######## bnn_pe_sequencer ########
bnn_pe_sequencer, placement by cell class:
Scale: 2 px per um.
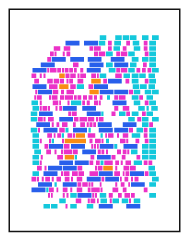

File: src/rtl/bnn_pe_sequencer.sv
// bnn_pe_sequencer: fetch/exec/capture sequencer for one binary PE over a conv layer.
// Optional threshold output under `ifdef PE_SEQ_BINARIZE_EN.
module bnn_pe_sequencer #(
  parameter int CH_W   = 4,
  parameter int ADDR_W = 10
) (
  input  logic              clk_in,
  input  logic              rst_in,
  input  logic              start_in,
  input  logic [CH_W-1:0]   num_ch_in,
  input  logic [ADDR_W-1:0] num_pix_in,
`ifdef PE_SEQ_BINARIZE_EN
  input  logic [6:0]        thresh_in,
  output logic              res_bit_out,
`endif
  output logic              busy_out,
  output logic              done_out,
  output logic              act_rd_out,
  output logic [ADDR_W-1:0] act_addr_out,
  input  logic [8:0]        act_data_in,
  output logic [CH_W-1:0]   wgt_addr_out,
  input  logic [8:0]        wgt_data_in,
  output logic [8:0]        pe_act_out,
  output logic [8:0]        pe_wgt_out,
  output logic [6:0]        pe_psum_out,
  input  logic [6:0]        pe_result_in,
  output logic              res_valid_out,
  input  logic              res_ready_in,
  output logic [6:0]        res_data_out
);
  typedef enum logic [2:0] {IDLE, FETCH, TAIL, SETTLE, OUT} state_t;
  state_t state_q, state_d;
  logic [CH_W-1:0] n_q, n_d, ch_q, ch_d;
  logic [ADDR_W-1:0] p_q, p_d, pix_q, pix_d, addr_q, addr_d;
  logic ex_v_q, ex_v_d, ex_first_q, ex_first_d, res_valid_q, res_valid_d, done_q, done_d;
  logic [6:0] res_data_q, res_data_d;
  logic start, fetch, hs;
`ifdef PE_SEQ_BINARIZE_EN
  logic [6:0] thresh_q, thresh_d;
  logic res_bit_q, res_bit_d;
`endif
  assign start = state_q == IDLE && start_in;
  assign fetch = state_q == FETCH;
  assign hs    = state_q == OUT && res_ready_in;
  always_ff @(posedge clk_in) begin
    if (!rst_in) begin
      state_q     <= IDLE;
      n_q         <= '0;
      p_q         <= '0;
      ch_q        <= '0;
      pix_q       <= '0;
      addr_q      <= '0;
      ex_v_q      <= 1'b0;
      ex_first_q  <= 1'b0;
      res_valid_q <= 1'b0;
      res_data_q  <= '0;
      done_q      <= 1'b0;
`ifdef PE_SEQ_BINARIZE_EN
      thresh_q    <= '0;
      res_bit_q   <= 1'b0;
`endif
    end else begin
      state_q     <= state_d;
      n_q         <= n_d;
      p_q         <= p_d;
      ch_q        <= ch_d;
      pix_q       <= pix_d;
      addr_q      <= addr_d;
      ex_v_q      <= ex_v_d;
      ex_first_q  <= ex_first_d;
      res_valid_q <= res_valid_d;
      res_data_q  <= res_data_d;
      done_q      <= done_d;
`ifdef PE_SEQ_BINARIZE_EN
      thresh_q    <= thresh_d;
      res_bit_q   <= res_bit_d;
`endif
    end
  end
  always_comb begin
    state_d = state_q;
    case (state_q)
      IDLE:    state_d = start_in ? FETCH : IDLE;
      FETCH:   state_d = ch_q == n_q ? TAIL : FETCH;
      TAIL:    state_d = SETTLE;
      SETTLE:  state_d = OUT;
      OUT:     state_d = !res_ready_in ? OUT : pix_q == p_q ? IDLE : FETCH;
      default: state_d = IDLE;
    endcase
  end
  // addr keeps running across pixels so pixel p, channel c lands at p*(N+1)+c
  always_comb begin
    n_d         = start ? num_ch_in : n_q;
    p_d         = start ? num_pix_in : p_q;
    ch_d        = start ? '0 : fetch ? (ch_q == n_q ? '0 : ch_q + 1'b1) : ch_q;
    addr_d      = start ? '0 : fetch ? addr_q + 1'b1 : addr_q;
    pix_d       = start ? '0 : (hs && pix_q != p_q) ? pix_q + 1'b1 : pix_q;
    ex_v_d      = fetch;
    ex_first_d  = fetch && ch_q == '0;
    res_valid_d = state_q == SETTLE ? 1'b1 : hs ? 1'b0 : res_valid_q;
    res_data_d  = state_q == SETTLE ? pe_result_in : res_data_q;
    done_d      = hs && pix_q == p_q;
`ifdef PE_SEQ_BINARIZE_EN
    thresh_d    = start ? thresh_in : thresh_q;
    res_bit_d   = state_q == SETTLE ? pe_result_in >= thresh_q : res_bit_q;
`endif
  end
  always_comb begin
    busy_out      = state_q != IDLE;
    done_out      = done_q;
    act_rd_out    = fetch;
    act_addr_out  = fetch ? addr_q : '0;
    wgt_addr_out  = fetch ? ch_q : '0;
    pe_act_out    = ex_v_q ? act_data_in : '0;
    pe_wgt_out    = ex_v_q ? wgt_data_in : '0;
    pe_psum_out   = (ex_v_q && !ex_first_q) ? pe_result_in : '0;
    res_valid_out = res_valid_q;
    res_data_out  = res_data_q;
`ifdef PE_SEQ_BINARIZE_EN
    res_bit_out   = res_bit_q;
`endif
  end
endmodule

File: config.mk
export PLATFORM = sky130hd
export DESIGN_NAME = bnn_pe_sequencer
export DESIGN_NICKNAME = d
export VERILOG_FILES = /design/src/rtl/bnn_pe_sequencer.sv
export SDC_FILE = /design/constraint.sdc
export NUM_CORES = 1
export LEC_CHECK = 0
export ABC_CLOCK_PERIOD_IN_PS = 3900
export CAP_MARGIN = 10
export CORE_ASPECT_RATIO = 1.4
export CORE_MARGIN = 10
export CORE_UTILIZATION = 45
export DETAILED_ROUTE_END_ITERATION = 8
export GPL_TIMING_DRIVEN = 0
export PLACE_DENSITY_LB_ADDON = 0.12
export SETUP_SLACK_MARGIN = 0.15
export SLEW_MARGIN = 15
export SYNTH_ARGS = -nofsm -noshare
export SYNTH_HDL_FRONTEND = slang
export SYNTH_SLANG_ARGS = --single-unit
export TNS_END_PERCENT = 100
File: constraint.sdc
create_clock -name clk_in -period 3.9 [get_ports clk_in]
set_input_delay 1.17 -clock clk_in [delete_from_list [all_inputs] [get_ports clk_in]]
set_output_delay 1.17 -clock clk_in [all_outputs]
set_load 0.03 [all_outputs]
######## rr_mux_flat ########
`src/rtl/rr_mux_pkg.sv`:
```
// rr_mux shared package: clog2 helper and mode encodings.
// Imported by rr_mux_if, rr_mux_arb and rr_mux.
package rr_mux_pkg;

  localparam logic RR_MUX_MODE_RR    = 1'b0;
  localparam logic RR_MUX_MODE_FIXED = 1'b1;

  function automatic int clog2(input int n);
    int r;
    r = 0;
    for (int i = 0; i < 31; i++) begin
      if ((1 << i) < n) r = i + 1;
    end
    return r;
  endfunction

endpackage

```
`src/rtl/rr_mux_if.sv`:
```
// rr_mux handshake bundle: N producer channels in, one registered beat out.
// slave = the mux side, master = producers/consumer side.
interface rr_mux_if
  import rr_mux_pkg::*;
#(
  parameter int N = 4,
  parameter int W = 32
);
  localparam int SW = (clog2(N) < 1) ? 1 : clog2(N);

  logic           flush;
  logic           mode;
  logic [SW-1:0]  fix_sel;
  logic [N-1:0]   in_valid;
  logic [N*W-1:0] in_data;
  logic [N-1:0]   in_last;
  logic [N-1:0]   in_ready;
  logic           out_valid;
  logic [W-1:0]   out_data;
  logic           out_last;
  logic [SW-1:0]  out_chan;
  logic           out_ready;
  logic           sel_err;

  modport master (
    output flush, mode, fix_sel,
    output in_valid, in_data, in_last,
    output out_ready,
    input  in_ready,
    input  out_valid, out_data, out_last, out_chan,
    input  sel_err
  );

  modport slave (
    input  flush, mode, fix_sel,
    input  in_valid, in_data, in_last,
    input  out_ready,
    output in_ready,
    output out_valid, out_data, out_last, out_chan,
    output sel_err
  );

endinterface

```
`src/rtl/rr_mux_arb.sv`:
```
// Combinational round-robin grant: first req at or after ptr, wrapping.
// Ports: req[N], ptr, lock_en, lock_chan in; one-hot grant[N] out.
module rr_mux_arb
  import rr_mux_pkg::*;
#(
  parameter int N  = 4,
  parameter int SW = 2
) (
  input  logic [N-1:0]  req,
  input  logic [SW-1:0] ptr,
  input  logic          lock_en,
  input  logic [SW-1:0] lock_chan,
  output logic [N-1:0]  grant
);

  logic found;

  always_comb begin
    grant = '0;
    found = 1'b0;
    if (lock_en) begin
      for (int i = 0; i < N; i++) begin
        if (int'(lock_chan) == i) grant[i] = req[i];
      end
    end else begin
      // Walk offsets from ptr; first hit wins.
      for (int k = 0; k < N; k++) begin
        for (int i = 0; i < N; i++) begin
          if (!found && req[i] &&
              ((int'(ptr) + k) % N == i)) begin
            grant[i] = 1'b1;
            found    = 1'b1;
          end
        end
      end
    end
  end

endmodule

```
`src/rtl/rr_mux.sv`:
```
// rr_mux: N-channel W-bit registered selector, round-robin or fixed select.
// Ports: clk, reset (async, active-high), bus (rr_mux_if.slave).
// Optional burst lock when RR_MUX_LOCK_EN is defined.
module rr_mux
  import rr_mux_pkg::*;
#(
  parameter int N = 4,
  parameter int W = 32
) (
  input  logic   clk,
  input  logic   reset,
  rr_mux_if.slave bus
);

  localparam int SW = (clog2(N) < 1) ? 1 : clog2(N);

  logic [SW-1:0] ptr;
  logic [SW-1:0] nxt_ptr;
  logic          load;
  logic          bad_sel;
  logic          xfer;
  logic          ptr_adv;
  logic [N-1:0]  rr_grant;
  logic [N-1:0]  fix_grant;
  logic [N-1:0]  grant;
  logic [W-1:0]  sel_data;
  logic          sel_last;
  logic [SW-1:0] sel_chan;
  logic          arb_lock;
  logic [SW-1:0] arb_chan;

  assign load = !bus.flush &&
                (!bus.out_valid || bus.out_ready);

  // fix_sel can exceed N-1 only when N is not a power of two.
  assign bad_sel = (bus.mode == RR_MUX_MODE_FIXED) &&
                   (int'(bus.fix_sel) >= N);

  always_comb begin
    fix_grant = '0;
    for (int i = 0; i < N; i++) begin
      if (int'(bus.fix_sel) == i)
        fix_grant[i] = bus.in_valid[i];
    end
  end

  rr_mux_arb #(
    .N  (N),
    .SW (SW)
  ) u_arb (
    .req       (bus.in_valid),
    .ptr       (ptr),
    .lock_en   (arb_lock),
    .lock_chan (arb_chan),
    .grant     (rr_grant)
  );

  assign grant = (bus.mode == RR_MUX_MODE_FIXED) ?
                 fix_grant : rr_grant;

  assign bus.in_ready = load ? grant : '0;
  assign xfer = |bus.in_ready;

  always_comb begin
    sel_data = '0;
    sel_last = 1'b0;
    sel_chan = '0;
    for (int i = 0; i < N; i++) begin
      if (grant[i]) begin
        sel_data = bus.in_data[i*W +: W];
        sel_last = bus.in_last[i];
        sel_chan = SW'(i);
      end
    end
  end

  assign nxt_ptr = (int'(sel_chan) == N - 1) ?
                   '0 : sel_chan + SW'(1);

`ifdef RR_MUX_LOCK_EN
  logic          lock;
  logic [SW-1:0] lock_chan;

  assign arb_lock = lock &&
                    (bus.mode == RR_MUX_MODE_RR);
  assign arb_chan = lock_chan;
  // Pointer moves only once a burst completes.
  assign ptr_adv  = sel_last;

  always_ff @(posedge clk or posedge reset) begin
    if (reset) begin
      lock      <= 1'b0;
      lock_chan <= '0;
    end else if (bus.flush ||
                 bus.mode == RR_MUX_MODE_FIXED) begin
      lock      <= 1'b0;
    end else if (xfer) begin
      lock      <= !sel_last;
      lock_chan <= sel_chan;
    end
  end
`else
  assign arb_lock = 1'b0;
  assign arb_chan = ptr;
  assign ptr_adv  = 1'b1;
`endif

  always_ff @(posedge clk or posedge reset) begin
    if (reset) begin
      ptr <= '0;
    end else if (xfer && ptr_adv &&
                 bus.mode == RR_MUX_MODE_RR) begin
      ptr <= nxt_ptr;
    end
  end

  always_ff @(posedge clk or posedge reset) begin
    if (reset) begin
      bus.out_valid <= 1'b0;
      bus.out_data  <= '0;
      bus.out_last  <= 1'b0;
      bus.out_chan  <= '0;
      bus.sel_err   <= 1'b0;
    end else begin
      bus.sel_err <= bad_sel && !bus.flush;
      if (bus.flush) begin
        bus.out_valid <= 1'b0;
      end else if (xfer) begin
        bus.out_valid <= 1'b1;
        bus.out_data  <= sel_data;
        bus.out_last  <= sel_last;
        bus.out_chan  <= sel_chan;
      end else if (bus.out_ready) begin
        bus.out_valid <= 1'b0;
      end
    end
  end

endmodule

```
`src/flat_wrapper.sv`:
```
// flat-port wrapper written by rule: the top's interface ports become plain ports
module rr_mux_flat import rr_mux_pkg::*;
#(
  parameter int N = 4,
  parameter int W = 32
)
  (clk, reset, bus_flush, bus_mode, bus_fix_sel, bus_in_valid, bus_in_data, bus_in_last, bus_out_ready, bus_in_ready, bus_out_valid, bus_out_data, bus_out_last, bus_out_chan, bus_sel_err);
  rr_mux_if #(.N(N), .W(W)) bus_i ();
  input  logic clk;
  input  logic reset;
  input wire logic [$bits(bus_i.flush)-1:0] bus_flush;
  input wire logic [$bits(bus_i.mode)-1:0] bus_mode;
  input wire logic [$bits(bus_i.fix_sel)-1:0] bus_fix_sel;
  input wire logic [$bits(bus_i.in_valid)-1:0] bus_in_valid;
  input wire logic [$bits(bus_i.in_data)-1:0] bus_in_data;
  input wire logic [$bits(bus_i.in_last)-1:0] bus_in_last;
  input wire logic [$bits(bus_i.out_ready)-1:0] bus_out_ready;
  output wire logic [$bits(bus_i.in_ready)-1:0] bus_in_ready;
  output wire logic [$bits(bus_i.out_valid)-1:0] bus_out_valid;
  output wire logic [$bits(bus_i.out_data)-1:0] bus_out_data;
  output wire logic [$bits(bus_i.out_last)-1:0] bus_out_last;
  output wire logic [$bits(bus_i.out_chan)-1:0] bus_out_chan;
  output wire logic [$bits(bus_i.sel_err)-1:0] bus_sel_err;
  assign bus_i.flush = bus_flush;
  assign bus_i.mode = bus_mode;
  assign bus_i.fix_sel = bus_fix_sel;
  assign bus_i.in_valid = bus_in_valid;
  assign bus_i.in_data = bus_in_data;
  assign bus_i.in_last = bus_in_last;
  assign bus_i.out_ready = bus_out_ready;
  assign bus_in_ready = bus_i.in_ready;
  assign bus_out_valid = bus_i.out_valid;
  assign bus_out_data = bus_i.out_data;
  assign bus_out_last = bus_i.out_last;
  assign bus_out_chan = bus_i.out_chan;
  assign bus_sel_err = bus_i.sel_err;
  rr_mux #(.N(N), .W(W)) u_core (.clk(clk), .reset(reset), .bus(bus_i));
endmodule
```
`config.mk`:
```
export PLATFORM = sky130hd
export DESIGN_NAME = rr_mux_flat
export DESIGN_NICKNAME = d
export VERILOG_FILES = /design/src/rtl/rr_mux_pkg.sv /design/src/rtl/rr_mux_if.sv /design/src/rtl/rr_mux_arb.sv /design/src/rtl/rr_mux.sv /design/src/flat_wrapper.sv
export SDC_FILE = /design/constraint.sdc
export NUM_CORES = 1
export LEC_CHECK = 0
export CAP_MARGIN = 20
export CORE_ASPECT_RATIO = 1.4
export CORE_MARGIN = 2
export CORE_UTILIZATION = 38
export CTS_CLUSTER_SIZE = 25
export DETAILED_ROUTE_END_ITERATION = 10
export PLACE_DENSITY = 0.82
export SLEW_MARGIN = 15
export SYNTH_ARGS = -nofsm -noshare
export SYNTH_HDL_FRONTEND = slang
export SYNTH_HIERARCHICAL = 1
export SYNTH_SLANG_ARGS = --single-unit
```
`constraint.sdc`:
```
create_clock -name clk -period 2.5 [get_ports clk]
set_clock_uncertainty 0.1 [all_clocks]
set_input_delay 0.25 -clock clk [delete_from_list [all_inputs] [get_ports clk]]
set_output_delay 0.25 -clock clk [all_outputs]
set_load 0.01 [all_outputs]
```
######## code_mask_decoder ########
--- src/rtl/code_mask_decoder.sv ---
// Streaming 4-to-16 index decoder: ORs one-hot bits from a beat sequence into a
// mask and presents mask, popcount and duplicate flag on a registered valid/ready port.
module code_mask_decoder #(
  parameter int MASK_W = 16,
  parameter int CODE_W = 4
) (
  input  logic              clk,
  input  logic              rst_n,
  input  logic              in_valid,
  output logic              in_ready,
  input  logic [CODE_W-1:0] in_code,
  input  logic              in_nz,
  input  logic              in_last,
  output logic              out_valid,
  input  logic              out_ready,
  output logic [MASK_W-1:0] out_mask,
  output logic [4:0]        out_popcnt,
  output logic              out_dup,
  output logic              dbg_state
);

  // Handshakes: a transfer happens on a rising clk edge where valid && ready.
  // Producers hold payload stable while valid=1 and ready=0.

  typedef enum logic {ACCUM = 1'b0, HOLD = 1'b1} state_t;

  state_t            state;
  logic [MASK_W-1:0] acc;
  logic [4:0]        cnt;
  logic              dup;

  logic              accept;
  logic              hit;
  logic [MASK_W-1:0] onehot;
  logic [MASK_W-1:0] next_acc;
  logic [4:0]        next_cnt;
  logic              next_dup;

  // In HOLD the input is only taken when the pending mask drains in the same
  // cycle, so back-to-back single-beat groups stream at full rate.
  assign in_ready  = (state == ACCUM) || out_ready;
  assign out_valid = (state == HOLD);
  assign dbg_state = state;
  assign accept    = in_valid && in_ready;

  always_comb begin
    onehot = '0;
    if (in_nz) onehot = {{(MASK_W-1){1'b0}}, 1'b1} << in_code;
    hit      = in_nz && acc[in_code];
    next_acc = acc | onehot;
    next_cnt = cnt + {4'b0000, (in_nz && !hit)};
    next_dup = dup | hit;
  end

  always_ff @(posedge clk or negedge rst_n) begin
    if (!rst_n) begin
      state      <= ACCUM;
      acc        <= '0;
      cnt        <= '0;
      dup        <= 1'b0;
      out_mask   <= '0;
      out_popcnt <= '0;
      out_dup    <= 1'b0;
    end else if (accept) begin
      if (in_last) begin
        out_mask   <= next_acc;
        out_popcnt <= next_cnt;
        out_dup    <= next_dup;
        acc        <= '0;
        cnt        <= '0;
        dup        <= 1'b0;
        state      <= HOLD;
      end else begin
        acc   <= next_acc;
        cnt   <= next_cnt;
        dup   <= next_dup;
        // A non-last beat taken in HOLD means the pending mask drained.
        state <= ACCUM;
      end
    end else if (state == HOLD && out_ready) begin
      state <= ACCUM;
    end
  end

endmodule

--- config.mk ---
export PLATFORM = sky130hd
export DESIGN_NAME = code_mask_decoder
export DESIGN_NICKNAME = d
export VERILOG_FILES = /design/src/rtl/code_mask_decoder.sv
export SDC_FILE = /design/constraint.sdc
export NUM_CORES = 1
export LEC_CHECK = 0
export ABC_AREA = 1
export CAP_MARGIN = 10
export CORE_UTILIZATION = 35
export CTS_CLUSTER_DIAMETER = 200
export CTS_CLUSTER_SIZE = 28
export DETAILED_ROUTE_END_ITERATION = 10
export PLACE_DENSITY_LB_ADDON = 0.12
export RECOVER_POWER = 50
export SLEW_MARGIN = 20
export SYNTH_ARGS = -nofsm -noshare
export SYNTH_HDL_FRONTEND = slang
export SYNTH_SLANG_ARGS = --single-unit
--- constraint.sdc ---
create_clock -name clk -period 1.4 [get_ports clk]
set_input_delay 0.21 -clock clk [delete_from_list [all_inputs] [get_ports clk]]
set_output_delay 0.21 -clock clk [all_outputs]
set_load 0.02 [all_outputs]
######## mm_cmd_master ########
<file path="config.mk">
export PLATFORM = sky130hd
export DESIGN_NAME = mm_cmd_master
export DESIGN_NICKNAME = d
export VERILOG_FILES = /design/src/rtl/mm_cmd_master.sv
export SDC_FILE = /design/constraint.sdc
export NUM_CORES = 1
export LEC_CHECK = 0
export CORE_UTILIZATION = 48
export CTS_BUF_LIST = sky130_fd_sc_hd__clkbuf_2 sky130_fd_sc_hd__clkbuf_4 sky130_fd_sc_hd__clkbuf_8
export CTS_CLUSTER_DIAMETER = 40
export CTS_CLUSTER_SIZE = 28
export DETAILED_ROUTE_END_ITERATION = 10
export PLACE_DENSITY = 0.91
export SLEW_MARGIN = 10
export SYNTH_ARGS = -nofsm -noshare
export SYNTH_HDL_FRONTEND = slang
export SYNTH_SLANG_ARGS = --single-unit
</file>
<file path="constraint.sdc">
create_clock -name clk -period 5.54 [get_ports clk]
set_clock_uncertainty 0.15 [all_clocks]
set_input_delay 0.554 -clock clk [delete_from_list [all_inputs] [get_ports clk]]
set_output_delay 0.554 -clock clk [all_outputs]
set_load 0.02 [all_outputs]
</file>
<file path="src/rtl/mm_cmd_master.sv">
// Avalon-MM initiator: turns a valid/ready command stream into bus reads/writes,
// tracks pipelined reads and returns read data (or a timeout error) as a response stream.
`timescale 1ns/1ps
module mm_cmd_master #(
  parameter int ADDR_W          = 32,
  parameter int DATA_W          = 32,
  parameter int MAX_OUTSTANDING = 4,
  parameter int TIMEOUT_CYCLES  = 255
) (
  input  logic                               clk,
  input  logic                               rst_n,
  input  logic                               cmd_valid,
  output logic                               cmd_ready,
  input  logic                               cmd_write,
  input  logic [ADDR_W-1:0]                  cmd_address,
  input  logic [DATA_W-1:0]                  cmd_writedata,
  output logic                               rsp_valid,
  output logic [DATA_W-1:0]                  rsp_readdata,
  output logic                               rsp_error,
  output logic                               protocol_err,
  output logic [$clog2(MAX_OUTSTANDING+1)-1:0] outstanding,
  output logic                               busy,
  output logic [ADDR_W-1:0]                  mm_address,
  output logic [DATA_W-1:0]                  mm_writedata,
  output logic                               mm_write,
  output logic                               mm_read,
  input  logic [DATA_W-1:0]                  mm_readdata,
  input  logic                               mm_readdatavalid,
  input  logic                               mm_waitrequest
);

  localparam int OW = $clog2(MAX_OUTSTANDING + 1);
  localparam int TW = $clog2(TIMEOUT_CYCLES);
  localparam logic [OW-1:0] MAX_O      = OW'(MAX_OUTSTANDING);
  localparam logic [TW-1:0] TIMER_LAST = TW'(TIMEOUT_CYCLES - 1);

  // Command handshake: a command transfers on any cycle with cmd_valid && cmd_ready.
  // cmd_ready is registered and only ever high in IDLE with room for another read.
  typedef enum logic {IDLE, ISSUE} state_t;
  state_t state, state_next;

  logic [TW-1:0]     timer, timer_next;
  logic [OW-1:0]     out_next;
  logic [ADDR_W-1:0] addr_next;
  logic [DATA_W-1:0] wdata_next;
  logic              write_next, read_next, ready_next;
  logic              handshake, read_accept, rsp_normal, stray, timeout;

  assign handshake   = cmd_valid & cmd_ready;
  assign read_accept = (state == ISSUE) & ~mm_waitrequest & mm_read;
  // Reads accepted this cycle are not yet counted when qualifying readdatavalid.
  assign rsp_normal  = mm_readdatavalid & (outstanding != '0);
  assign stray       = mm_readdatavalid & (outstanding == '0);
  assign timeout     = (outstanding != '0) & ~mm_readdatavalid & (timer == TIMER_LAST);
  assign busy        = (state != IDLE) || (outstanding != '0);

  always_comb begin
    out_next = outstanding;
    if (read_accept && !(rsp_normal || timeout))
      out_next = outstanding + OW'(1);
    else if (!read_accept && (rsp_normal || timeout))
      out_next = outstanding - OW'(1);
  end

  always_comb begin
    timer_next = timer + TW'(1);
    if ((outstanding == '0) || mm_readdatavalid || timeout)
      timer_next = '0;
  end

  always_comb begin
    state_next = state;
    addr_next  = mm_address;
    wdata_next = mm_writedata;
    write_next = mm_write;
    read_next  = mm_read;
    ready_next = 1'b0;
    case (state)
      IDLE: begin
        if (handshake) begin
          state_next = ISSUE;
          addr_next  = cmd_address;
          wdata_next = cmd_writedata;
          write_next = cmd_write;
          read_next  = ~cmd_write;
        end else begin
          ready_next = (out_next < MAX_O);
        end
      end
      ISSUE: begin
        // Strobe, address and data hold until the responder drops waitrequest.
        if (!mm_waitrequest) begin
          state_next = IDLE;
          write_next = 1'b0;
          read_next  = 1'b0;
          ready_next = (out_next < MAX_O);
        end
      end
      default: state_next = IDLE;
    endcase
  end

  always_ff @(posedge clk or negedge rst_n) begin
    if (!rst_n) begin
      state        <= IDLE;
      cmd_ready    <= 1'b0;
      mm_address   <= '0;
      mm_writedata <= '0;
      mm_write     <= 1'b0;
      mm_read      <= 1'b0;
      outstanding  <= '0;
      timer        <= '0;
      rsp_valid    <= 1'b0;
      rsp_readdata <= '0;
      rsp_error    <= 1'b0;
      protocol_err <= 1'b0;
    end else begin
      state        <= state_next;
      cmd_ready    <= ready_next;
      mm_address   <= addr_next;
      mm_writedata <= wdata_next;
      mm_write     <= write_next;
      mm_read      <= read_next;
      outstanding  <= out_next;
      timer        <= timer_next;
      rsp_valid    <= rsp_normal | timeout;
      rsp_error    <= timeout;
      if (rsp_normal)
        rsp_readdata <= mm_readdata;
      else if (timeout)
        rsp_readdata <= '1;
      protocol_err <= protocol_err | stray;
    end
  end

endmodule

</file>

==> screenshots <==
I/O nets highlighted.
panel A
Scale: 4 px per um.
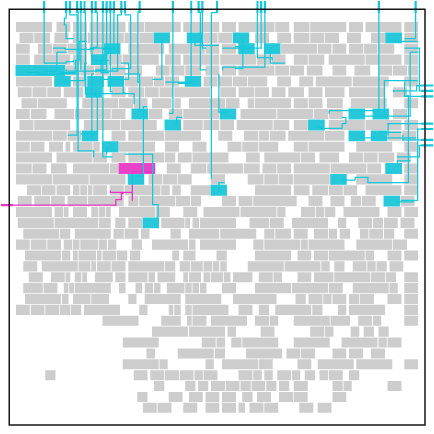
panel B
Scale: 4 px per um.
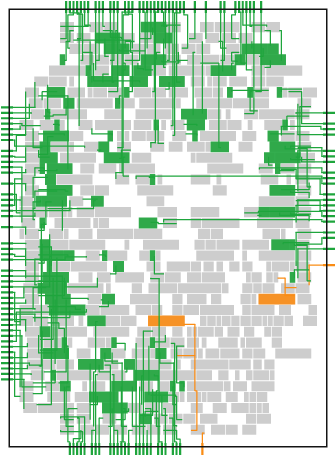
panel C
Scale: 4 px per um.
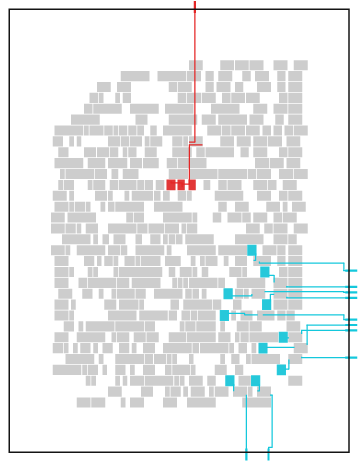
panel D
Scale: 6 px per um.
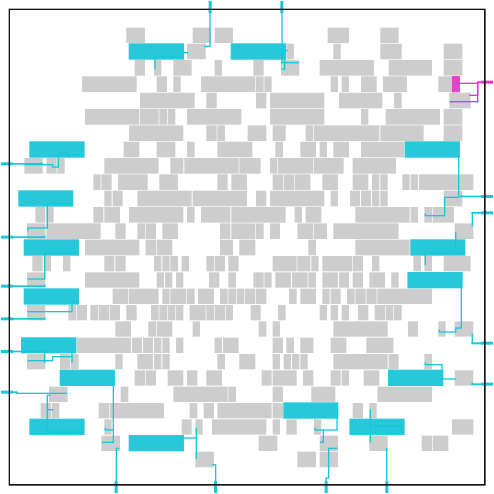
code_mask_decoder is panel D.
bnn_pe_sequencer is panel C.
rr_mux_flat is panel B.
mm_cmd_master is panel A.

Key to panel C:
port	color	bits	direction	edge	end cells	buffers	wire
`act_addr_out`	cyan	10	output	8 right, 2 bottom	10	10	200 um
`res_ready_in`	red	1	input	top	3	1	53.2 um

code_mask_decoder, clock network drawn from the DEF:
Scale: 3 px per um.
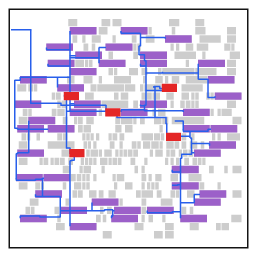
[flip-flops] purple | count: 45
[cells driving clock nets] red | count: 5
[clock wires] blue | length: 576 um
routed clock nets	6
Fin Clk Skew: 6.773 ps
Clock group: 0.00117 W
Clock power frac: 0.375
clk latency late pin: 300 ps

code_mask_decoder, placement view:
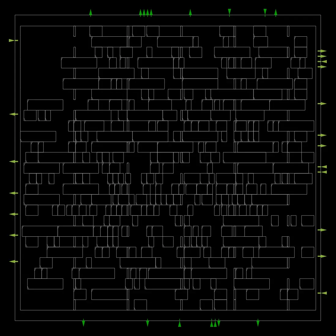
fin cells: 393
post-layout util: 0.5353
Seq/total area: 0.3752
Core Area: 5608 sq um

==> results.cfg, code_mask_decoder <==
; synthesis and place-and-route metrics
[yosys]
synthAdderAreaFrac = 0.01206
numSynthFlops = 45
ys_top_cells_by_count = nand2_1, dfrtp_1, o21ai_0

[cts]
cts_setup_buffers = 1
cts_buffer_depth = 2
clkSinkCount = 45

[critical_path]
reg2reg_slack_ps = -290

[timing]
setup_slack_ps = -285.1
setup_viol = 8
finalMaxSlewViolations = 0

[hold_path]
holdCritStartpoint = out_mask[9]$_DFFE_PN0P_

[routing]
vias = 1852
drc_errors = 0

[floorplan]
ioPinCount = 35
fp_util = 0.3701

[final_layout]
drive_gt1_frac = 0.2212

[outcome]
status = finished with violations
violations = setup timing
-- code_mask_decoder: cell usage in the layout, fill, tap and decap left out, drive strengths merged, types with 4 or more instances in the layout --
| cell type | n |
|---|---|
| nand2 | 69 |
| dfrtp | 45 |
| o21ai | 43 |
| buf | 38 |
| dlygate4sd2 | 28 |
| inv | 25 |
| nor2 | 24 |
| a21oi | 14 |
| nand3 | 11 |
| clkbuf | 7 |
| clkdlybuf4s50 | 4 |
-- code_mask_decoder: cell type report --
| type | instances | area [sq um] |
|---|---|---|
| clock inverter | 3 | 65.06 |
| timing repair buffer | 74 | 680.7 |
| inverter | 25 | 96.34 |
| tap | 72 | 90.09 |
| sequential | 45 | 1126 |
| multi-input combinational | 169 | 874.6 |
| fill | 559 | 2606 |
| clock buffer | 5 | 68.82 |
-- code_mask_decoder: flip-flops by register name (all words and copies together), names as in the netlist --
signal,flops
acc,16
cnt,5
out_popcnt,5
dbg_state,1
out_mask,16
dup,1
out_dup,1
-- code_mask_decoder: power by group --
group | switching, W | internal (W)
sequential | 0.0000389 | 0.00136
clock | 0.000466 | 0.000709
combinational | 0.000319 | 0.000239
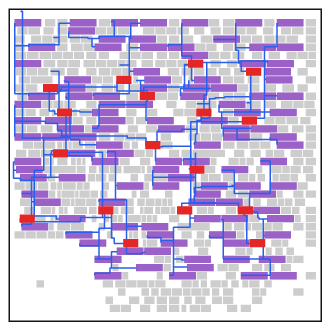
mm_cmd_master: clock network drawn from the DEF
Scale: 3 px per um.
[cells driving clock nets] red | count: 17
[flip-flops] purple | count: 114
[clock wires] blue | length: 1,470 um
routed clock nets	18
flops lie	all over the die

==> results.cfg, mm_cmd_master <==
; synthesis and place-and-route metrics
[outcome]
status = finished, final reports clean

[yosys]
yosys-dominant-comb-family = multiplexers
yosys-stat-cells = 370
flop_cell = dfrtp_1

[job]
maxCapViolations = 0

[final_layout]
combGateArea_sq_um = 1933
nClkBuffers = 21
sh_comb_area = 0.2579
diodes = 0

[routing]
wirelength_mm = 13.79

[floorplan]
placementRows = 36

[critical_path]
path_max_fanout = 5
reg2reg_slack_ps = 2960
crit_path_end_kind = output port

[cts]
clk_pin_slew_worst_paths_ps = 70

[timing]
finalCriticalPeriod_ps = 2711
==> mm_cmd_master: routing by layer <==
metal  share of wire  global-route usage  vias up  routed length [um]
li1                -                   -     1756                   -
met1            0.38              0.3055     1876                5297
met2            0.53              0.4717      152                7271
met3           0.062             0.08370       28                 854
met4           0.027              0.1170        0                 370
met5               0                   0        -                   0
==> mm_cmd_master: synth_stat cells (4+ instances only) <==
cell      number
buf_6          4
a21oi_1        6
o311a_1       32
o21ai_0        7
buf_2          9
nand3_1        5
nand2_1        6
inv_1          7
mux2_2        64
nand3b_1      32
dfrtp_1      114
nor3_1         5
clkbuf_1      12
ha_1           7
nand2b_1      36
==> mm_cmd_master: power groups by stage <==
stage | Clock (W) | Combinational, W | Sequential (W)
floorplan | 0 | 0.000630 | 0.00190
global placement | 0 | 0.00205 | 0.00144
detailed placement | 0 | 0.00212 | 0.00147
CTS | 0.000830 | 0.00213 | 0.00146
global route | 0.000871 | 0.00222 | 0.00151
finish | 0.000816 | 0.00212 | 0.00146
rr_mux_flat, clock network drawn from the DEF:
Scale: 2 px per um.
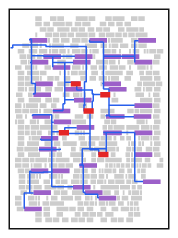
[clock wires] blue | length: 589 um
[flip-flops] purple | count: 38
[cells driving clock nets] red | count: 5
flops lie	all over the die
Clock group: 0.000526 W
Clock power frac: 0.128
clk latency late pin: 280 ps

==> results.cfg, rr_mux_flat <==
; synthesis and place-and-route metrics
[routing]
vias_per_cell = 5.387

[cts]
cts_buffer_depth = 2
clkSinkCount = 38

[yosys]
ys_top_cells_by_count = nor2_1, dfrtp_1, nand2_1
flop_cell = dfrtp_1
syn_area_per_cell_sq_um = 10.18
top_area_cell = dfrtp_1

[critical_path]
crit_path_end = u_core/bus.out_data[15]$_DFFE_PP0P_
reg2reg_slack_ps = 70

[final_layout]
fin_util = 0.7074

[pwr]
power_density_nw_per_um2 = 755.1

[timing]
rsz0062_at_grt = true

[placed_design]
place_ws_ps = -284.8

[global_route]
track_usage = 0.2356

[outcome]
status = finished, final reports clean

[job]
log.warning_count = 28

[floorplan]
floorplan.die.width_um = 79.01
rr_mux_flat: power groups by stage:
stage,registers [W],logic (W),clock network [W]
2_1_floorplan,0.00124,0.000980,0
3_3_place_gp,0.00109,0.00223,0
3_5_place_dp,0.00111,0.00227,0
4_1_cts,0.00109,0.00232,0.000540
5_1_grt,0.00113,0.00265,0.000565
6_report,0.00110,0.00249,0.000526
rr_mux_flat: what timing repair did:
action	4_1_cts	5_1_grt
setup endpoints to repair	4	17
buffers inserted	3	6
cloned	0	2
resized	8	32
pin swaps	1	12
rr_mux_flat: placed cells by master, fill, tap and decap left out, types with 6 or more instances in the layout:
cell type,instances
a22o_4,28
a211oi_1,19
buf_12,6
clkdlybuf4s50_1,176
nor2_1,42
dfrtp_1,36
buf_4,24
a211oi_2,12
nand2_1,36
o31ai_2,29
buf_6,7
rr_mux_flat: routing by layer:
metal  GRT usage  share of wire
met3     0.04636          0.054
met1      0.2484           0.35
met5           0              0
met2      0.4522           0.56
met4     0.09236          0.026
rr_mux_flat: flip-flops by register name, indices dropped and copies added (netlist names):
name and flops:
u_core/bus.out_valid 1, u_core/bus.out_chan 2, u_core/arb_chan 2, u_core/bus.out_last 1, u_core/bus.out_data 32
bnn_pe_sequencer, sequential cells colored by netlist name:
Scale: 2 px per um.
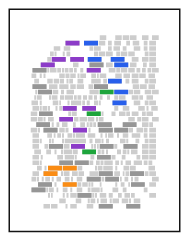
netlist name	color	placed flops
`res_data_out`	blue	7
`n_q`	orange	4
`pix_q`	purple	10
`state_q`	green	3
Seq power: 0.000574 W
Sequential Area: 1041 sq um

bnn_pe_sequencer, placement view:
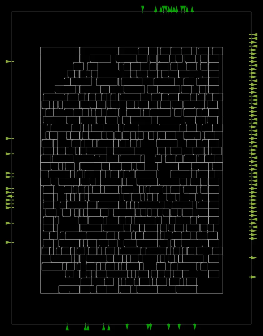
Seq cells: 52
Well Taps: 68
Seq/total area: 0.2770
fillers: 510
Core Area: 5605 sq um

Notes on 'placement by cell class' of bnn_pe_sequencer above:
class	color	cells
clock drivers and dummy loads	orange	8
other buffers and delay cells	cyan	108
all other logic	magenta	240
flops	blue	52
post-route cell area: 3759 sq um
row cnt: 32
post-layout util: 0.6705

==> results.cfg, bnn_pe_sequencer <==
; synthesis and place-and-route metrics
[pwr]
combPwrFrac = 0.242

[global_route]
track_usage = 0.1454
grt_pass1_vias = 2397

[hold_path]
min_path_cells = 2

[routing]
drtAntennaViolNets = 0
first_pass_iters = 4

[critical_path]
path_max_fanout = 2
worstPathCellList = clkdlybuf4s50_1, and2_1, clkdlybuf4s50_1
setup.worst_path.start_class = input port
crit_cells = 3

[outcome]
status = finished, final reports clean

[yosys]
yosys-dominant-comb-family = simple AND/OR/NAND/NOR gates
top_area_cell = dfxtp_1
ys_chip_area_sq_um = 2625
ys_sh_mux = 0.04242

[final_layout]
most-common-layout-cells = clkdlybuf4s50_1, dfxtp_1, nand2_1, and2_1, xor2_1
largest_registers = addr_q: 10 flops, p_q: 10 flops, pix_q: 10 flops

[timing]
setup_viol = 0
totalNegativeSetupSlack_ps = 0
maxSlewHeadroom = 0.5762

[floorplan]
ioPinCount = 93

[cts]
cts-buffers-inserted = 5
bnn_pe_sequencer: cell type report:
cell class                      instances  area share
Timing Repair Buffer                   92      0.2463
Clock inverter                          2     0.01032
Sequential cell                        52      0.2770
Multi-Input combinational cell        236      0.3951
Inverter                                4    0.003995
Tap cell                               68     0.02264
Buffer                                 16     0.02264
Clock buffer                            6     0.02197
bnn_pe_sequencer: through the flow:
step | std cells | hold slack, ps | cell area, sq um | setup WS (ps)
6_report | 476 | 471.2 | 3759 | 277.9
4_1_cts | 476 | 478.7 | 3752 | 158.6
2_1_floorplan | 308 | 455.1 | 2625 | 956.1
3_5_place_dp | 468 | 465.6 | 3631 | 276.9
5_1_grt | 476 | 511.0 | 3759 | 157.9
3_3_place_gp | 468 | 452.5 | 3631 | 277.1
bnn_pe_sequencer: per-layer routing:
layer	track usage	share of wire	up-vias
met5	0	0	-
met4	0.05660	0.026	0
met3	0.04332	0.076	12
met2	0.2622	0.48	88
met1	0.1564	0.42	1089
li1	-	-	1241
bnn_pe_sequencer: worst min-delay path: cells and delay by family, from the launching register on:
kind / cells / cell delay (ps)
and+or+nand+nor: 1 / 50
DFF: 1 / 320
AOI/OAI and AO/OA: 1 / 60

######## uart_rx_mmio ########
### config.mk
export PLATFORM = sky130hd
export DESIGN_NAME = uart_rx_mmio
export DESIGN_NICKNAME = d
export VERILOG_FILES = /design/src/rtl/uart_rx_mmio.sv
export SDC_FILE = /design/constraint.sdc
export NUM_CORES = 1
export LEC_CHECK = 0
export CAP_MARGIN = 40
export CORE_ASPECT_RATIO = 1.1
export CORE_MARGIN = 2
export CORE_UTILIZATION = 55
export CTS_CLUSTER_DIAMETER = 100
export DETAILED_ROUTE_END_ITERATION = 12
export HOLD_SLACK_MARGIN = 0.08
export PLACE_DENSITY = 0.71
export SLEW_MARGIN = 25
export SYNTH_ARGS = -nofsm -noshare
export SYNTH_HDL_FRONTEND = slang
export SYNTH_SLANG_ARGS = --single-unit
### constraint.sdc
create_clock -name clk_i -period 9.6 [get_ports clk_i]
set_clock_uncertainty 0.2 [all_clocks]
set_input_delay 2.88 -clock clk_i [delete_from_list [all_inputs] [get_ports clk_i]]
set_output_delay 2.88 -clock clk_i [all_outputs]
set_load 0.02 [all_outputs]
### src/rtl/uart_rx_mmio.sv
// UART receiver with FIFO and memory-mapped read registers (DATA, STATUS).
// Optional even parity (8E1) enabled by defining UART_RX_PARITY_EN.
module uart_rx_mmio #(
  parameter int CLKS_PER_BIT = 868,
  parameter int FIFO_DEPTH   = 16
) (
  input  logic        clk_i,
  input  logic        rst_n,
  input  logic        rxd_i,
  input  logic        bus_sel_i,
  input  logic        bus_ren_i,
  input  logic [3:0]  bus_addr_i,
  output logic [31:0] bus_rdata_o,
  output logic        bus_rvalid_o,
  output logic        irq_o
);

  localparam int CW = $clog2(CLKS_PER_BIT);
  localparam int AW = $clog2(FIFO_DEPTH);
  localparam logic [CW-1:0] C_FULL = CW'(CLKS_PER_BIT - 1);
  localparam logic [CW-1:0] C_HALF = CW'(CLKS_PER_BIT / 2 - 1);
  localparam logic [AW:0] C_DEPTH = (AW + 1)'(FIFO_DEPTH);

  typedef enum logic [2:0] {
    ST_IDLE, ST_START, ST_DATA, ST_PARITY, ST_STOP, ST_WAIT
  } state_t;

  state_t r_state, w_nstate;
  logic [CW-1:0] r_cnt, w_ncnt;
  logic [2:0] r_idx, w_nidx;
  logic [7:0] r_shift, w_nshift;
  logic r_rx_meta, r_rx_s;
  logic w_push, w_ferr_set, w_perr_set;
`ifdef UART_RX_PARITY_EN
  logic r_pbad, w_npbad;
`endif

  logic [7:0] r_mem [FIFO_DEPTH];
  logic [AW-1:0] r_wptr, r_rptr;
  logic [AW:0] r_count;
  logic r_overrun, r_frame_err, r_par_err;
  logic [31:0] r_rdata, w_rdata;
  logic r_rvalid, r_irq;
  logic w_acc, w_pop, w_full, w_push_ok, w_ovr_set, w_sclr;
  logic [7:0] w_cnt8;

  // Two-flop synchroniser for the asynchronous serial input
  always_ff @(posedge clk_i) begin
    if (!rst_n) begin
      r_rx_meta <= 1'b1;
      r_rx_s    <= 1'b1;
    end else begin
      r_rx_meta <= rxd_i;
      r_rx_s    <= r_rx_meta;
    end
  end

  // Receiver state, bit timer, bit index and shift register
  always_ff @(posedge clk_i) begin
    if (!rst_n) begin
      r_state <= ST_IDLE;
      r_cnt   <= '0;
      r_idx   <= '0;
      r_shift <= '0;
`ifdef UART_RX_PARITY_EN
      r_pbad  <= 1'b0;
`endif
    end else begin
      r_state <= w_nstate;
      r_cnt   <= w_ncnt;
      r_idx   <= w_nidx;
      r_shift <= w_nshift;
`ifdef UART_RX_PARITY_EN
      r_pbad  <= w_npbad;
`endif
    end
  end

  // Receiver next-state: mid-bit sampling of each frame field
  always_comb begin
    w_nstate   = r_state;
    w_ncnt     = r_cnt + 1'b1;
    w_nidx     = r_idx;
    w_nshift   = r_shift;
    w_push     = 1'b0;
    w_ferr_set = 1'b0;
    w_perr_set = 1'b0;
`ifdef UART_RX_PARITY_EN
    w_npbad    = r_pbad;
`endif
    case (r_state)
      ST_IDLE: begin
        w_ncnt = '0;
        if (!r_rx_s) w_nstate = ST_START;
      end
      ST_START: begin
        if (r_cnt == C_HALF) begin
          w_ncnt   = '0;
          w_nidx   = '0;
          w_nstate = r_rx_s ? ST_IDLE : ST_DATA;
        end
      end
      ST_DATA: begin
        if (r_cnt == C_FULL) begin
          w_ncnt          = '0;
          w_nshift[r_idx] = r_rx_s;
          w_nidx          = r_idx + 1'b1;
          if (r_idx == 3'd7) begin
`ifdef UART_RX_PARITY_EN
            w_nstate = ST_PARITY;
`else
            w_nstate = ST_STOP;
`endif
          end
        end
      end
`ifdef UART_RX_PARITY_EN
      ST_PARITY: begin
        if (r_cnt == C_FULL) begin
          w_ncnt   = '0;
          w_npbad  = ^{r_shift, r_rx_s};
          w_nstate = ST_STOP;
        end
      end
`endif
      ST_STOP: begin
        if (r_cnt == C_FULL) begin
          w_ncnt = '0;
          if (r_rx_s) begin
            w_push   = 1'b1;
            w_nstate = ST_IDLE;
`ifdef UART_RX_PARITY_EN
            w_perr_set = r_pbad;
`endif
          end else begin
            w_ferr_set = 1'b1;
            w_nstate   = ST_WAIT;
          end
        end
      end
      ST_WAIT: begin
        w_ncnt = '0;
        if (r_rx_s) w_nstate = ST_IDLE;
      end
      default: begin
        w_ncnt   = '0;
        w_nstate = ST_IDLE;
      end
    endcase
  end

  assign w_acc     = bus_sel_i & bus_ren_i;
  assign w_full    = (r_count == C_DEPTH);
  assign w_pop     = w_acc && (bus_addr_i == 4'h0) && (r_count != '0);
  assign w_push_ok = w_push && (!w_full || w_pop);
  assign w_ovr_set = w_push && w_full && !w_pop;
  assign w_sclr    = w_acc && (bus_addr_i == 4'h4);
  assign w_cnt8    = 8'(r_count);

  // FIFO storage; contents need no reset
  always_ff @(posedge clk_i) begin
    if (w_push_ok) r_mem[r_wptr] <= r_shift;
  end

  // FIFO pointers, occupancy and sticky status flags
  always_ff @(posedge clk_i) begin
    if (!rst_n) begin
      r_wptr      <= '0;
      r_rptr      <= '0;
      r_count     <= '0;
      r_overrun   <= 1'b0;
      r_frame_err <= 1'b0;
      r_par_err   <= 1'b0;
    end else begin
      if (w_push_ok) r_wptr <= r_wptr + 1'b1;
      if (w_pop) r_rptr <= r_rptr + 1'b1;
      if (w_push_ok && !w_pop) r_count <= r_count + 1'b1;
      else if (!w_push_ok && w_pop) r_count <= r_count - 1'b1;
      r_overrun   <= (r_overrun & ~w_sclr) | w_ovr_set;
      r_frame_err <= (r_frame_err & ~w_sclr) | w_ferr_set;
      r_par_err   <= (r_par_err & ~w_sclr) | w_perr_set;
    end
  end

  // Read-data selection for the accepted offset
  always_comb begin
    w_rdata = '0;
    if (bus_addr_i == 4'h0) begin
      if (r_count != '0) w_rdata = {23'b0, 1'b1, r_mem[r_rptr]};
    end else if (bus_addr_i == 4'h4) begin
      w_rdata = {16'b0, w_cnt8, 4'b0, r_par_err, r_frame_err, r_overrun, w_full};
    end
  end

  // Registered read response and interrupt level
  always_ff @(posedge clk_i) begin
    if (!rst_n) begin
      r_rdata  <= '0;
      r_rvalid <= 1'b0;
      r_irq    <= 1'b0;
    end else begin
      r_rvalid <= w_acc;
      r_irq    <= (r_count != '0);
      if (w_acc) r_rdata <= w_rdata;
    end
  end

  assign bus_rdata_o  = r_rdata;
  assign bus_rvalid_o = r_rvalid;
  assign irq_o        = r_irq;

endmodule
######## cpu_control_seq ########
$ cat src/rtl/cpu_control_seq.sv
// Fetch/decode/control sequencer feeding the CPU data path; LD/ST go through a dmem handshake.
// Latency (zero-wait acks): ALU 3 cycles, ST 3, LD 4; all outputs registered.
// Backpressure: imem/dmem req holds until ack; TIMEOUT unacked cycles raise bus_err and halt.
module cpu_control_seq #(
    parameter int                  WIDTH    = 32,
    parameter int                  PC_WIDTH = 16,
    parameter logic [PC_WIDTH-1:0] RESET_PC = '0,
    parameter int                  TIMEOUT  = 15
) (
    input  logic                clk,
    input  logic                rst_n,
    input  logic                run,
    output logic                imem_req,
    output logic [PC_WIDTH-1:0] imem_addr,
    input  logic                imem_ack,
    input  logic [WIDTH-1:0]    imem_rdata,
    output logic                dmem_req,
    output logic                dmem_we,
    output logic [WIDTH-1:0]    dmem_addr,
    output logic [WIDTH-1:0]    dmem_wdata,
    input  logic                dmem_ack,
    input  logic [WIDTH-1:0]    dmem_rdata,
    input  logic [WIDTH-1:0]    alu_result,
    input  logic [WIDTH-1:0]    store_data,
    output logic [WIDTH-1:0]    ir_out,
    output logic                dp_wen,
    output logic                reg_file_sel,
    output logic [WIDTH-1:0]    data_out,
    output logic [PC_WIDTH-1:0] pc,
    output logic                halted,
    output logic                illegal,
    output logic                bus_err
);

    typedef enum logic [2:0] {
        S_FETCH, S_DECODE, S_EXEC, S_MEM, S_WB, S_HALT
    } state_t;

    localparam logic [3:0] OP_LD   = 4'h0;
    localparam logic [3:0] OP_ST   = 4'h1;
    localparam logic [3:0] OP_HALT = 4'hF;

    state_t                state_q, state_d;
    logic [PC_WIDTH-1:0]   pc_q, pc_d;
    logic [WIDTH-1:0]      ir_q, ir_d;
    logic [WIDTH-1:0]      data_q, data_d;
    logic [WIDTH-1:0]      daddr_q, daddr_d;
    logic [WIDTH-1:0]      dwdata_q, dwdata_d;
    logic                  imem_req_q, imem_req_d;
    logic                  dmem_req_q, dmem_req_d;
    logic                  dmem_we_q, dmem_we_d;
    logic                  dp_wen_q, dp_wen_d;
    logic                  sel_q, sel_d;
    logic                  halted_q, halted_d;
    logic                  illegal_q, illegal_d;
    logic                  bus_err_q, bus_err_d;
    logic [7:0]            cnt_q, cnt_d;
    logic [7:0]            cnt_inc;
    logic                  timeout_hit;

    assign cnt_inc     = cnt_q + 8'd1;
    assign timeout_hit = (cnt_inc == 8'(TIMEOUT));

    always_comb begin
        state_d    = state_q;
        pc_d       = pc_q;
        ir_d       = ir_q;
        data_d     = data_q;
        daddr_d    = daddr_q;
        dwdata_d   = dwdata_q;
        imem_req_d = 1'b0;
        dmem_req_d = 1'b0;
        dmem_we_d  = 1'b0;
        dp_wen_d   = 1'b0;
        sel_d      = 1'b0;
        halted_d   = halted_q;
        illegal_d  = illegal_q;
        bus_err_d  = bus_err_q;
        cnt_d      = cnt_q;

        case (state_q)
            S_FETCH: begin
                if (imem_req_q && imem_ack) begin
                    ir_d    = imem_rdata;
                    pc_d    = pc_q + PC_WIDTH'(1);
                    state_d = S_DECODE;
                end else if (imem_req_q) begin
                    // once raised, the fetch request ignores run until ack or timeout
                    cnt_d = cnt_inc;
                    if (timeout_hit) begin
                        bus_err_d = 1'b1;
                        halted_d  = 1'b1;
                        state_d   = S_HALT;
                    end else begin
                        imem_req_d = 1'b1;
                    end
                end else begin
                    imem_req_d = run;
                end
            end
            S_DECODE: begin
                if (!ir_q[31]) begin
                    dp_wen_d = 1'b1;
                    state_d  = S_EXEC;
                end else begin
                    case (ir_q[29:26])
                        OP_LD, OP_ST: begin
                            dmem_req_d = 1'b1;
                            dmem_we_d  = (ir_q[29:26] == OP_ST);
                            daddr_d    = alu_result;
                            dwdata_d   = store_data;
                            cnt_d      = 8'd0;
                            state_d    = S_MEM;
                        end
                        OP_HALT: begin
                            halted_d = 1'b1;
                            state_d  = S_HALT;
                        end
                        default: begin
                            illegal_d  = 1'b1;
                            imem_req_d = run;
                            cnt_d      = 8'd0;
                            state_d    = S_FETCH;
                        end
                    endcase
                end
            end
            S_EXEC, S_WB: begin
                imem_req_d = run;
                cnt_d      = 8'd0;
                state_d    = S_FETCH;
            end
            S_MEM: begin
                if (dmem_req_q && dmem_ack) begin
                    if (dmem_we_q) begin
                        imem_req_d = run;
                        cnt_d      = 8'd0;
                        state_d    = S_FETCH;
                    end else begin
                        data_d   = dmem_rdata;
                        dp_wen_d = 1'b1;
                        sel_d    = 1'b1;
                        state_d  = S_WB;
                    end
                end else begin
                    cnt_d = cnt_inc;
                    if (timeout_hit) begin
                        bus_err_d = 1'b1;
                        halted_d  = 1'b1;
                        state_d   = S_HALT;
                    end else begin
                        dmem_req_d = 1'b1;
                        dmem_we_d  = dmem_we_q;
                    end
                end
            end
            S_HALT: begin
                state_d = S_HALT;
            end
            default: begin
                state_d = S_FETCH;
            end
        endcase
    end

    always_ff @(posedge clk or negedge rst_n) begin
        if (!rst_n) begin
            state_q    <= S_FETCH;
            pc_q       <= RESET_PC;
            ir_q       <= '0;
            data_q     <= '0;
            daddr_q    <= '0;
            dwdata_q   <= '0;
            imem_req_q <= 1'b0;
            dmem_req_q <= 1'b0;
            dmem_we_q  <= 1'b0;
            dp_wen_q   <= 1'b0;
            sel_q      <= 1'b0;
            halted_q   <= 1'b0;
            illegal_q  <= 1'b0;
            bus_err_q  <= 1'b0;
            cnt_q      <= 8'd0;
        end else begin
            state_q    <= state_d;
            pc_q       <= pc_d;
            ir_q       <= ir_d;
            data_q     <= data_d;
            daddr_q    <= daddr_d;
            dwdata_q   <= dwdata_d;
            imem_req_q <= imem_req_d;
            dmem_req_q <= dmem_req_d;
            dmem_we_q  <= dmem_we_d;
            dp_wen_q   <= dp_wen_d;
            sel_q      <= sel_d;
            halted_q   <= halted_d;
            illegal_q  <= illegal_d;
            bus_err_q  <= bus_err_d;
            cnt_q      <= cnt_d;
        end
    end

    assign imem_req     = imem_req_q;
    assign imem_addr    = pc_q;
    assign dmem_req     = dmem_req_q;
    assign dmem_we      = dmem_we_q;
    assign dmem_addr    = daddr_q;
    assign dmem_wdata   = dwdata_q;
    assign ir_out       = ir_q;
    assign dp_wen       = dp_wen_q;
    assign reg_file_sel = sel_q;
    assign data_out     = data_q;
    assign pc           = pc_q;
    assign halted       = halted_q;
    assign illegal      = illegal_q;
    assign bus_err      = bus_err_q;

endmodule

$ cat config.mk
export PLATFORM = sky130hd
export DESIGN_NAME = cpu_control_seq
export DESIGN_NICKNAME = d
export VERILOG_FILES = /design/src/rtl/cpu_control_seq.sv
export SDC_FILE = /design/constraint.sdc
export NUM_CORES = 1
export LEC_CHECK = 0
export CAP_MARGIN = 25
export CORE_ASPECT_RATIO = 0.75
export CORE_MARGIN = 8
export CORE_UTILIZATION = 30
export CTS_BUF_LIST = sky130_fd_sc_hd__clkbuf_4
export DETAILED_ROUTE_END_ITERATION = 6
export HOLD_SLACK_MARGIN = 0.06
export PLACE_DENSITY_LB_ADDON = 0.05
export SLEW_MARGIN = 20
export SYNTH_ARGS = -nofsm -noshare
export SYNTH_HDL_FRONTEND = slang
export SYNTH_SLANG_ARGS = --single-unit
$ cat constraint.sdc
create_clock -name clk -period 1.85 [get_ports clk]
set_input_delay 0.4625 -clock clk [delete_from_list [all_inputs] [get_ports clk]]
set_output_delay 0.4625 -clock clk [all_outputs]
set_load 0.1 [all_outputs]

==> notes/layouts.md <==
Pictures saved along the way, in no particular order.

I/O nets highlighted.
picture 1
Scale: 4 px per um.
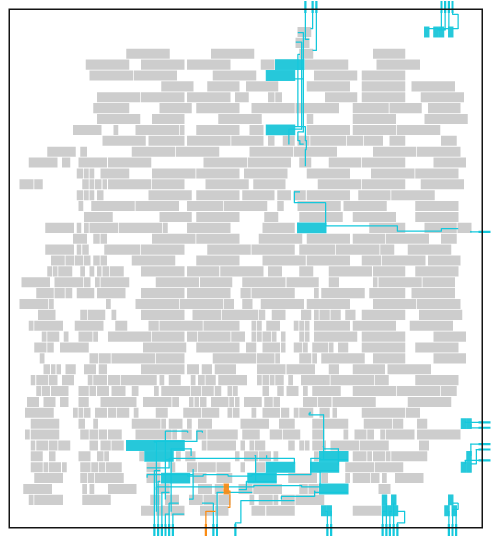
picture 2
Scale: 2 px per um.
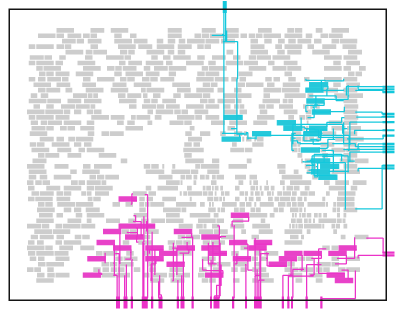
Of these, largest die: picture 2
Of these, most cells: picture 2
Picture 1 comes from uart_rx_mmio.
Picture 2 comes from cpu_control_seq.

Key to picture 2:
port	color	bits	direction	edge	end cells	buffers	wire
`imem_addr`	cyan	16	output	14 right, 2 top	16	16	1,020 um
`data_out`	magenta	32	output	30 bottom, 2 right	32	32	1,190 um

cpu_control_seq, clock network drawn from the DEF:
Scale: 1.5 px per um.
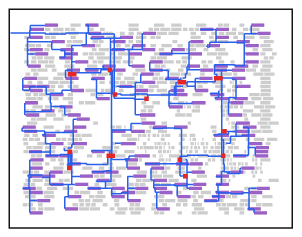
[flip-flops] purple | count: 163
[cells driving clock nets] red | count: 17
[clock wires] blue | length: 2,140 um
routed clock nets	18

==> results.cfg, cpu_control_seq <==
; synthesis and place-and-route metrics
[outcome]
violations = setup timing
status = finished with violations

[routing]
routed-wl-met3_mm = 2.223
top_layer = met5

[final_layout]
fill_cells = 1786
regArea_sq_um = 4119
nNonClkBuffers = 347
finalNonFillerCells = 1107
final_cell_area_sq_um = 12400

[timing]
setup_viol = 1
setup_slack_ps = -11.88
finalCritPeriodShare = 1.006
totalNegativeSetupSlack_ps = -11.88
tightest_slew_ps = 477.5

[yosys]
flop_cell = dfrtp_1
synthCells = 467
synth-async-reset-ratio = 1.000
synth_cell_type_count = 50
syn_area_per_cell_sq_um = 14.21

[global_route]
grt_pass1_vias = 5632
grt.busiest_layer = met2

[floorplan]
nWellTaps = 294
die_h_um = 144.8

[critical_path]
critPathLaunch = state_q[2]$_DFFE_PN0P_

[cts]
clkSinkCount = 163
htree_num_levels = 4
cts_buffer_depth = 2
-- cpu_control_seq: what timing repair did --
item / CTS / global route
pin swaps: 1 / 1
hold buffers: 1 / 0
gates cloned: 0 / 1
gates resized: 8 / 22
setup endpoints to repair: 43 / 66
hold endpoints to repair: 39 / 0
setup buffers: 5 / 1
-- cpu_control_seq: cells in the mapped netlist (3+ instances only) --
library cell	n
a21o_1	3
a21oi_1	3
and3_1	7
and4_1	4
buf_2	13
buf_4	18
dfrtp_1	163
ha_1	3
inv_1	4
mux2_2	127
nand2_1	23
nand2b_1	3
nand3_1	9
nor2_1	7
nor2b_1	4
nor3_1	5
o21ai_0	15
o31ai_1	3
xnor2_1	11
xor2_1	4
-- cpu_control_seq: worst max-delay path, stage by stage, from the launching register on --
cell and delay, ps:
dfrtp_1 440, buf_4 160, o21a_1 130, or4_4 510, or4b_1 510, nand2_1 70
-- cpu_control_seq: kinds of logic after synthesis --
group / after synthesis / share of synthesized area
DFF: 163 / 0.6147
muxes: 129 / 0.2189
and+or+nand+nor: 78 / 0.06544
AOI/OAI and AO/OA: 42 / 0.04186
buffers and inverters: 37 / 0.03357
xor gates and xnor gates: 15 / 0.01980
adders and majority gates: 3 / 0.005658
uart_rx_mmio, clock network drawn from the DEF:
Scale: 2 px per um.
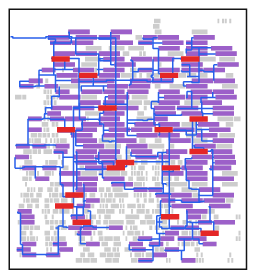
[cells driving clock nets] red | count: 17
[clock wires] blue | length: 1,950 um
[flip-flops] purple | count: 189
flops lie	all over the die
routed clock nets	18
clk latency late pin: 430 ps

==> results.cfg, uart_rx_mmio <==
; synthesis and place-and-route metrics
[yosys]
synth-async-reset-ratio = 0
top_area_cell = edfxtp_1

[floorplan]
die_h_um = 129.3
core_sq_um = 13850

[cts]
cts_setup_buffers = 0
cts_tree = done

[critical_path]
path_max_fanout = 19
crit_buf_inv = 2
crit_path_end_kind = flop
timing.rr.start = r_rx_s$_SDFF_PN1_

[placed_design]
gp_congestion = 0.7951
hpwl_mm = 10.01

[outcome]
status = finished, final reports clean

[routing]
first_pass_iters = 7
wirelength_mm = 15.01
routedWlPerCell_um = 19.40

[global_route]
grt_max_degree = 30
-- uart_rx_mmio: cells by family (layout without fill, tap and decap cells) --
group                    after synthesis  after routing  synth area share
flip-flops                           189            189            0.6456
AND/OR/NAND/NOR                      148            148           0.09633
multiplexers                          58             58            0.1260
AND-OR/OR-AND                         56             56           0.04864
buffers and inverters                 54             83           0.03844
XOR/XNOR                              19             19           0.02121
adder cells (fa/ha/maj)               14             14           0.02329
other                                  1             19         0.0004780
-- uart_rx_mmio: cell type report --
class | instances | area, sq um
Clock buffer | 23 | 467.9
Tap cell | 188 | 235.2
Clock inverter | 9 | 111.4
Fill cell | 1041 | 5004
Multi-Input combinational cell | 314 | 2561
Timing Repair Buffer | 40 | 365.4
Inverter | 11 | 41.29
Sequential cell | 189 | 5065
-- uart_rx_mmio: metal layers --
layer	wire length, um	up-vias	part of all wire	global-route usage
li1	-	2059	-	-
met1	6402	2240	0.43	0.2651
met2	7773	88	0.52	0.3635
met3	599	21	0.040	0.05238
met4	238	0	0.016	0.08009
met5	0	-	0	0

######## uart_tx_scheduler ########
**src/rtl/uart_tx_scheduler.sv**
```systemverilog
// uart_tx_scheduler: round-robin arbiter between two byte requesters feeding
// one UART transmit line (start, data LSB first, optional parity, stop bits).
module uart_tx_scheduler #(
  parameter int CLK_PER_BIT = 16,
  parameter int DATA_WIDTH  = 8,
  parameter int PARITY_EN   = 1,
  parameter int PARITY_ODD  = 0,
  parameter int STOP_BITS   = 1
) (
  input  logic                  clk,
  input  logic                  rst,
  input  logic                  dev0_valid,
  input  logic [DATA_WIDTH-1:0] dev0_data,
  output logic                  dev0_ready,
  input  logic                  dev1_valid,
  input  logic [DATA_WIDTH-1:0] dev1_data,
  output logic                  dev1_ready,
  output logic                  tx,
  output logic                  busy,
  output logic                  grant_id,
  output logic                  frame_done
);

  localparam int BAUD_W = (CLK_PER_BIT > 1) ? $clog2(CLK_PER_BIT) : 1;
  localparam int BIT_W  = $clog2(DATA_WIDTH + 1);

  localparam logic [BAUD_W-1:0] BAUD_LAST = BAUD_W'(CLK_PER_BIT - 1);
  localparam logic [BAUD_W-1:0] BAUD_ZERO = {BAUD_W{1'b0}};
  localparam logic [BAUD_W-1:0] BAUD_ONE  = BAUD_W'(1);
  localparam logic [BIT_W-1:0]  DATA_LAST = BIT_W'(DATA_WIDTH - 1);
  localparam logic [BIT_W-1:0]  STOP_LAST = BIT_W'(STOP_BITS - 1);
  localparam logic [BIT_W-1:0]  BIT_ZERO  = {BIT_W{1'b0}};
  localparam logic [BIT_W-1:0]  BIT_ONE   = BIT_W'(1);

  localparam logic [2:0] S_IDLE   = 3'd0;
  localparam logic [2:0] S_START  = 3'd1;
  localparam logic [2:0] S_DATA   = 3'd2;
  localparam logic [2:0] S_PARITY = 3'd3;
  localparam logic [2:0] S_STOP   = 3'd4;

  // Parity over the data word; odd parity is the inverted even parity.
  function automatic logic calc_parity(input logic [DATA_WIDTH-1:0] data);
    return (^data) ^ (PARITY_ODD != 0);
  endfunction

  logic [2:0]            state_q,      state_d;
  logic [BAUD_W-1:0]     baud_q,       baud_d;
  logic [BIT_W-1:0]      bit_q,        bit_d;
  logic [DATA_WIDTH-1:0] shift_q,      shift_d;
  logic                  parity_q,     parity_d;
  logic                  last_grant_q, last_grant_d;
  logic                  grant_id_q,   grant_id_d;
  logic                  tx_q,         tx_d;
  logic                  busy_q,       busy_d;
  logic                  frame_done_q, frame_done_d;

  logic grant_sel;
  logic baud_end;

  assign baud_end = (baud_q == BAUD_LAST);

  // Round-robin grant and combinational ready, offered only while idle.
  always_comb begin
    grant_sel  = 1'b0;
    dev0_ready = 1'b0;
    dev1_ready = 1'b0;
    if (dev0_valid && dev1_valid) begin
      grant_sel = ~last_grant_q;
    end else if (dev1_valid) begin
      grant_sel = 1'b1;
    end else begin
      grant_sel = 1'b0;
    end
    if (!rst && (state_q == S_IDLE)) begin
      dev0_ready = dev0_valid && !grant_sel;
      dev1_ready = dev1_valid && grant_sel;
    end else begin
      dev0_ready = 1'b0;
      dev1_ready = 1'b0;
    end
  end

  // Frame sequencer: state, baud/bit counters, shift register and grant history.
  always_comb begin
    state_d      = state_q;
    baud_d       = baud_q;
    bit_d        = bit_q;
    shift_d      = shift_q;
    parity_d     = parity_q;
    last_grant_d = last_grant_q;
    grant_id_d   = grant_id_q;
    case (state_q)
      S_IDLE: begin
        baud_d = BAUD_ZERO;
        bit_d  = BIT_ZERO;
        if (dev0_ready || dev1_ready) begin
          state_d      = S_START;
          shift_d      = grant_sel ? dev1_data : dev0_data;
          parity_d     = calc_parity(grant_sel ? dev1_data : dev0_data);
          last_grant_d = grant_sel;
          grant_id_d   = grant_sel;
        end else begin
          state_d = S_IDLE;
        end
      end
      S_START: begin
        if (baud_end) begin
          state_d = S_DATA;
          baud_d  = BAUD_ZERO;
          bit_d   = BIT_ZERO;
        end else begin
          baud_d = baud_q + BAUD_ONE;
        end
      end
      S_DATA: begin
        if (baud_end) begin
          baud_d  = BAUD_ZERO;
          shift_d = shift_q >> 1;
          if (bit_q == DATA_LAST) begin
            state_d = (PARITY_EN != 0) ? S_PARITY : S_STOP;
            bit_d   = BIT_ZERO;
          end else begin
            bit_d = bit_q + BIT_ONE;
          end
        end else begin
          baud_d = baud_q + BAUD_ONE;
        end
      end
      S_PARITY: begin
        if (baud_end) begin
          state_d = S_STOP;
          baud_d  = BAUD_ZERO;
          bit_d   = BIT_ZERO;
        end else begin
          baud_d = baud_q + BAUD_ONE;
        end
      end
      S_STOP: begin
        if (baud_end) begin
          baud_d = BAUD_ZERO;
          if (bit_q == STOP_LAST) begin
            state_d = S_IDLE;
            bit_d   = BIT_ZERO;
          end else begin
            bit_d = bit_q + BIT_ONE;
          end
        end else begin
          baud_d = baud_q + BAUD_ONE;
        end
      end
      default: begin
        state_d = S_IDLE;
        baud_d  = BAUD_ZERO;
        bit_d   = BIT_ZERO;
      end
    endcase
  end

  // Registered outputs are derived from the next state so they line up with it.
  always_comb begin
    tx_d = 1'b1;
    case (state_d)
      S_IDLE:   tx_d = 1'b1;
      S_START:  tx_d = 1'b0;
      S_DATA:   tx_d = shift_d[0];
      S_PARITY: tx_d = parity_d;
      S_STOP:   tx_d = 1'b1;
      default:  tx_d = 1'b1;
    endcase
    busy_d       = (state_d != S_IDLE);
    frame_done_d = (state_d == S_STOP) && (baud_d == BAUD_LAST) && (bit_d == STOP_LAST);
  end

  // State and output registers with synchronous reset.
  always_ff @(posedge clk) begin
    if (rst) begin
      state_q      <= S_IDLE;
      baud_q       <= BAUD_ZERO;
      bit_q        <= BIT_ZERO;
      shift_q      <= {DATA_WIDTH{1'b0}};
      parity_q     <= 1'b0;
      last_grant_q <= 1'b1;
      grant_id_q   <= 1'b0;
      tx_q         <= 1'b1;
      busy_q       <= 1'b0;
      frame_done_q <= 1'b0;
    end else begin
      state_q      <= state_d;
      baud_q       <= baud_d;
      bit_q        <= bit_d;
      shift_q      <= shift_d;
      parity_q     <= parity_d;
      last_grant_q <= last_grant_d;
      grant_id_q   <= grant_id_d;
      tx_q         <= tx_d;
      busy_q       <= busy_d;
      frame_done_q <= frame_done_d;
    end
  end

  assign tx         = tx_q;
  assign busy       = busy_q;
  assign grant_id   = grant_id_q;
  assign frame_done = frame_done_q;

endmodule

```
**config.mk**
```make
export PLATFORM = sky130hd
export DESIGN_NAME = uart_tx_scheduler
export DESIGN_NICKNAME = d
export VERILOG_FILES = /design/src/rtl/uart_tx_scheduler.sv
export SDC_FILE = /design/constraint.sdc
export NUM_CORES = 1
export LEC_CHECK = 0
export ABC_AREA = 0
export CAP_MARGIN = 20
export CORE_UTILIZATION = 40
export CTS_CLUSTER_SIZE = 10
export DETAILED_ROUTE_END_ITERATION = 7
export PLACE_DENSITY = 0.66
export SETUP_SLACK_MARGIN = 0.4
export SYNTH_ARGS = -nofsm -noshare
export SYNTH_HDL_FRONTEND = slang
export SYNTH_SLANG_ARGS = --single-unit
```
**constraint.sdc**
```tcl
create_clock -name clk -period 1.6 [get_ports clk]
set_input_delay 0.32 -clock clk [delete_from_list [all_inputs] [get_ports clk]]
set_output_delay 0.32 -clock clk [all_outputs]
set_load 0.01 [all_outputs]
```
######## ahci_dma_rd_stuff_ctrl ########
### src/rtl/ahci_dma_rd_stuff_ctrl.sv
// Host-to-device DMA read segment sequencer: gates FIFO dwords into the word
// stuffer with per-dword word masks, flushes the tail and counts packed output.
module ahci_dma_rd_stuff_ctrl #(
   parameter int WORDS_W = 22
) (
   input  logic               clk,
   input  logic               rst,
   input  logic               start,
   input  logic [WORDS_W-1:0] xfer_words,
   input  logic               start_word,
   input  logic               abort,
   input  logic               fifo_av,
   input  logic               fifo_avm,
   output logic               fifo_re,
   output logic               st_din_av,
   output logic               st_din_avm,
   output logic [1:0]         st_dm,
   output logic               st_flush,
   output logic               st_rst,
   input  logic               st_din_re,
   input  logic               st_dout_vld,
   input  logic               st_dout_re,
   output logic               busy,
   output logic               done,
   output logic               aborted,
   output logic               overrun,
   output logic [WORDS_W-1:0] out_cnt
);

   typedef enum logic [2:0] {S_IDLE, S_XFER, S_FLUSH, S_DRAIN, S_DONE} state_t;

   state_t             state, state_nxt;
   logic [WORDS_W-1:0] rem;
   logic [WORDS_W-1:0] exp_cnt;
   logic [WORDS_W-1:0] exp_init;
   logic [WORDS_W-1:0] rem_left;
   logic [WORDS_W-1:0] out_cnt_nxt;
   logic [1:0]         nw;
   logic               first;
   logic               eq_r;
   logic               start_ok;
   logic               abort_ok;
   logic               out_rd;
   logic               at_exp;
   logic               cnt_inc;

   // (n+1)>>1 written as (n>>1)+lsb so it never needs a carry bit
   assign exp_init    = {1'b0, xfer_words[WORDS_W-1:1]} + WORDS_W'(xfer_words[0]);
   assign start_ok    = start && (state == S_IDLE);
   assign abort_ok    = abort && (state != S_IDLE);
   assign out_rd      = st_dout_vld && st_dout_re && (state != S_IDLE);
   assign at_exp      = (out_cnt == exp_cnt);
   assign cnt_inc     = out_rd && !at_exp;
   assign out_cnt_nxt = out_cnt + WORDS_W'(cnt_inc);
   assign nw          = {1'b0, st_dm[1]} + {1'b0, st_dm[0]};
   assign rem_left    = rem - WORDS_W'(nw);

   // state register
   always_ff @(posedge clk or posedge rst) begin
      if (rst) state <= S_IDLE;
      else     state <= state_nxt;
   end

   // next state; abort overrides every transition once a segment is running
   always_comb begin
      state_nxt = state;
      if (abort_ok) begin
         state_nxt = S_IDLE;
      end else begin
         case (state)
            S_IDLE:  if (start) state_nxt = (xfer_words == '0) ? S_DONE : S_XFER;
            S_XFER:  if (fifo_re && (rem_left == '0)) state_nxt = S_FLUSH;
            S_FLUSH: state_nxt = S_DRAIN;
            S_DRAIN: if (eq_r) state_nxt = S_DONE;
            S_DONE:  state_nxt = S_IDLE;
            default: state_nxt = S_IDLE;
         endcase
      end
   end

   // outputs
   always_comb begin
      st_dm = 2'b11;
      if (first)                     st_dm = 2'b10;
      else if (rem == WORDS_W'(1))   st_dm = 2'b01;
      busy       = (state != S_IDLE);
      done       = (state == S_DONE);
      st_flush   = (state == S_FLUSH);
      st_din_av  = fifo_av && (state == S_XFER) && (rem != '0);
      // hide the lookahead dword when it belongs to the next segment
      st_din_avm = fifo_avm && (state == S_XFER) && (rem_left != '0);
      fifo_re    = st_din_re && st_din_av && !abort_ok;
   end

   always_ff @(posedge clk or posedge rst) begin
      if (rst) begin
         rem     <= '0;
         exp_cnt <= '0;
         first   <= 1'b0;
         out_cnt <= '0;
         overrun <= 1'b0;
         eq_r    <= 1'b0;
         aborted <= 1'b0;
         st_rst  <= 1'b0;
      end else begin
         aborted <= abort_ok;
         st_rst  <= abort_ok;
         if (start_ok) begin
            rem     <= xfer_words;
            exp_cnt <= exp_init;
            first   <= start_word;
            out_cnt <= '0;
            overrun <= 1'b0;
            eq_r    <= 1'b0;
         end else begin
            if (abort_ok) begin
               rem <= '0;
            end else if (fifo_re) begin
               rem   <= rem_left;
               first <= 1'b0;
            end
            out_cnt <= out_cnt_nxt;
            // compare against the post-update count so done lands 2 cycles after the last read
            eq_r    <= (out_cnt_nxt == exp_cnt);
            if (out_rd && at_exp) overrun <= 1'b1;
         end
      end
   end

endmodule

### config.mk
export PLATFORM = sky130hd
export DESIGN_NAME = ahci_dma_rd_stuff_ctrl
export DESIGN_NICKNAME = d
export VERILOG_FILES = /design/src/rtl/ahci_dma_rd_stuff_ctrl.sv
export SDC_FILE = /design/constraint.sdc
export NUM_CORES = 1
export LEC_CHECK = 0
export ABC_AREA = 1
export CAP_MARGIN = 20
export CELL_PAD_IN_SITES_DETAIL_PLACEMENT = 0
export CELL_PAD_IN_SITES_GLOBAL_PLACEMENT = 1
export CORE_ASPECT_RATIO = 1.2
export CORE_UTILIZATION = 40
export CTS_CLUSTER_DIAMETER = 120
export CTS_CLUSTER_SIZE = 14
export DETAILED_ROUTE_END_ITERATION = 10
export GPL_TIMING_DRIVEN = 0
export PLACE_DENSITY_LB_ADDON = 0.1
export SYNTH_ARGS = -nofsm -noshare
export SYNTH_HDL_FRONTEND = slang
export SYNTH_SLANG_ARGS = --single-unit
export TNS_END_PERCENT = 20
### constraint.sdc
create_clock -name clk -period 3.75 [get_ports clk]
set_input_delay 0.75 -clock clk [delete_from_list [all_inputs] [get_ports clk]]
set_output_delay 0.75 -clock clk [all_outputs]
set_load 0.05 [all_outputs]
######## muldiv_seq_flat ########
[config.mk]
export PLATFORM = sky130hd
export DESIGN_NAME = muldiv_seq_flat
export DESIGN_NICKNAME = d
export VERILOG_FILES = /design/src/rtl/muldiv_seq_pkg.sv /design/src/rtl/muldiv_seq_if.sv /design/src/rtl/muldiv_seq.sv /design/src/flat_wrapper.sv
export SDC_FILE = /design/constraint.sdc
export NUM_CORES = 1
export LEC_CHECK = 0
export CAP_MARGIN = 20
export CORE_MARGIN = 5
export CORE_UTILIZATION = 44
export DETAILED_ROUTE_END_ITERATION = 16
export DONT_BUFFER_PORTS = 1
export PLACE_DENSITY_LB_ADDON = 0.08
export SLEW_MARGIN = 10
export SYNTH_ARGS = -nofsm -noshare
export SYNTH_HDL_FRONTEND = slang
export SYNTH_SLANG_ARGS = --single-unit
[constraint.sdc]
create_clock -name clk -period 6.23 [get_ports clk]
set_input_delay 1.246 -clock clk [delete_from_list [all_inputs] [get_ports clk]]
set_output_delay 1.246 -clock clk [all_outputs]
set_load 0.03 [all_outputs]
[src/rtl/muldiv_seq_pkg.sv]
// Shared constants for the multi-cycle MULT/MULTU/DIV/DIVU sequencer:
// op codes, FSM state encoding and the shared ALU opcodes it drives.
package muldiv_seq_pkg;

    typedef enum logic [1:0] {
        MD_MULT  = 2'b00,
        MD_MULTU = 2'b01,
        MD_DIV   = 2'b10,
        MD_DIVU  = 2'b11
    } md_op_t;

    typedef enum logic [2:0] {
        S_IDLE   = 3'd0,
        S_ABS_A  = 3'd1,
        S_ABS_B  = 3'd2,
        S_ITER   = 3'd3,
        S_FIX_LO = 3'd4,
        S_FIX_HI = 3'd5,
        S_DONE   = 3'd6
    } md_state_t;

    // Shared ALU opcodes; RSUB computes alu_b - alu_a.
    localparam logic [3:0] ALU_ADD  = 4'b0010;
    localparam logic [3:0] ALU_SUB  = 4'b0110;
    localparam logic [3:0] ALU_XOR  = 4'b0101;
    localparam logic [3:0] ALU_RSUB = 4'b1110;

    localparam int unsigned MD_ITERS = 32;

    function automatic logic is_signed_op(input md_op_t op);
        return ~op[0];
    endfunction

endpackage

[src/rtl/muldiv_seq_if.sv]
// Bundle of request/result and shared-ALU signals between the EX stage and muldiv_seq.
interface muldiv_seq_if;
    import muldiv_seq_pkg::*;

    // Handshake: the request (start, op, a, b) is taken on any rising edge where
    // start=1 and busy=0; busy=0 is the ready. done is a one-cycle valid for hi/lo,
    // which then hold until the next accepted start. start while busy is dropped.
    logic        start;
    md_op_t      op;
    logic [31:0] a;
    logic [31:0] b;
    logic        busy;
    logic        done;
    logic [31:0] hi;
    logic [31:0] lo;
    logic [31:0] alu_a;
    logic [31:0] alu_b;
    logic [3:0]  alu_aluc;
    logic [31:0] alu_s;

    modport master (
        output start, op, a, b, alu_s,
        input  busy, done, hi, lo, alu_a, alu_b, alu_aluc
    );

    modport slave (
        input  start, op, a, b, alu_s,
        output busy, done, hi, lo, alu_a, alu_b, alu_aluc
    );

endinterface

[src/rtl/muldiv_seq.sv]
// Multi-cycle signed/unsigned multiply and divide, one shared-ALU pass per cycle:
// magnitudes, 32 shift-add / restoring-divide steps, then sign fix-up of lo and hi.
module muldiv_seq
    import muldiv_seq_pkg::*;
(
    input  logic         clk,
    input  logic         rst,
    muldiv_seq_if.slave  md,
    output md_state_t    state_dbg
);

    md_state_t   state_q, state_d;
    logic [31:0] hi_q, lo_q, d_q;
    logic [4:0]  cnt_q;
    logic        is_div_q, neg_a_q, neg_b_q, neg_q_q, neg_r_q, lo_zero_q;

    logic        accept;
    logic [31:0] r_shift;
    logic        div_ok;
    logic        mul_carry;
    logic        sgn;

    assign accept    = md.start && (state_q == S_IDLE || state_q == S_DONE);
    assign r_shift   = {hi_q[30:0], lo_q[31]};
    assign div_ok    = hi_q[31] | (r_shift >= d_q);
    assign mul_carry = md.alu_s < hi_q;
    assign sgn       = is_signed_op(md.op);

    assign md.busy   = (state_q != S_IDLE) && (state_q != S_DONE);
    assign md.done   = (state_q == S_DONE);
    assign md.hi     = hi_q;
    assign md.lo     = lo_q;
    assign state_dbg = state_q;

    always_ff @(posedge clk) begin
        if (rst) state_q <= S_IDLE;
        else     state_q <= state_d;
    end

    always_comb begin
        state_d     = state_q;
        md.alu_a    = 32'd0;
        md.alu_b    = 32'd0;
        md.alu_aluc = ALU_ADD;
        case (state_q)
            S_IDLE, S_DONE: state_d = accept ? S_ABS_A : S_IDLE;
            S_ABS_A: begin
                md.alu_a    = lo_q;
                md.alu_aluc = neg_a_q ? ALU_RSUB : ALU_ADD;
                state_d     = S_ABS_B;
            end
            S_ABS_B: begin
                // Multiply parked b in lo during ABS_A; divide kept it in d.
                md.alu_a    = is_div_q ? d_q : lo_q;
                md.alu_aluc = neg_b_q ? ALU_RSUB : ALU_ADD;
                state_d     = S_ITER;
            end
            S_ITER: begin
                if (is_div_q) begin
                    md.alu_a    = r_shift;
                    md.alu_b    = d_q;
                    md.alu_aluc = ALU_SUB;
                end else begin
                    md.alu_a    = hi_q;
                    md.alu_b    = lo_q[0] ? d_q : 32'd0;
                end
                if (cnt_q == 5'(MD_ITERS - 1)) state_d = S_FIX_LO;
            end
            S_FIX_LO: begin
                md.alu_a    = lo_q;
                md.alu_aluc = neg_q_q ? ALU_RSUB : ALU_ADD;
                state_d     = S_FIX_HI;
            end
            S_FIX_HI: begin
                md.alu_a = hi_q;
                if (is_div_q) begin
                    md.alu_aluc = neg_r_q ? ALU_RSUB : ALU_ADD;
                end else if (neg_q_q) begin
                    // 64-bit negate: the +1 only carries into hi when lo was zero.
                    if (lo_zero_q) begin
                        md.alu_aluc = ALU_RSUB;
                    end else begin
                        md.alu_b    = 32'hFFFF_FFFF;
                        md.alu_aluc = ALU_XOR;
                    end
                end
                state_d = S_DONE;
            end
            default: state_d = S_IDLE;
        endcase
    end

    always_ff @(posedge clk) begin
        if (rst) begin
            hi_q      <= 32'd0;
            lo_q      <= 32'd0;
            d_q       <= 32'd0;
            cnt_q     <= 5'd0;
            is_div_q  <= 1'b0;
            neg_a_q   <= 1'b0;
            neg_b_q   <= 1'b0;
            neg_q_q   <= 1'b0;
            neg_r_q   <= 1'b0;
            lo_zero_q <= 1'b0;
        end else begin
            case (state_q)
                S_IDLE, S_DONE: begin
                    if (accept) begin
                        lo_q     <= md.a;
                        d_q      <= md.b;
                        hi_q     <= 32'd0;
                        cnt_q    <= 5'd0;
                        is_div_q <= md.op[1];
                        neg_a_q  <= sgn & md.a[31];
                        neg_b_q  <= sgn & md.b[31];
                        neg_q_q  <= sgn & (md.a[31] ^ md.b[31]);
                        neg_r_q  <= sgn & md.a[31];
                    end
                end
                S_ABS_A: begin
                    if (is_div_q) begin
                        lo_q <= md.alu_s;
                    end else begin
                        d_q  <= md.alu_s;
                        lo_q <= d_q;
                    end
                end
                S_ABS_B: begin
                    if (is_div_q) d_q  <= md.alu_s;
                    else          lo_q <= md.alu_s;
                end
                S_ITER: begin
                    cnt_q <= cnt_q + 5'd1;
                    if (is_div_q) begin
                        hi_q <= div_ok ? md.alu_s : r_shift;
                        lo_q <= {lo_q[30:0], div_ok};
                    end else begin
                        hi_q <= {mul_carry, md.alu_s[31:1]};
                        lo_q <= {md.alu_s[0], lo_q[31:1]};
                    end
                end
                S_FIX_LO: begin
                    lo_q      <= md.alu_s;
                    lo_zero_q <= (lo_q == 32'd0);
                end
                S_FIX_HI: hi_q <= md.alu_s;
                default: ;
            endcase
        end
    end

endmodule

[src/flat_wrapper.sv]
// flat-port wrapper written by rule: the top's interface ports become plain ports
module muldiv_seq_flat import muldiv_seq_pkg::*;
  (clk, rst, state_dbg, md_start, md_op, md_a, md_b, md_alu_s, md_busy, md_done, md_hi, md_lo, md_alu_a, md_alu_b, md_alu_aluc);
  muldiv_seq_if md_i ();
  input  logic clk;
  input  logic rst;
  output md_state_t state_dbg;
  input wire logic [$bits(md_i.start)-1:0] md_start;
  input wire logic [$bits(md_i.op)-1:0] md_op;
  input wire logic [$bits(md_i.a)-1:0] md_a;
  input wire logic [$bits(md_i.b)-1:0] md_b;
  input wire logic [$bits(md_i.alu_s)-1:0] md_alu_s;
  output wire logic [$bits(md_i.busy)-1:0] md_busy;
  output wire logic [$bits(md_i.done)-1:0] md_done;
  output wire logic [$bits(md_i.hi)-1:0] md_hi;
  output wire logic [$bits(md_i.lo)-1:0] md_lo;
  output wire logic [$bits(md_i.alu_a)-1:0] md_alu_a;
  output wire logic [$bits(md_i.alu_b)-1:0] md_alu_b;
  output wire logic [$bits(md_i.alu_aluc)-1:0] md_alu_aluc;
  assign md_i.start = md_start;
  assign md_i.op = md_op;
  assign md_i.a = md_a;
  assign md_i.b = md_b;
  assign md_i.alu_s = md_alu_s;
  assign md_busy = md_i.busy;
  assign md_done = md_i.done;
  assign md_hi = md_i.hi;
  assign md_lo = md_i.lo;
  assign md_alu_a = md_i.alu_a;
  assign md_alu_b = md_i.alu_b;
  assign md_alu_aluc = md_i.alu_aluc;
  muldiv_seq u_core (.clk(clk), .rst(rst), .md(md_i), .state_dbg(state_dbg));
endmodule
######## prio_enc_8to3 ########
$ cat src/rtl/prio_enc_pkg.sv
// Shared types, widths and the highest-set-bit helper for the 8-to-3 priority encoder.
package prio_enc_pkg;

    localparam int N_REQ  = 8;
    localparam int CODE_W = 3;
    localparam int CNT_W  = 8;

    typedef enum logic [1:0] {
        IDLE,
        HOLD,
        RELEASE
    } state_t;

    // Index of the highest set bit; an all-zero vector maps to 0.
    function automatic logic [CODE_W-1:0] hi_idx(input logic [N_REQ-1:0] v);
        logic [CODE_W-1:0] r;
        r = '0;
        for (int i = 0; i < N_REQ; i++) begin
            if (v[i]) r = CODE_W'(i);
        end
        return r;
    endfunction

    // Bits strictly above position c.
    function automatic logic [N_REQ-1:0] above_mask(input logic [CODE_W-1:0] c);
        logic [N_REQ:0] t;
        t = ((N_REQ+1)'(2) << c) - (N_REQ+1)'(1);
        return ~t[N_REQ-1:0];
    endfunction

endpackage

$ cat src/rtl/prio_enc_8to3_sync_2ff.sv
// Single-bit two-flop synchronizer; resets to 1 so an active-low request line reads idle.
module prio_enc_8to3_sync_2ff (
    input  logic clk_i,
    input  logic rst_n_i,
    input  logic d_i,
    output logic q_o
);

    logic meta_q;

    always_ff @(posedge clk_i or negedge rst_n_i) begin
        if (!rst_n_i) begin
            meta_q <= 1'b1;
            q_o    <= 1'b1;
        end else begin
            meta_q <= d_i;
            q_o    <= meta_q;
        end
    end

endmodule

$ cat src/rtl/prio_enc_8to3.sv
// Registered 8-to-3 priority encoder with 74148-style cascade pins and valid/ready output.
// Define PRIO_ENC_SYNC_EN to pass in_n_i through a two-flop synchronizer (+2 cycles latency).
module prio_enc_8to3
    import prio_enc_pkg::*;
(
    input  logic              clk_i,
    input  logic              rst_n_i,
    input  logic [N_REQ-1:0]  in_n_i,
    input  logic              ei_n_i,
    output logic [CODE_W-1:0] code_o,
    output logic              valid_o,
    input  logic              ready_i,
    output logic              gs_n_o,
    output logic              eo_n_o,
    output logic [CNT_W-1:0]  evt_cnt_o
);

    logic [N_REQ-1:0]  in_n_s;
    logic [N_REQ-1:0]  req;
    logic [CODE_W-1:0] hi;
    logic              hi_above;

    state_t            state_q, state_d;
    logic [CODE_W-1:0] code_q, code_d;
    logic [CNT_W-1:0]  cnt_q;
    logic              cnt_inc;
    logic              gs_n_q, eo_n_q;

`ifdef PRIO_ENC_SYNC_EN
    for (genvar g = 0; g < N_REQ; g++) begin : g_sync
        prio_enc_8to3_sync_2ff u_sync (
            .clk_i   (clk_i),
            .rst_n_i (rst_n_i),
            .d_i     (in_n_i[g]),
            .q_o     (in_n_s[g])
        );
    end
`else
    assign in_n_s = in_n_i;
`endif

    // Enable gates the sampled vector; it is deliberately not synchronized.
    assign req      = ei_n_i ? '0 : ~in_n_s;
    assign hi       = hi_idx(req);
    assign hi_above = |(req & above_mask(code_q));

    always_comb begin
        state_d = state_q;
        code_d  = code_q;
        cnt_inc = 1'b0;
        case (state_q)
            IDLE: begin
                if (|req) begin
                    code_d  = hi;
                    state_d = HOLD;
                end
            end
            HOLD: begin
                if (ready_i) begin
                    cnt_inc = 1'b1;
                    state_d = RELEASE;
                end
            end
            RELEASE: begin
                // A still-held reported line is not re-reported; only a higher one preempts.
                if (hi_above) begin
                    code_d  = hi;
                    state_d = HOLD;
                end else if (!req[code_q]) begin
                    state_d = IDLE;
                end
            end
            default: state_d = IDLE;
        endcase
    end

    always_ff @(posedge clk_i or negedge rst_n_i) begin
        if (!rst_n_i) begin
            state_q <= IDLE;
            code_q  <= '0;
            cnt_q   <= '0;
            gs_n_q  <= 1'b1;
            eo_n_q  <= 1'b1;
        end else begin
            state_q <= state_d;
            code_q  <= code_d;
            if (cnt_inc) cnt_q <= cnt_q + CNT_W'(1);
            gs_n_q  <= ~(|req);
            eo_n_q  <= ei_n_i | (|req);
        end
    end

    assign valid_o   = (state_q == HOLD);
    assign code_o    = code_q;
    assign evt_cnt_o = cnt_q;
    assign gs_n_o    = gs_n_q;
    assign eo_n_o    = eo_n_q;

endmodule

$ cat config.mk
export PLATFORM = sky130hd
export DESIGN_NAME = prio_enc_8to3
export DESIGN_NICKNAME = d
export VERILOG_FILES = /design/src/rtl/prio_enc_pkg.sv /design/src/rtl/prio_enc_8to3_sync_2ff.sv /design/src/rtl/prio_enc_8to3.sv
export SDC_FILE = /design/constraint.sdc
export NUM_CORES = 1
export LEC_CHECK = 0
export CAP_MARGIN = 40
export CORE_MARGIN = 2
export CORE_UTILIZATION = 51
export DETAILED_ROUTE_END_ITERATION = 6
export PLACE_DENSITY = 0.95
export SLEW_MARGIN = 0
export SYNTH_ARGS = -nofsm -noshare
export SYNTH_HDL_FRONTEND = slang
export SYNTH_SLANG_ARGS = --single-unit
$ cat constraint.sdc
create_clock -name clk_i -period 4.5 [get_ports clk_i]
set_input_delay 0.9 -clock clk_i [delete_from_list [all_inputs] [get_ports clk_i]]
set_output_delay 0.9 -clock clk_i [all_outputs]
set_load 0.02 [all_outputs]
prio_enc_8to3, placement by cell class:
Scale: 6 px per um.
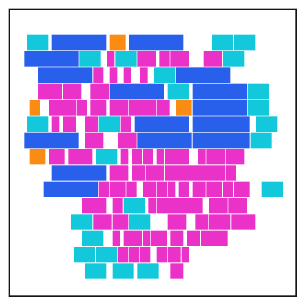
class	color	cells
flops	blue	15
clock drivers and dummy loads	orange	4
all other logic	magenta	76
other buffers and delay cells	cyan	25
Core Area: 1764 sq um
post-route cell area: 1244 sq um
post-layout util: 0.7050
row cnt: 15
Seq/total area: 0.3038

==> results.cfg, prio_enc_8to3 <==
; synthesis and place-and-route metrics
[final_layout]
clock_area_frac = 0.02213
nNetsFinal = 135
largestClassByArea = multi-input combinational cells
syn2layout_area_growth_pct = 28.42
nNonClkBuffers = 25
most-common-layout-cells = clkdlybuf4s50_1, dfrtp_1, nor2_1, nand3_1, xnor2_1

[pwr]
swShare = 0.4291
clockPowerShare = 0.103

[critical_path]
setup.worst_path.start_class = flop
critPathLaunch = code_o[1]$_DFFE_PN0P_

[timing]
timing.fmax_ghz = 0.3514
setup_slack_ps = 1654

[outcome]
status = finished, final reports clean

[hold_path]
holdCritStartpoint = evt_cnt_o[7]$_DFFE_PN0P_

[routing]
wirelength_mm = 2.123

[cts]
htree_num_levels = 1
cts_hold_buffers = 0
cts-buffers-inserted = 3

[yosys]
enable_flop_cells = 0

[placed_design]
io_buffers = 25
place_area_sq_um = 1216

[floorplan]
fp_util = 0.5489
## prio_enc_8to3: state kept, by name (all words and copies together) (netlist names)
name       count
code_o         3
gs_n_o         1
state_q        2
evt_cnt_o      8
eo_n_o         1
## prio_enc_8to3: metal layers
| metal | global-route usage | routed length, um |
|---|---|---|
| met5 | 0 | 0 |
| met4 | 0.08649 | 51 |
| met3 | 0.07170 | 131 |
| met2 | 0.3622 | 1075 |
| met1 | 0.2881 | 864 |
## prio_enc_8to3: metrics by stage
| step | hold WS [ps] | util | power (W) |
|---|---|---|---|
| 5_1_grt | 503.5 | 0.7050 | 0.0007777 |
| 2_1_floorplan | 572.3 | - | 0.0005282 |
| 4_1_cts | 499.6 | 0.7050 | 0.0007296 |
| 3_3_place_gp | 460.6 | 0.6894 | 0.0006389 |
| 3_5_place_dp | 483.2 | 0.6894 | 0.0006528 |
| 6_report | 488.8 | 0.7050 | 0.0007280 |
## prio_enc_8to3: power groups by stage
stage	clock network, W	logic [W]	registers, W
after floorplan	0	0.000257	0.000271
after global placement	0	0.000383	0.000256
after detailed placement	0	0.000392	0.000261
after CTS	0.0000778	0.000394	0.000258
after global routing	0.0000848	0.000424	0.000269
final	0.0000752	0.000393	0.000260
muldiv_seq_flat, placement view:
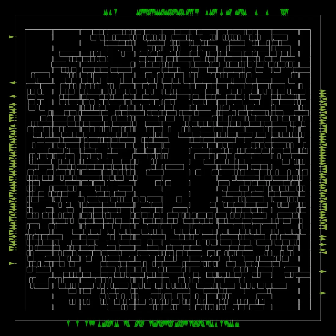
Seq cells: 109
Well Taps: 270

==> results.cfg, muldiv_seq_flat <==
; synthesis and place-and-route metrics
[yosys]
yosys-stat-cells = 1188
synth_cell_type_count = 61
ys_chip_area_sq_um = 9150
yosys-top-cells-area = dfxtp_1, ha_1, nand2_1
enable_flop_cells = 0

[critical_path]
path_class = reg -> out
critPathLaunch = u_core.state_dbg[2]$_SDFFE_PP0P_

[placed_design]
io_buffers = 0

[floorplan]
dieArea_sq_um = 23780
die_h_um = 154.2
ioPinCount = 238
core_sq_um = 20360

[routing]
routedWlPerCell_um = 25.98
vias_per_cell = 6.854

[cts]
cts_hold_buffers = 0
clk_pin_slew_worst_paths_ps = 80

[timing]
finalHoldViolCount = 0
finalCriticalPeriod_ps = 4658
finalCritPeriodShare = 0.7477

[final_layout]
combGateArea_sq_um = 6356
diodes = 0

[pwr]
combPwrFrac = 0.351
p_seq_frac = 0.403

[outcome]
status = finished, final reports clean
## muldiv_seq_flat: worst max-delay path, cell delays in order (launching register included)
cell and delay [ps]:
dfxtp_1 680, nor2b_1 290, nand2_1 300, o21ai_2 930, buf_4 390, a222oi_1 140
nand2_1 300
## muldiv_seq_flat: metrics by stage
stage | setup slack (ps) | power (W) | std cells
2_1_floorplan | 2017 | 0.001706 | 1188
5_1_grt | 1405 | 0.002691 | 1387
4_1_cts | 1611 | 0.002559 | 1387
3_5_place_dp | 2008 | 0.001931 | 1371
3_3_place_gp | 2109 | 0.001928 | 1371
6_report | 1572 | 0.002561 | 1387
## muldiv_seq_flat: cells by family after synthesis
| kind of cell | count (synthesis) | share of synthesized area |
|---|---|---|
| AOI/OAI and AO/OA | 425 | 0.3662 |
| xor gates and xnor gates | 3 | 0.002872 |
| adders and majority gates | 65 | 0.08888 |
| buffers and inverters | 177 | 0.07616 |
| DFF | 109 | 0.2385 |
| muxes | 39 | 0.05661 |
| and+or+nand+nor | 370 | 0.1708 |
## muldiv_seq_flat: layer usage
metal | share of wire | wire length, um
met4 | 0.029 | 1038
met3 | 0.10 | 3611
met2 | 0.44 | 16010
met5 | 0 | 0
met1 | 0.43 | 15370
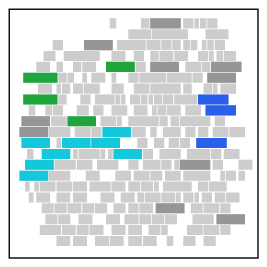
uart_tx_scheduler: sequential cells colored by netlist name
Scale: 4 px per um.
netlist name	color	placed flops
`bit_q`	green	4
`state_q`	blue	3
`shift_q`	cyan	8
not colored	10

==> results.cfg, uart_tx_scheduler <==
; synthesis and place-and-route metrics
[outcome]
status = finished with violations
violations = setup timing

[yosys]
ys_sh_aoi = 0.1809
yosys-stat-cells = 167
ys_top_cells_by_count = nor2_1, dfxtp_1, xnor2_1
ys_chip_area_sq_um = 1431
flop_cell = dfxtp_1

[timing]
setup_viol = 13
setup_slack_ps = -369.4
fin_skew_ps = 9.701

[routing]
routed-wl-met3_um = 131

[pwr]
swShare = 0.3003

[critical_path]
required_ps = 1280

[final_layout]
nClkBuffers = 3
fill_cells = 255
sh_comb_area = 0.4963
layout_top_cell = buf_4
regArea_sq_um = 515.5
nNetsFinal = 249
combGateArea_sq_um = 1184

[cts]
cts_hold_buffers = 0

[hold_path]
hp-class = in -> reg

[placed_design]
hpwl_mm = 2.708

[global_route]
use_met3 = 0.03313
[uart_tx_scheduler: sequential cells by signal, indices dropped and copies added (netlist names)]
| register | flops |
|---|---|
| last_grant_q | 1 |
| shift_q | 8 |
| bit_q | 4 |
| tx | 1 |
| grant_id | 1 |
| state_q | 3 |
| baud_q | 4 |
| busy | 1 |
| frame_done | 1 |
| parity_q | 1 |
[uart_tx_scheduler: stage by stage]
step / power (W) / setup WS (ps) / utilization
global route: 0.001472 / -410.7 / 0.7036
global placement: 0.001005 / -594.2 / 0.5677
CTS: 0.001362 / -362.4 / 0.6416
finish: 0.001406 / -369.4 / 0.7036
floorplan: 0.0008704 / -55.90 / -
detailed placement: 0.001014 / -653.9 / 0.5677
[uart_tx_scheduler: path summary, 6_finish.rpt]
check / startpoint / endpoint / cells after the start
min reg2reg: grant_id$_SDFFE_PP0N_ / grant_id$_SDFFE_PP0N_ / 2
min: rst / parity_q$_SDFF_PP0_ / 3
max reg2reg: state_q[2]$_SDFF_PP0_ / parity_q$_SDFF_PP0_ / 7
max: state_q[2]$_SDFF_PP0_ / dev0_ready / 4
ahci_dma_rd_stuff_ctrl, I/O nets highlighted:
Scale: 4 px per um.
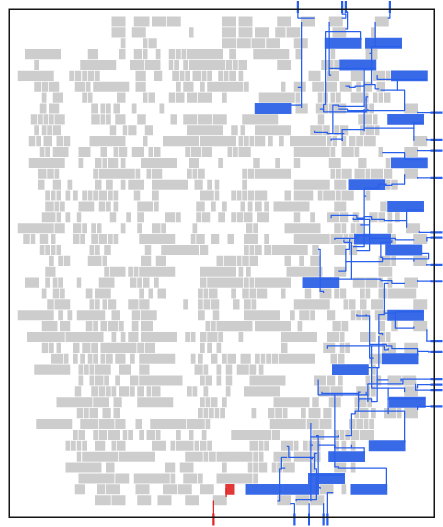
port	color	bits	direction	edge	end cells	buffers	wire
`rst`	red	1	input	bottom	1	1	5.60 um
`out_cnt`	blue	22	output	14 right, 4 bottom, 4 top	22	22	899 um
number of I/O pins: 65
IO Port Bufs: 64

ahci_dma_rd_stuff_ctrl, placement view:
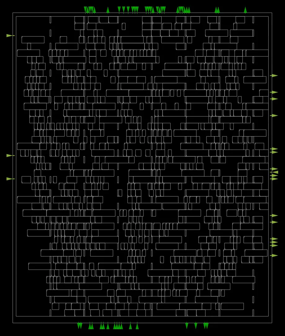
Well Taps: 164
Seq/total area: 0.2765
fin cells: 988

==> results.cfg, ahci_dma_rd_stuff_ctrl <==
; synthesis and place-and-route metrics
[timing]
setup_viol = 1
totalNegativeSetupSlack_ps = -274.4
finalHoldViolCount = 0
setup_slack_ps = -274.4

[critical_path]
timing.rr.start = out_cnt[15]$_DFF_PP0_
max_stage_delay_ps = 410
critPathArrivalTime_ps = 3270
crit_path_frequent_cell = nand2_1
reg2reg_slack_ps = 590

[global_route]
grt_max_degree = 58

[floorplan]
core_sq_um = 12610

[yosys]
ys_sh_aoi = 0.09957
synthCells = 727
flop_cell = dfrtp_1
syn_nets = 768
numSynthFlops = 73
synth_cell_type_count = 44

[routing]
vias_per_cell = 5.120
vias = 5059

[outcome]
status = finished with violations
violations = setup timing

[cts]
cts-buffers-inserted = 9
cts_tree = done

[hold_path]
min_path_cells = 2
hp-class = reg -> reg

[final_layout]
num-nonclk-inverters = 94
largestClassByArea = multi-input combinational cells
nNonClkBuffers = 99

[placed_design]
place_area_sq_um = 6056
==> ahci_dma_rd_stuff_ctrl: timing repair <==
action	in CTS	in global routing
pin swaps	17	14
endpoints found under the setup margin	1	1
buffers inserted	13	4
hold buffers	0	0
gates resized	34	13
==> ahci_dma_rd_stuff_ctrl: sequential cells by signal, indices dropped and copies added (netlist names) <==
register / cells
aborted: 1
eq_r: 1
exp_cnt: 22
first: 1
out_cnt: 22
overrun: 1
rem: 22
state: 3
==> ahci_dma_rd_stuff_ctrl: worst min-delay path, delay by kind of cell (launching register included) <==
kind | cells | cell delay, ps
AND-OR/OR-AND | 1 | 60
AND/OR/NAND/NOR | 1 | 60
flip-flops | 1 | 360
==> ahci_dma_rd_stuff_ctrl: per-layer routing <==
layer	vias up	share of wire	GRT usage
li1	2547	-	-
met1	2398	0.42	0.2952
met2	95	0.53	0.4441
met3	19	0.031	0.03135
met4	0	0.022	0.08252
met5	-	0	0
==> ahci_dma_rd_stuff_ctrl: where the power goes <==
part / switching [W] / total (W) / internal, W
combinational: 0.00154 / 0.00248 / 0.000939
clock: 0.000347 / 0.000876 / 0.000529
sequential: 0.000273 / 0.00133 / 0.00105
total: 0.00216 / 0.00468 / 0.00252


## Gallery

Sequential cells colored by netlist name.
shot_01.png
Scale: 2 px per um.
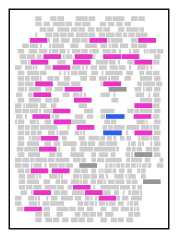
shot_02.png
Scale: 2 px per um.
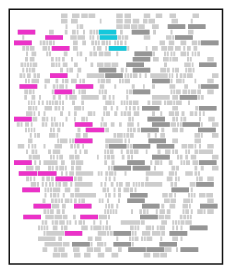
shot_03.png
Scale: 1.5 px per um.
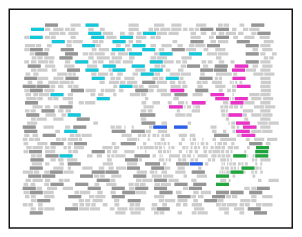
shot_04.png
Scale: 6 px per um.
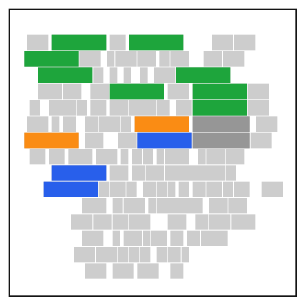
shot_05.png
Scale: 3 px per um.
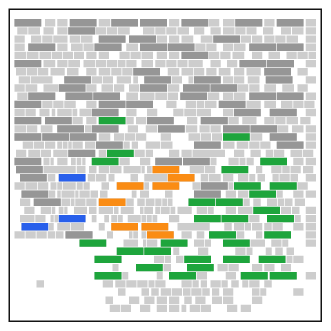
shot_06.png
Scale: 3 px per um.
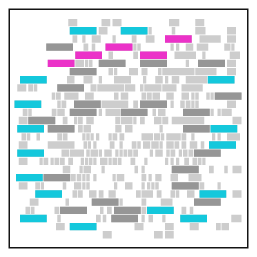
The one with the smallest die is shot_04.png.
rr_mux_flat: shot_01.png
code_mask_decoder: shot_06.png
ahci_dma_rd_stuff_ctrl: shot_02.png
mm_cmd_master: shot_05.png
cpu_control_seq: shot_03.png
prio_enc_8to3: shot_04.png


==> gallery <==
Placement view.
Plate I
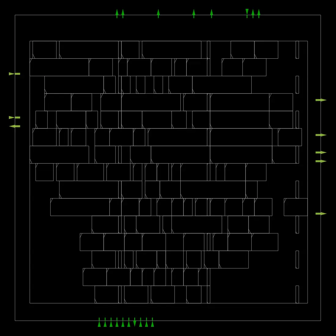
Plate II
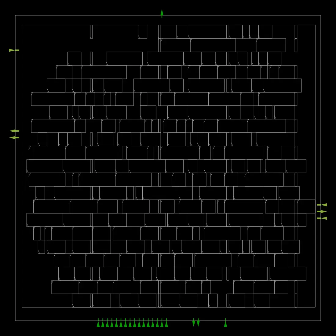
Plate III
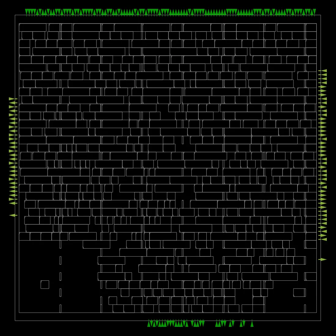
Plate IV
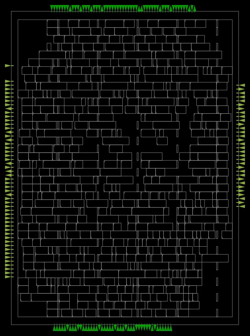
Plate V
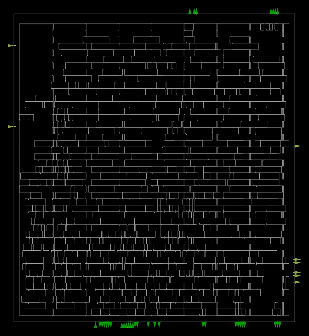
Plate VI
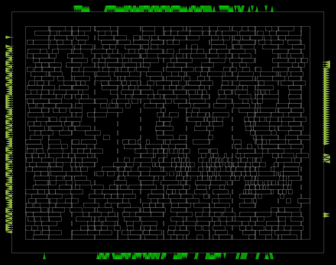
mm_cmd_master -> Plate III
uart_rx_mmio -> Plate V
prio_enc_8to3 -> Plate I
rr_mux_flat -> Plate IV
cpu_control_seq -> Plate VI
uart_tx_scheduler -> Plate II
Of these, fewest sequential cells: Plate I
Of these, most cells: Plate VI

Power and IR drop assume default switching activity.
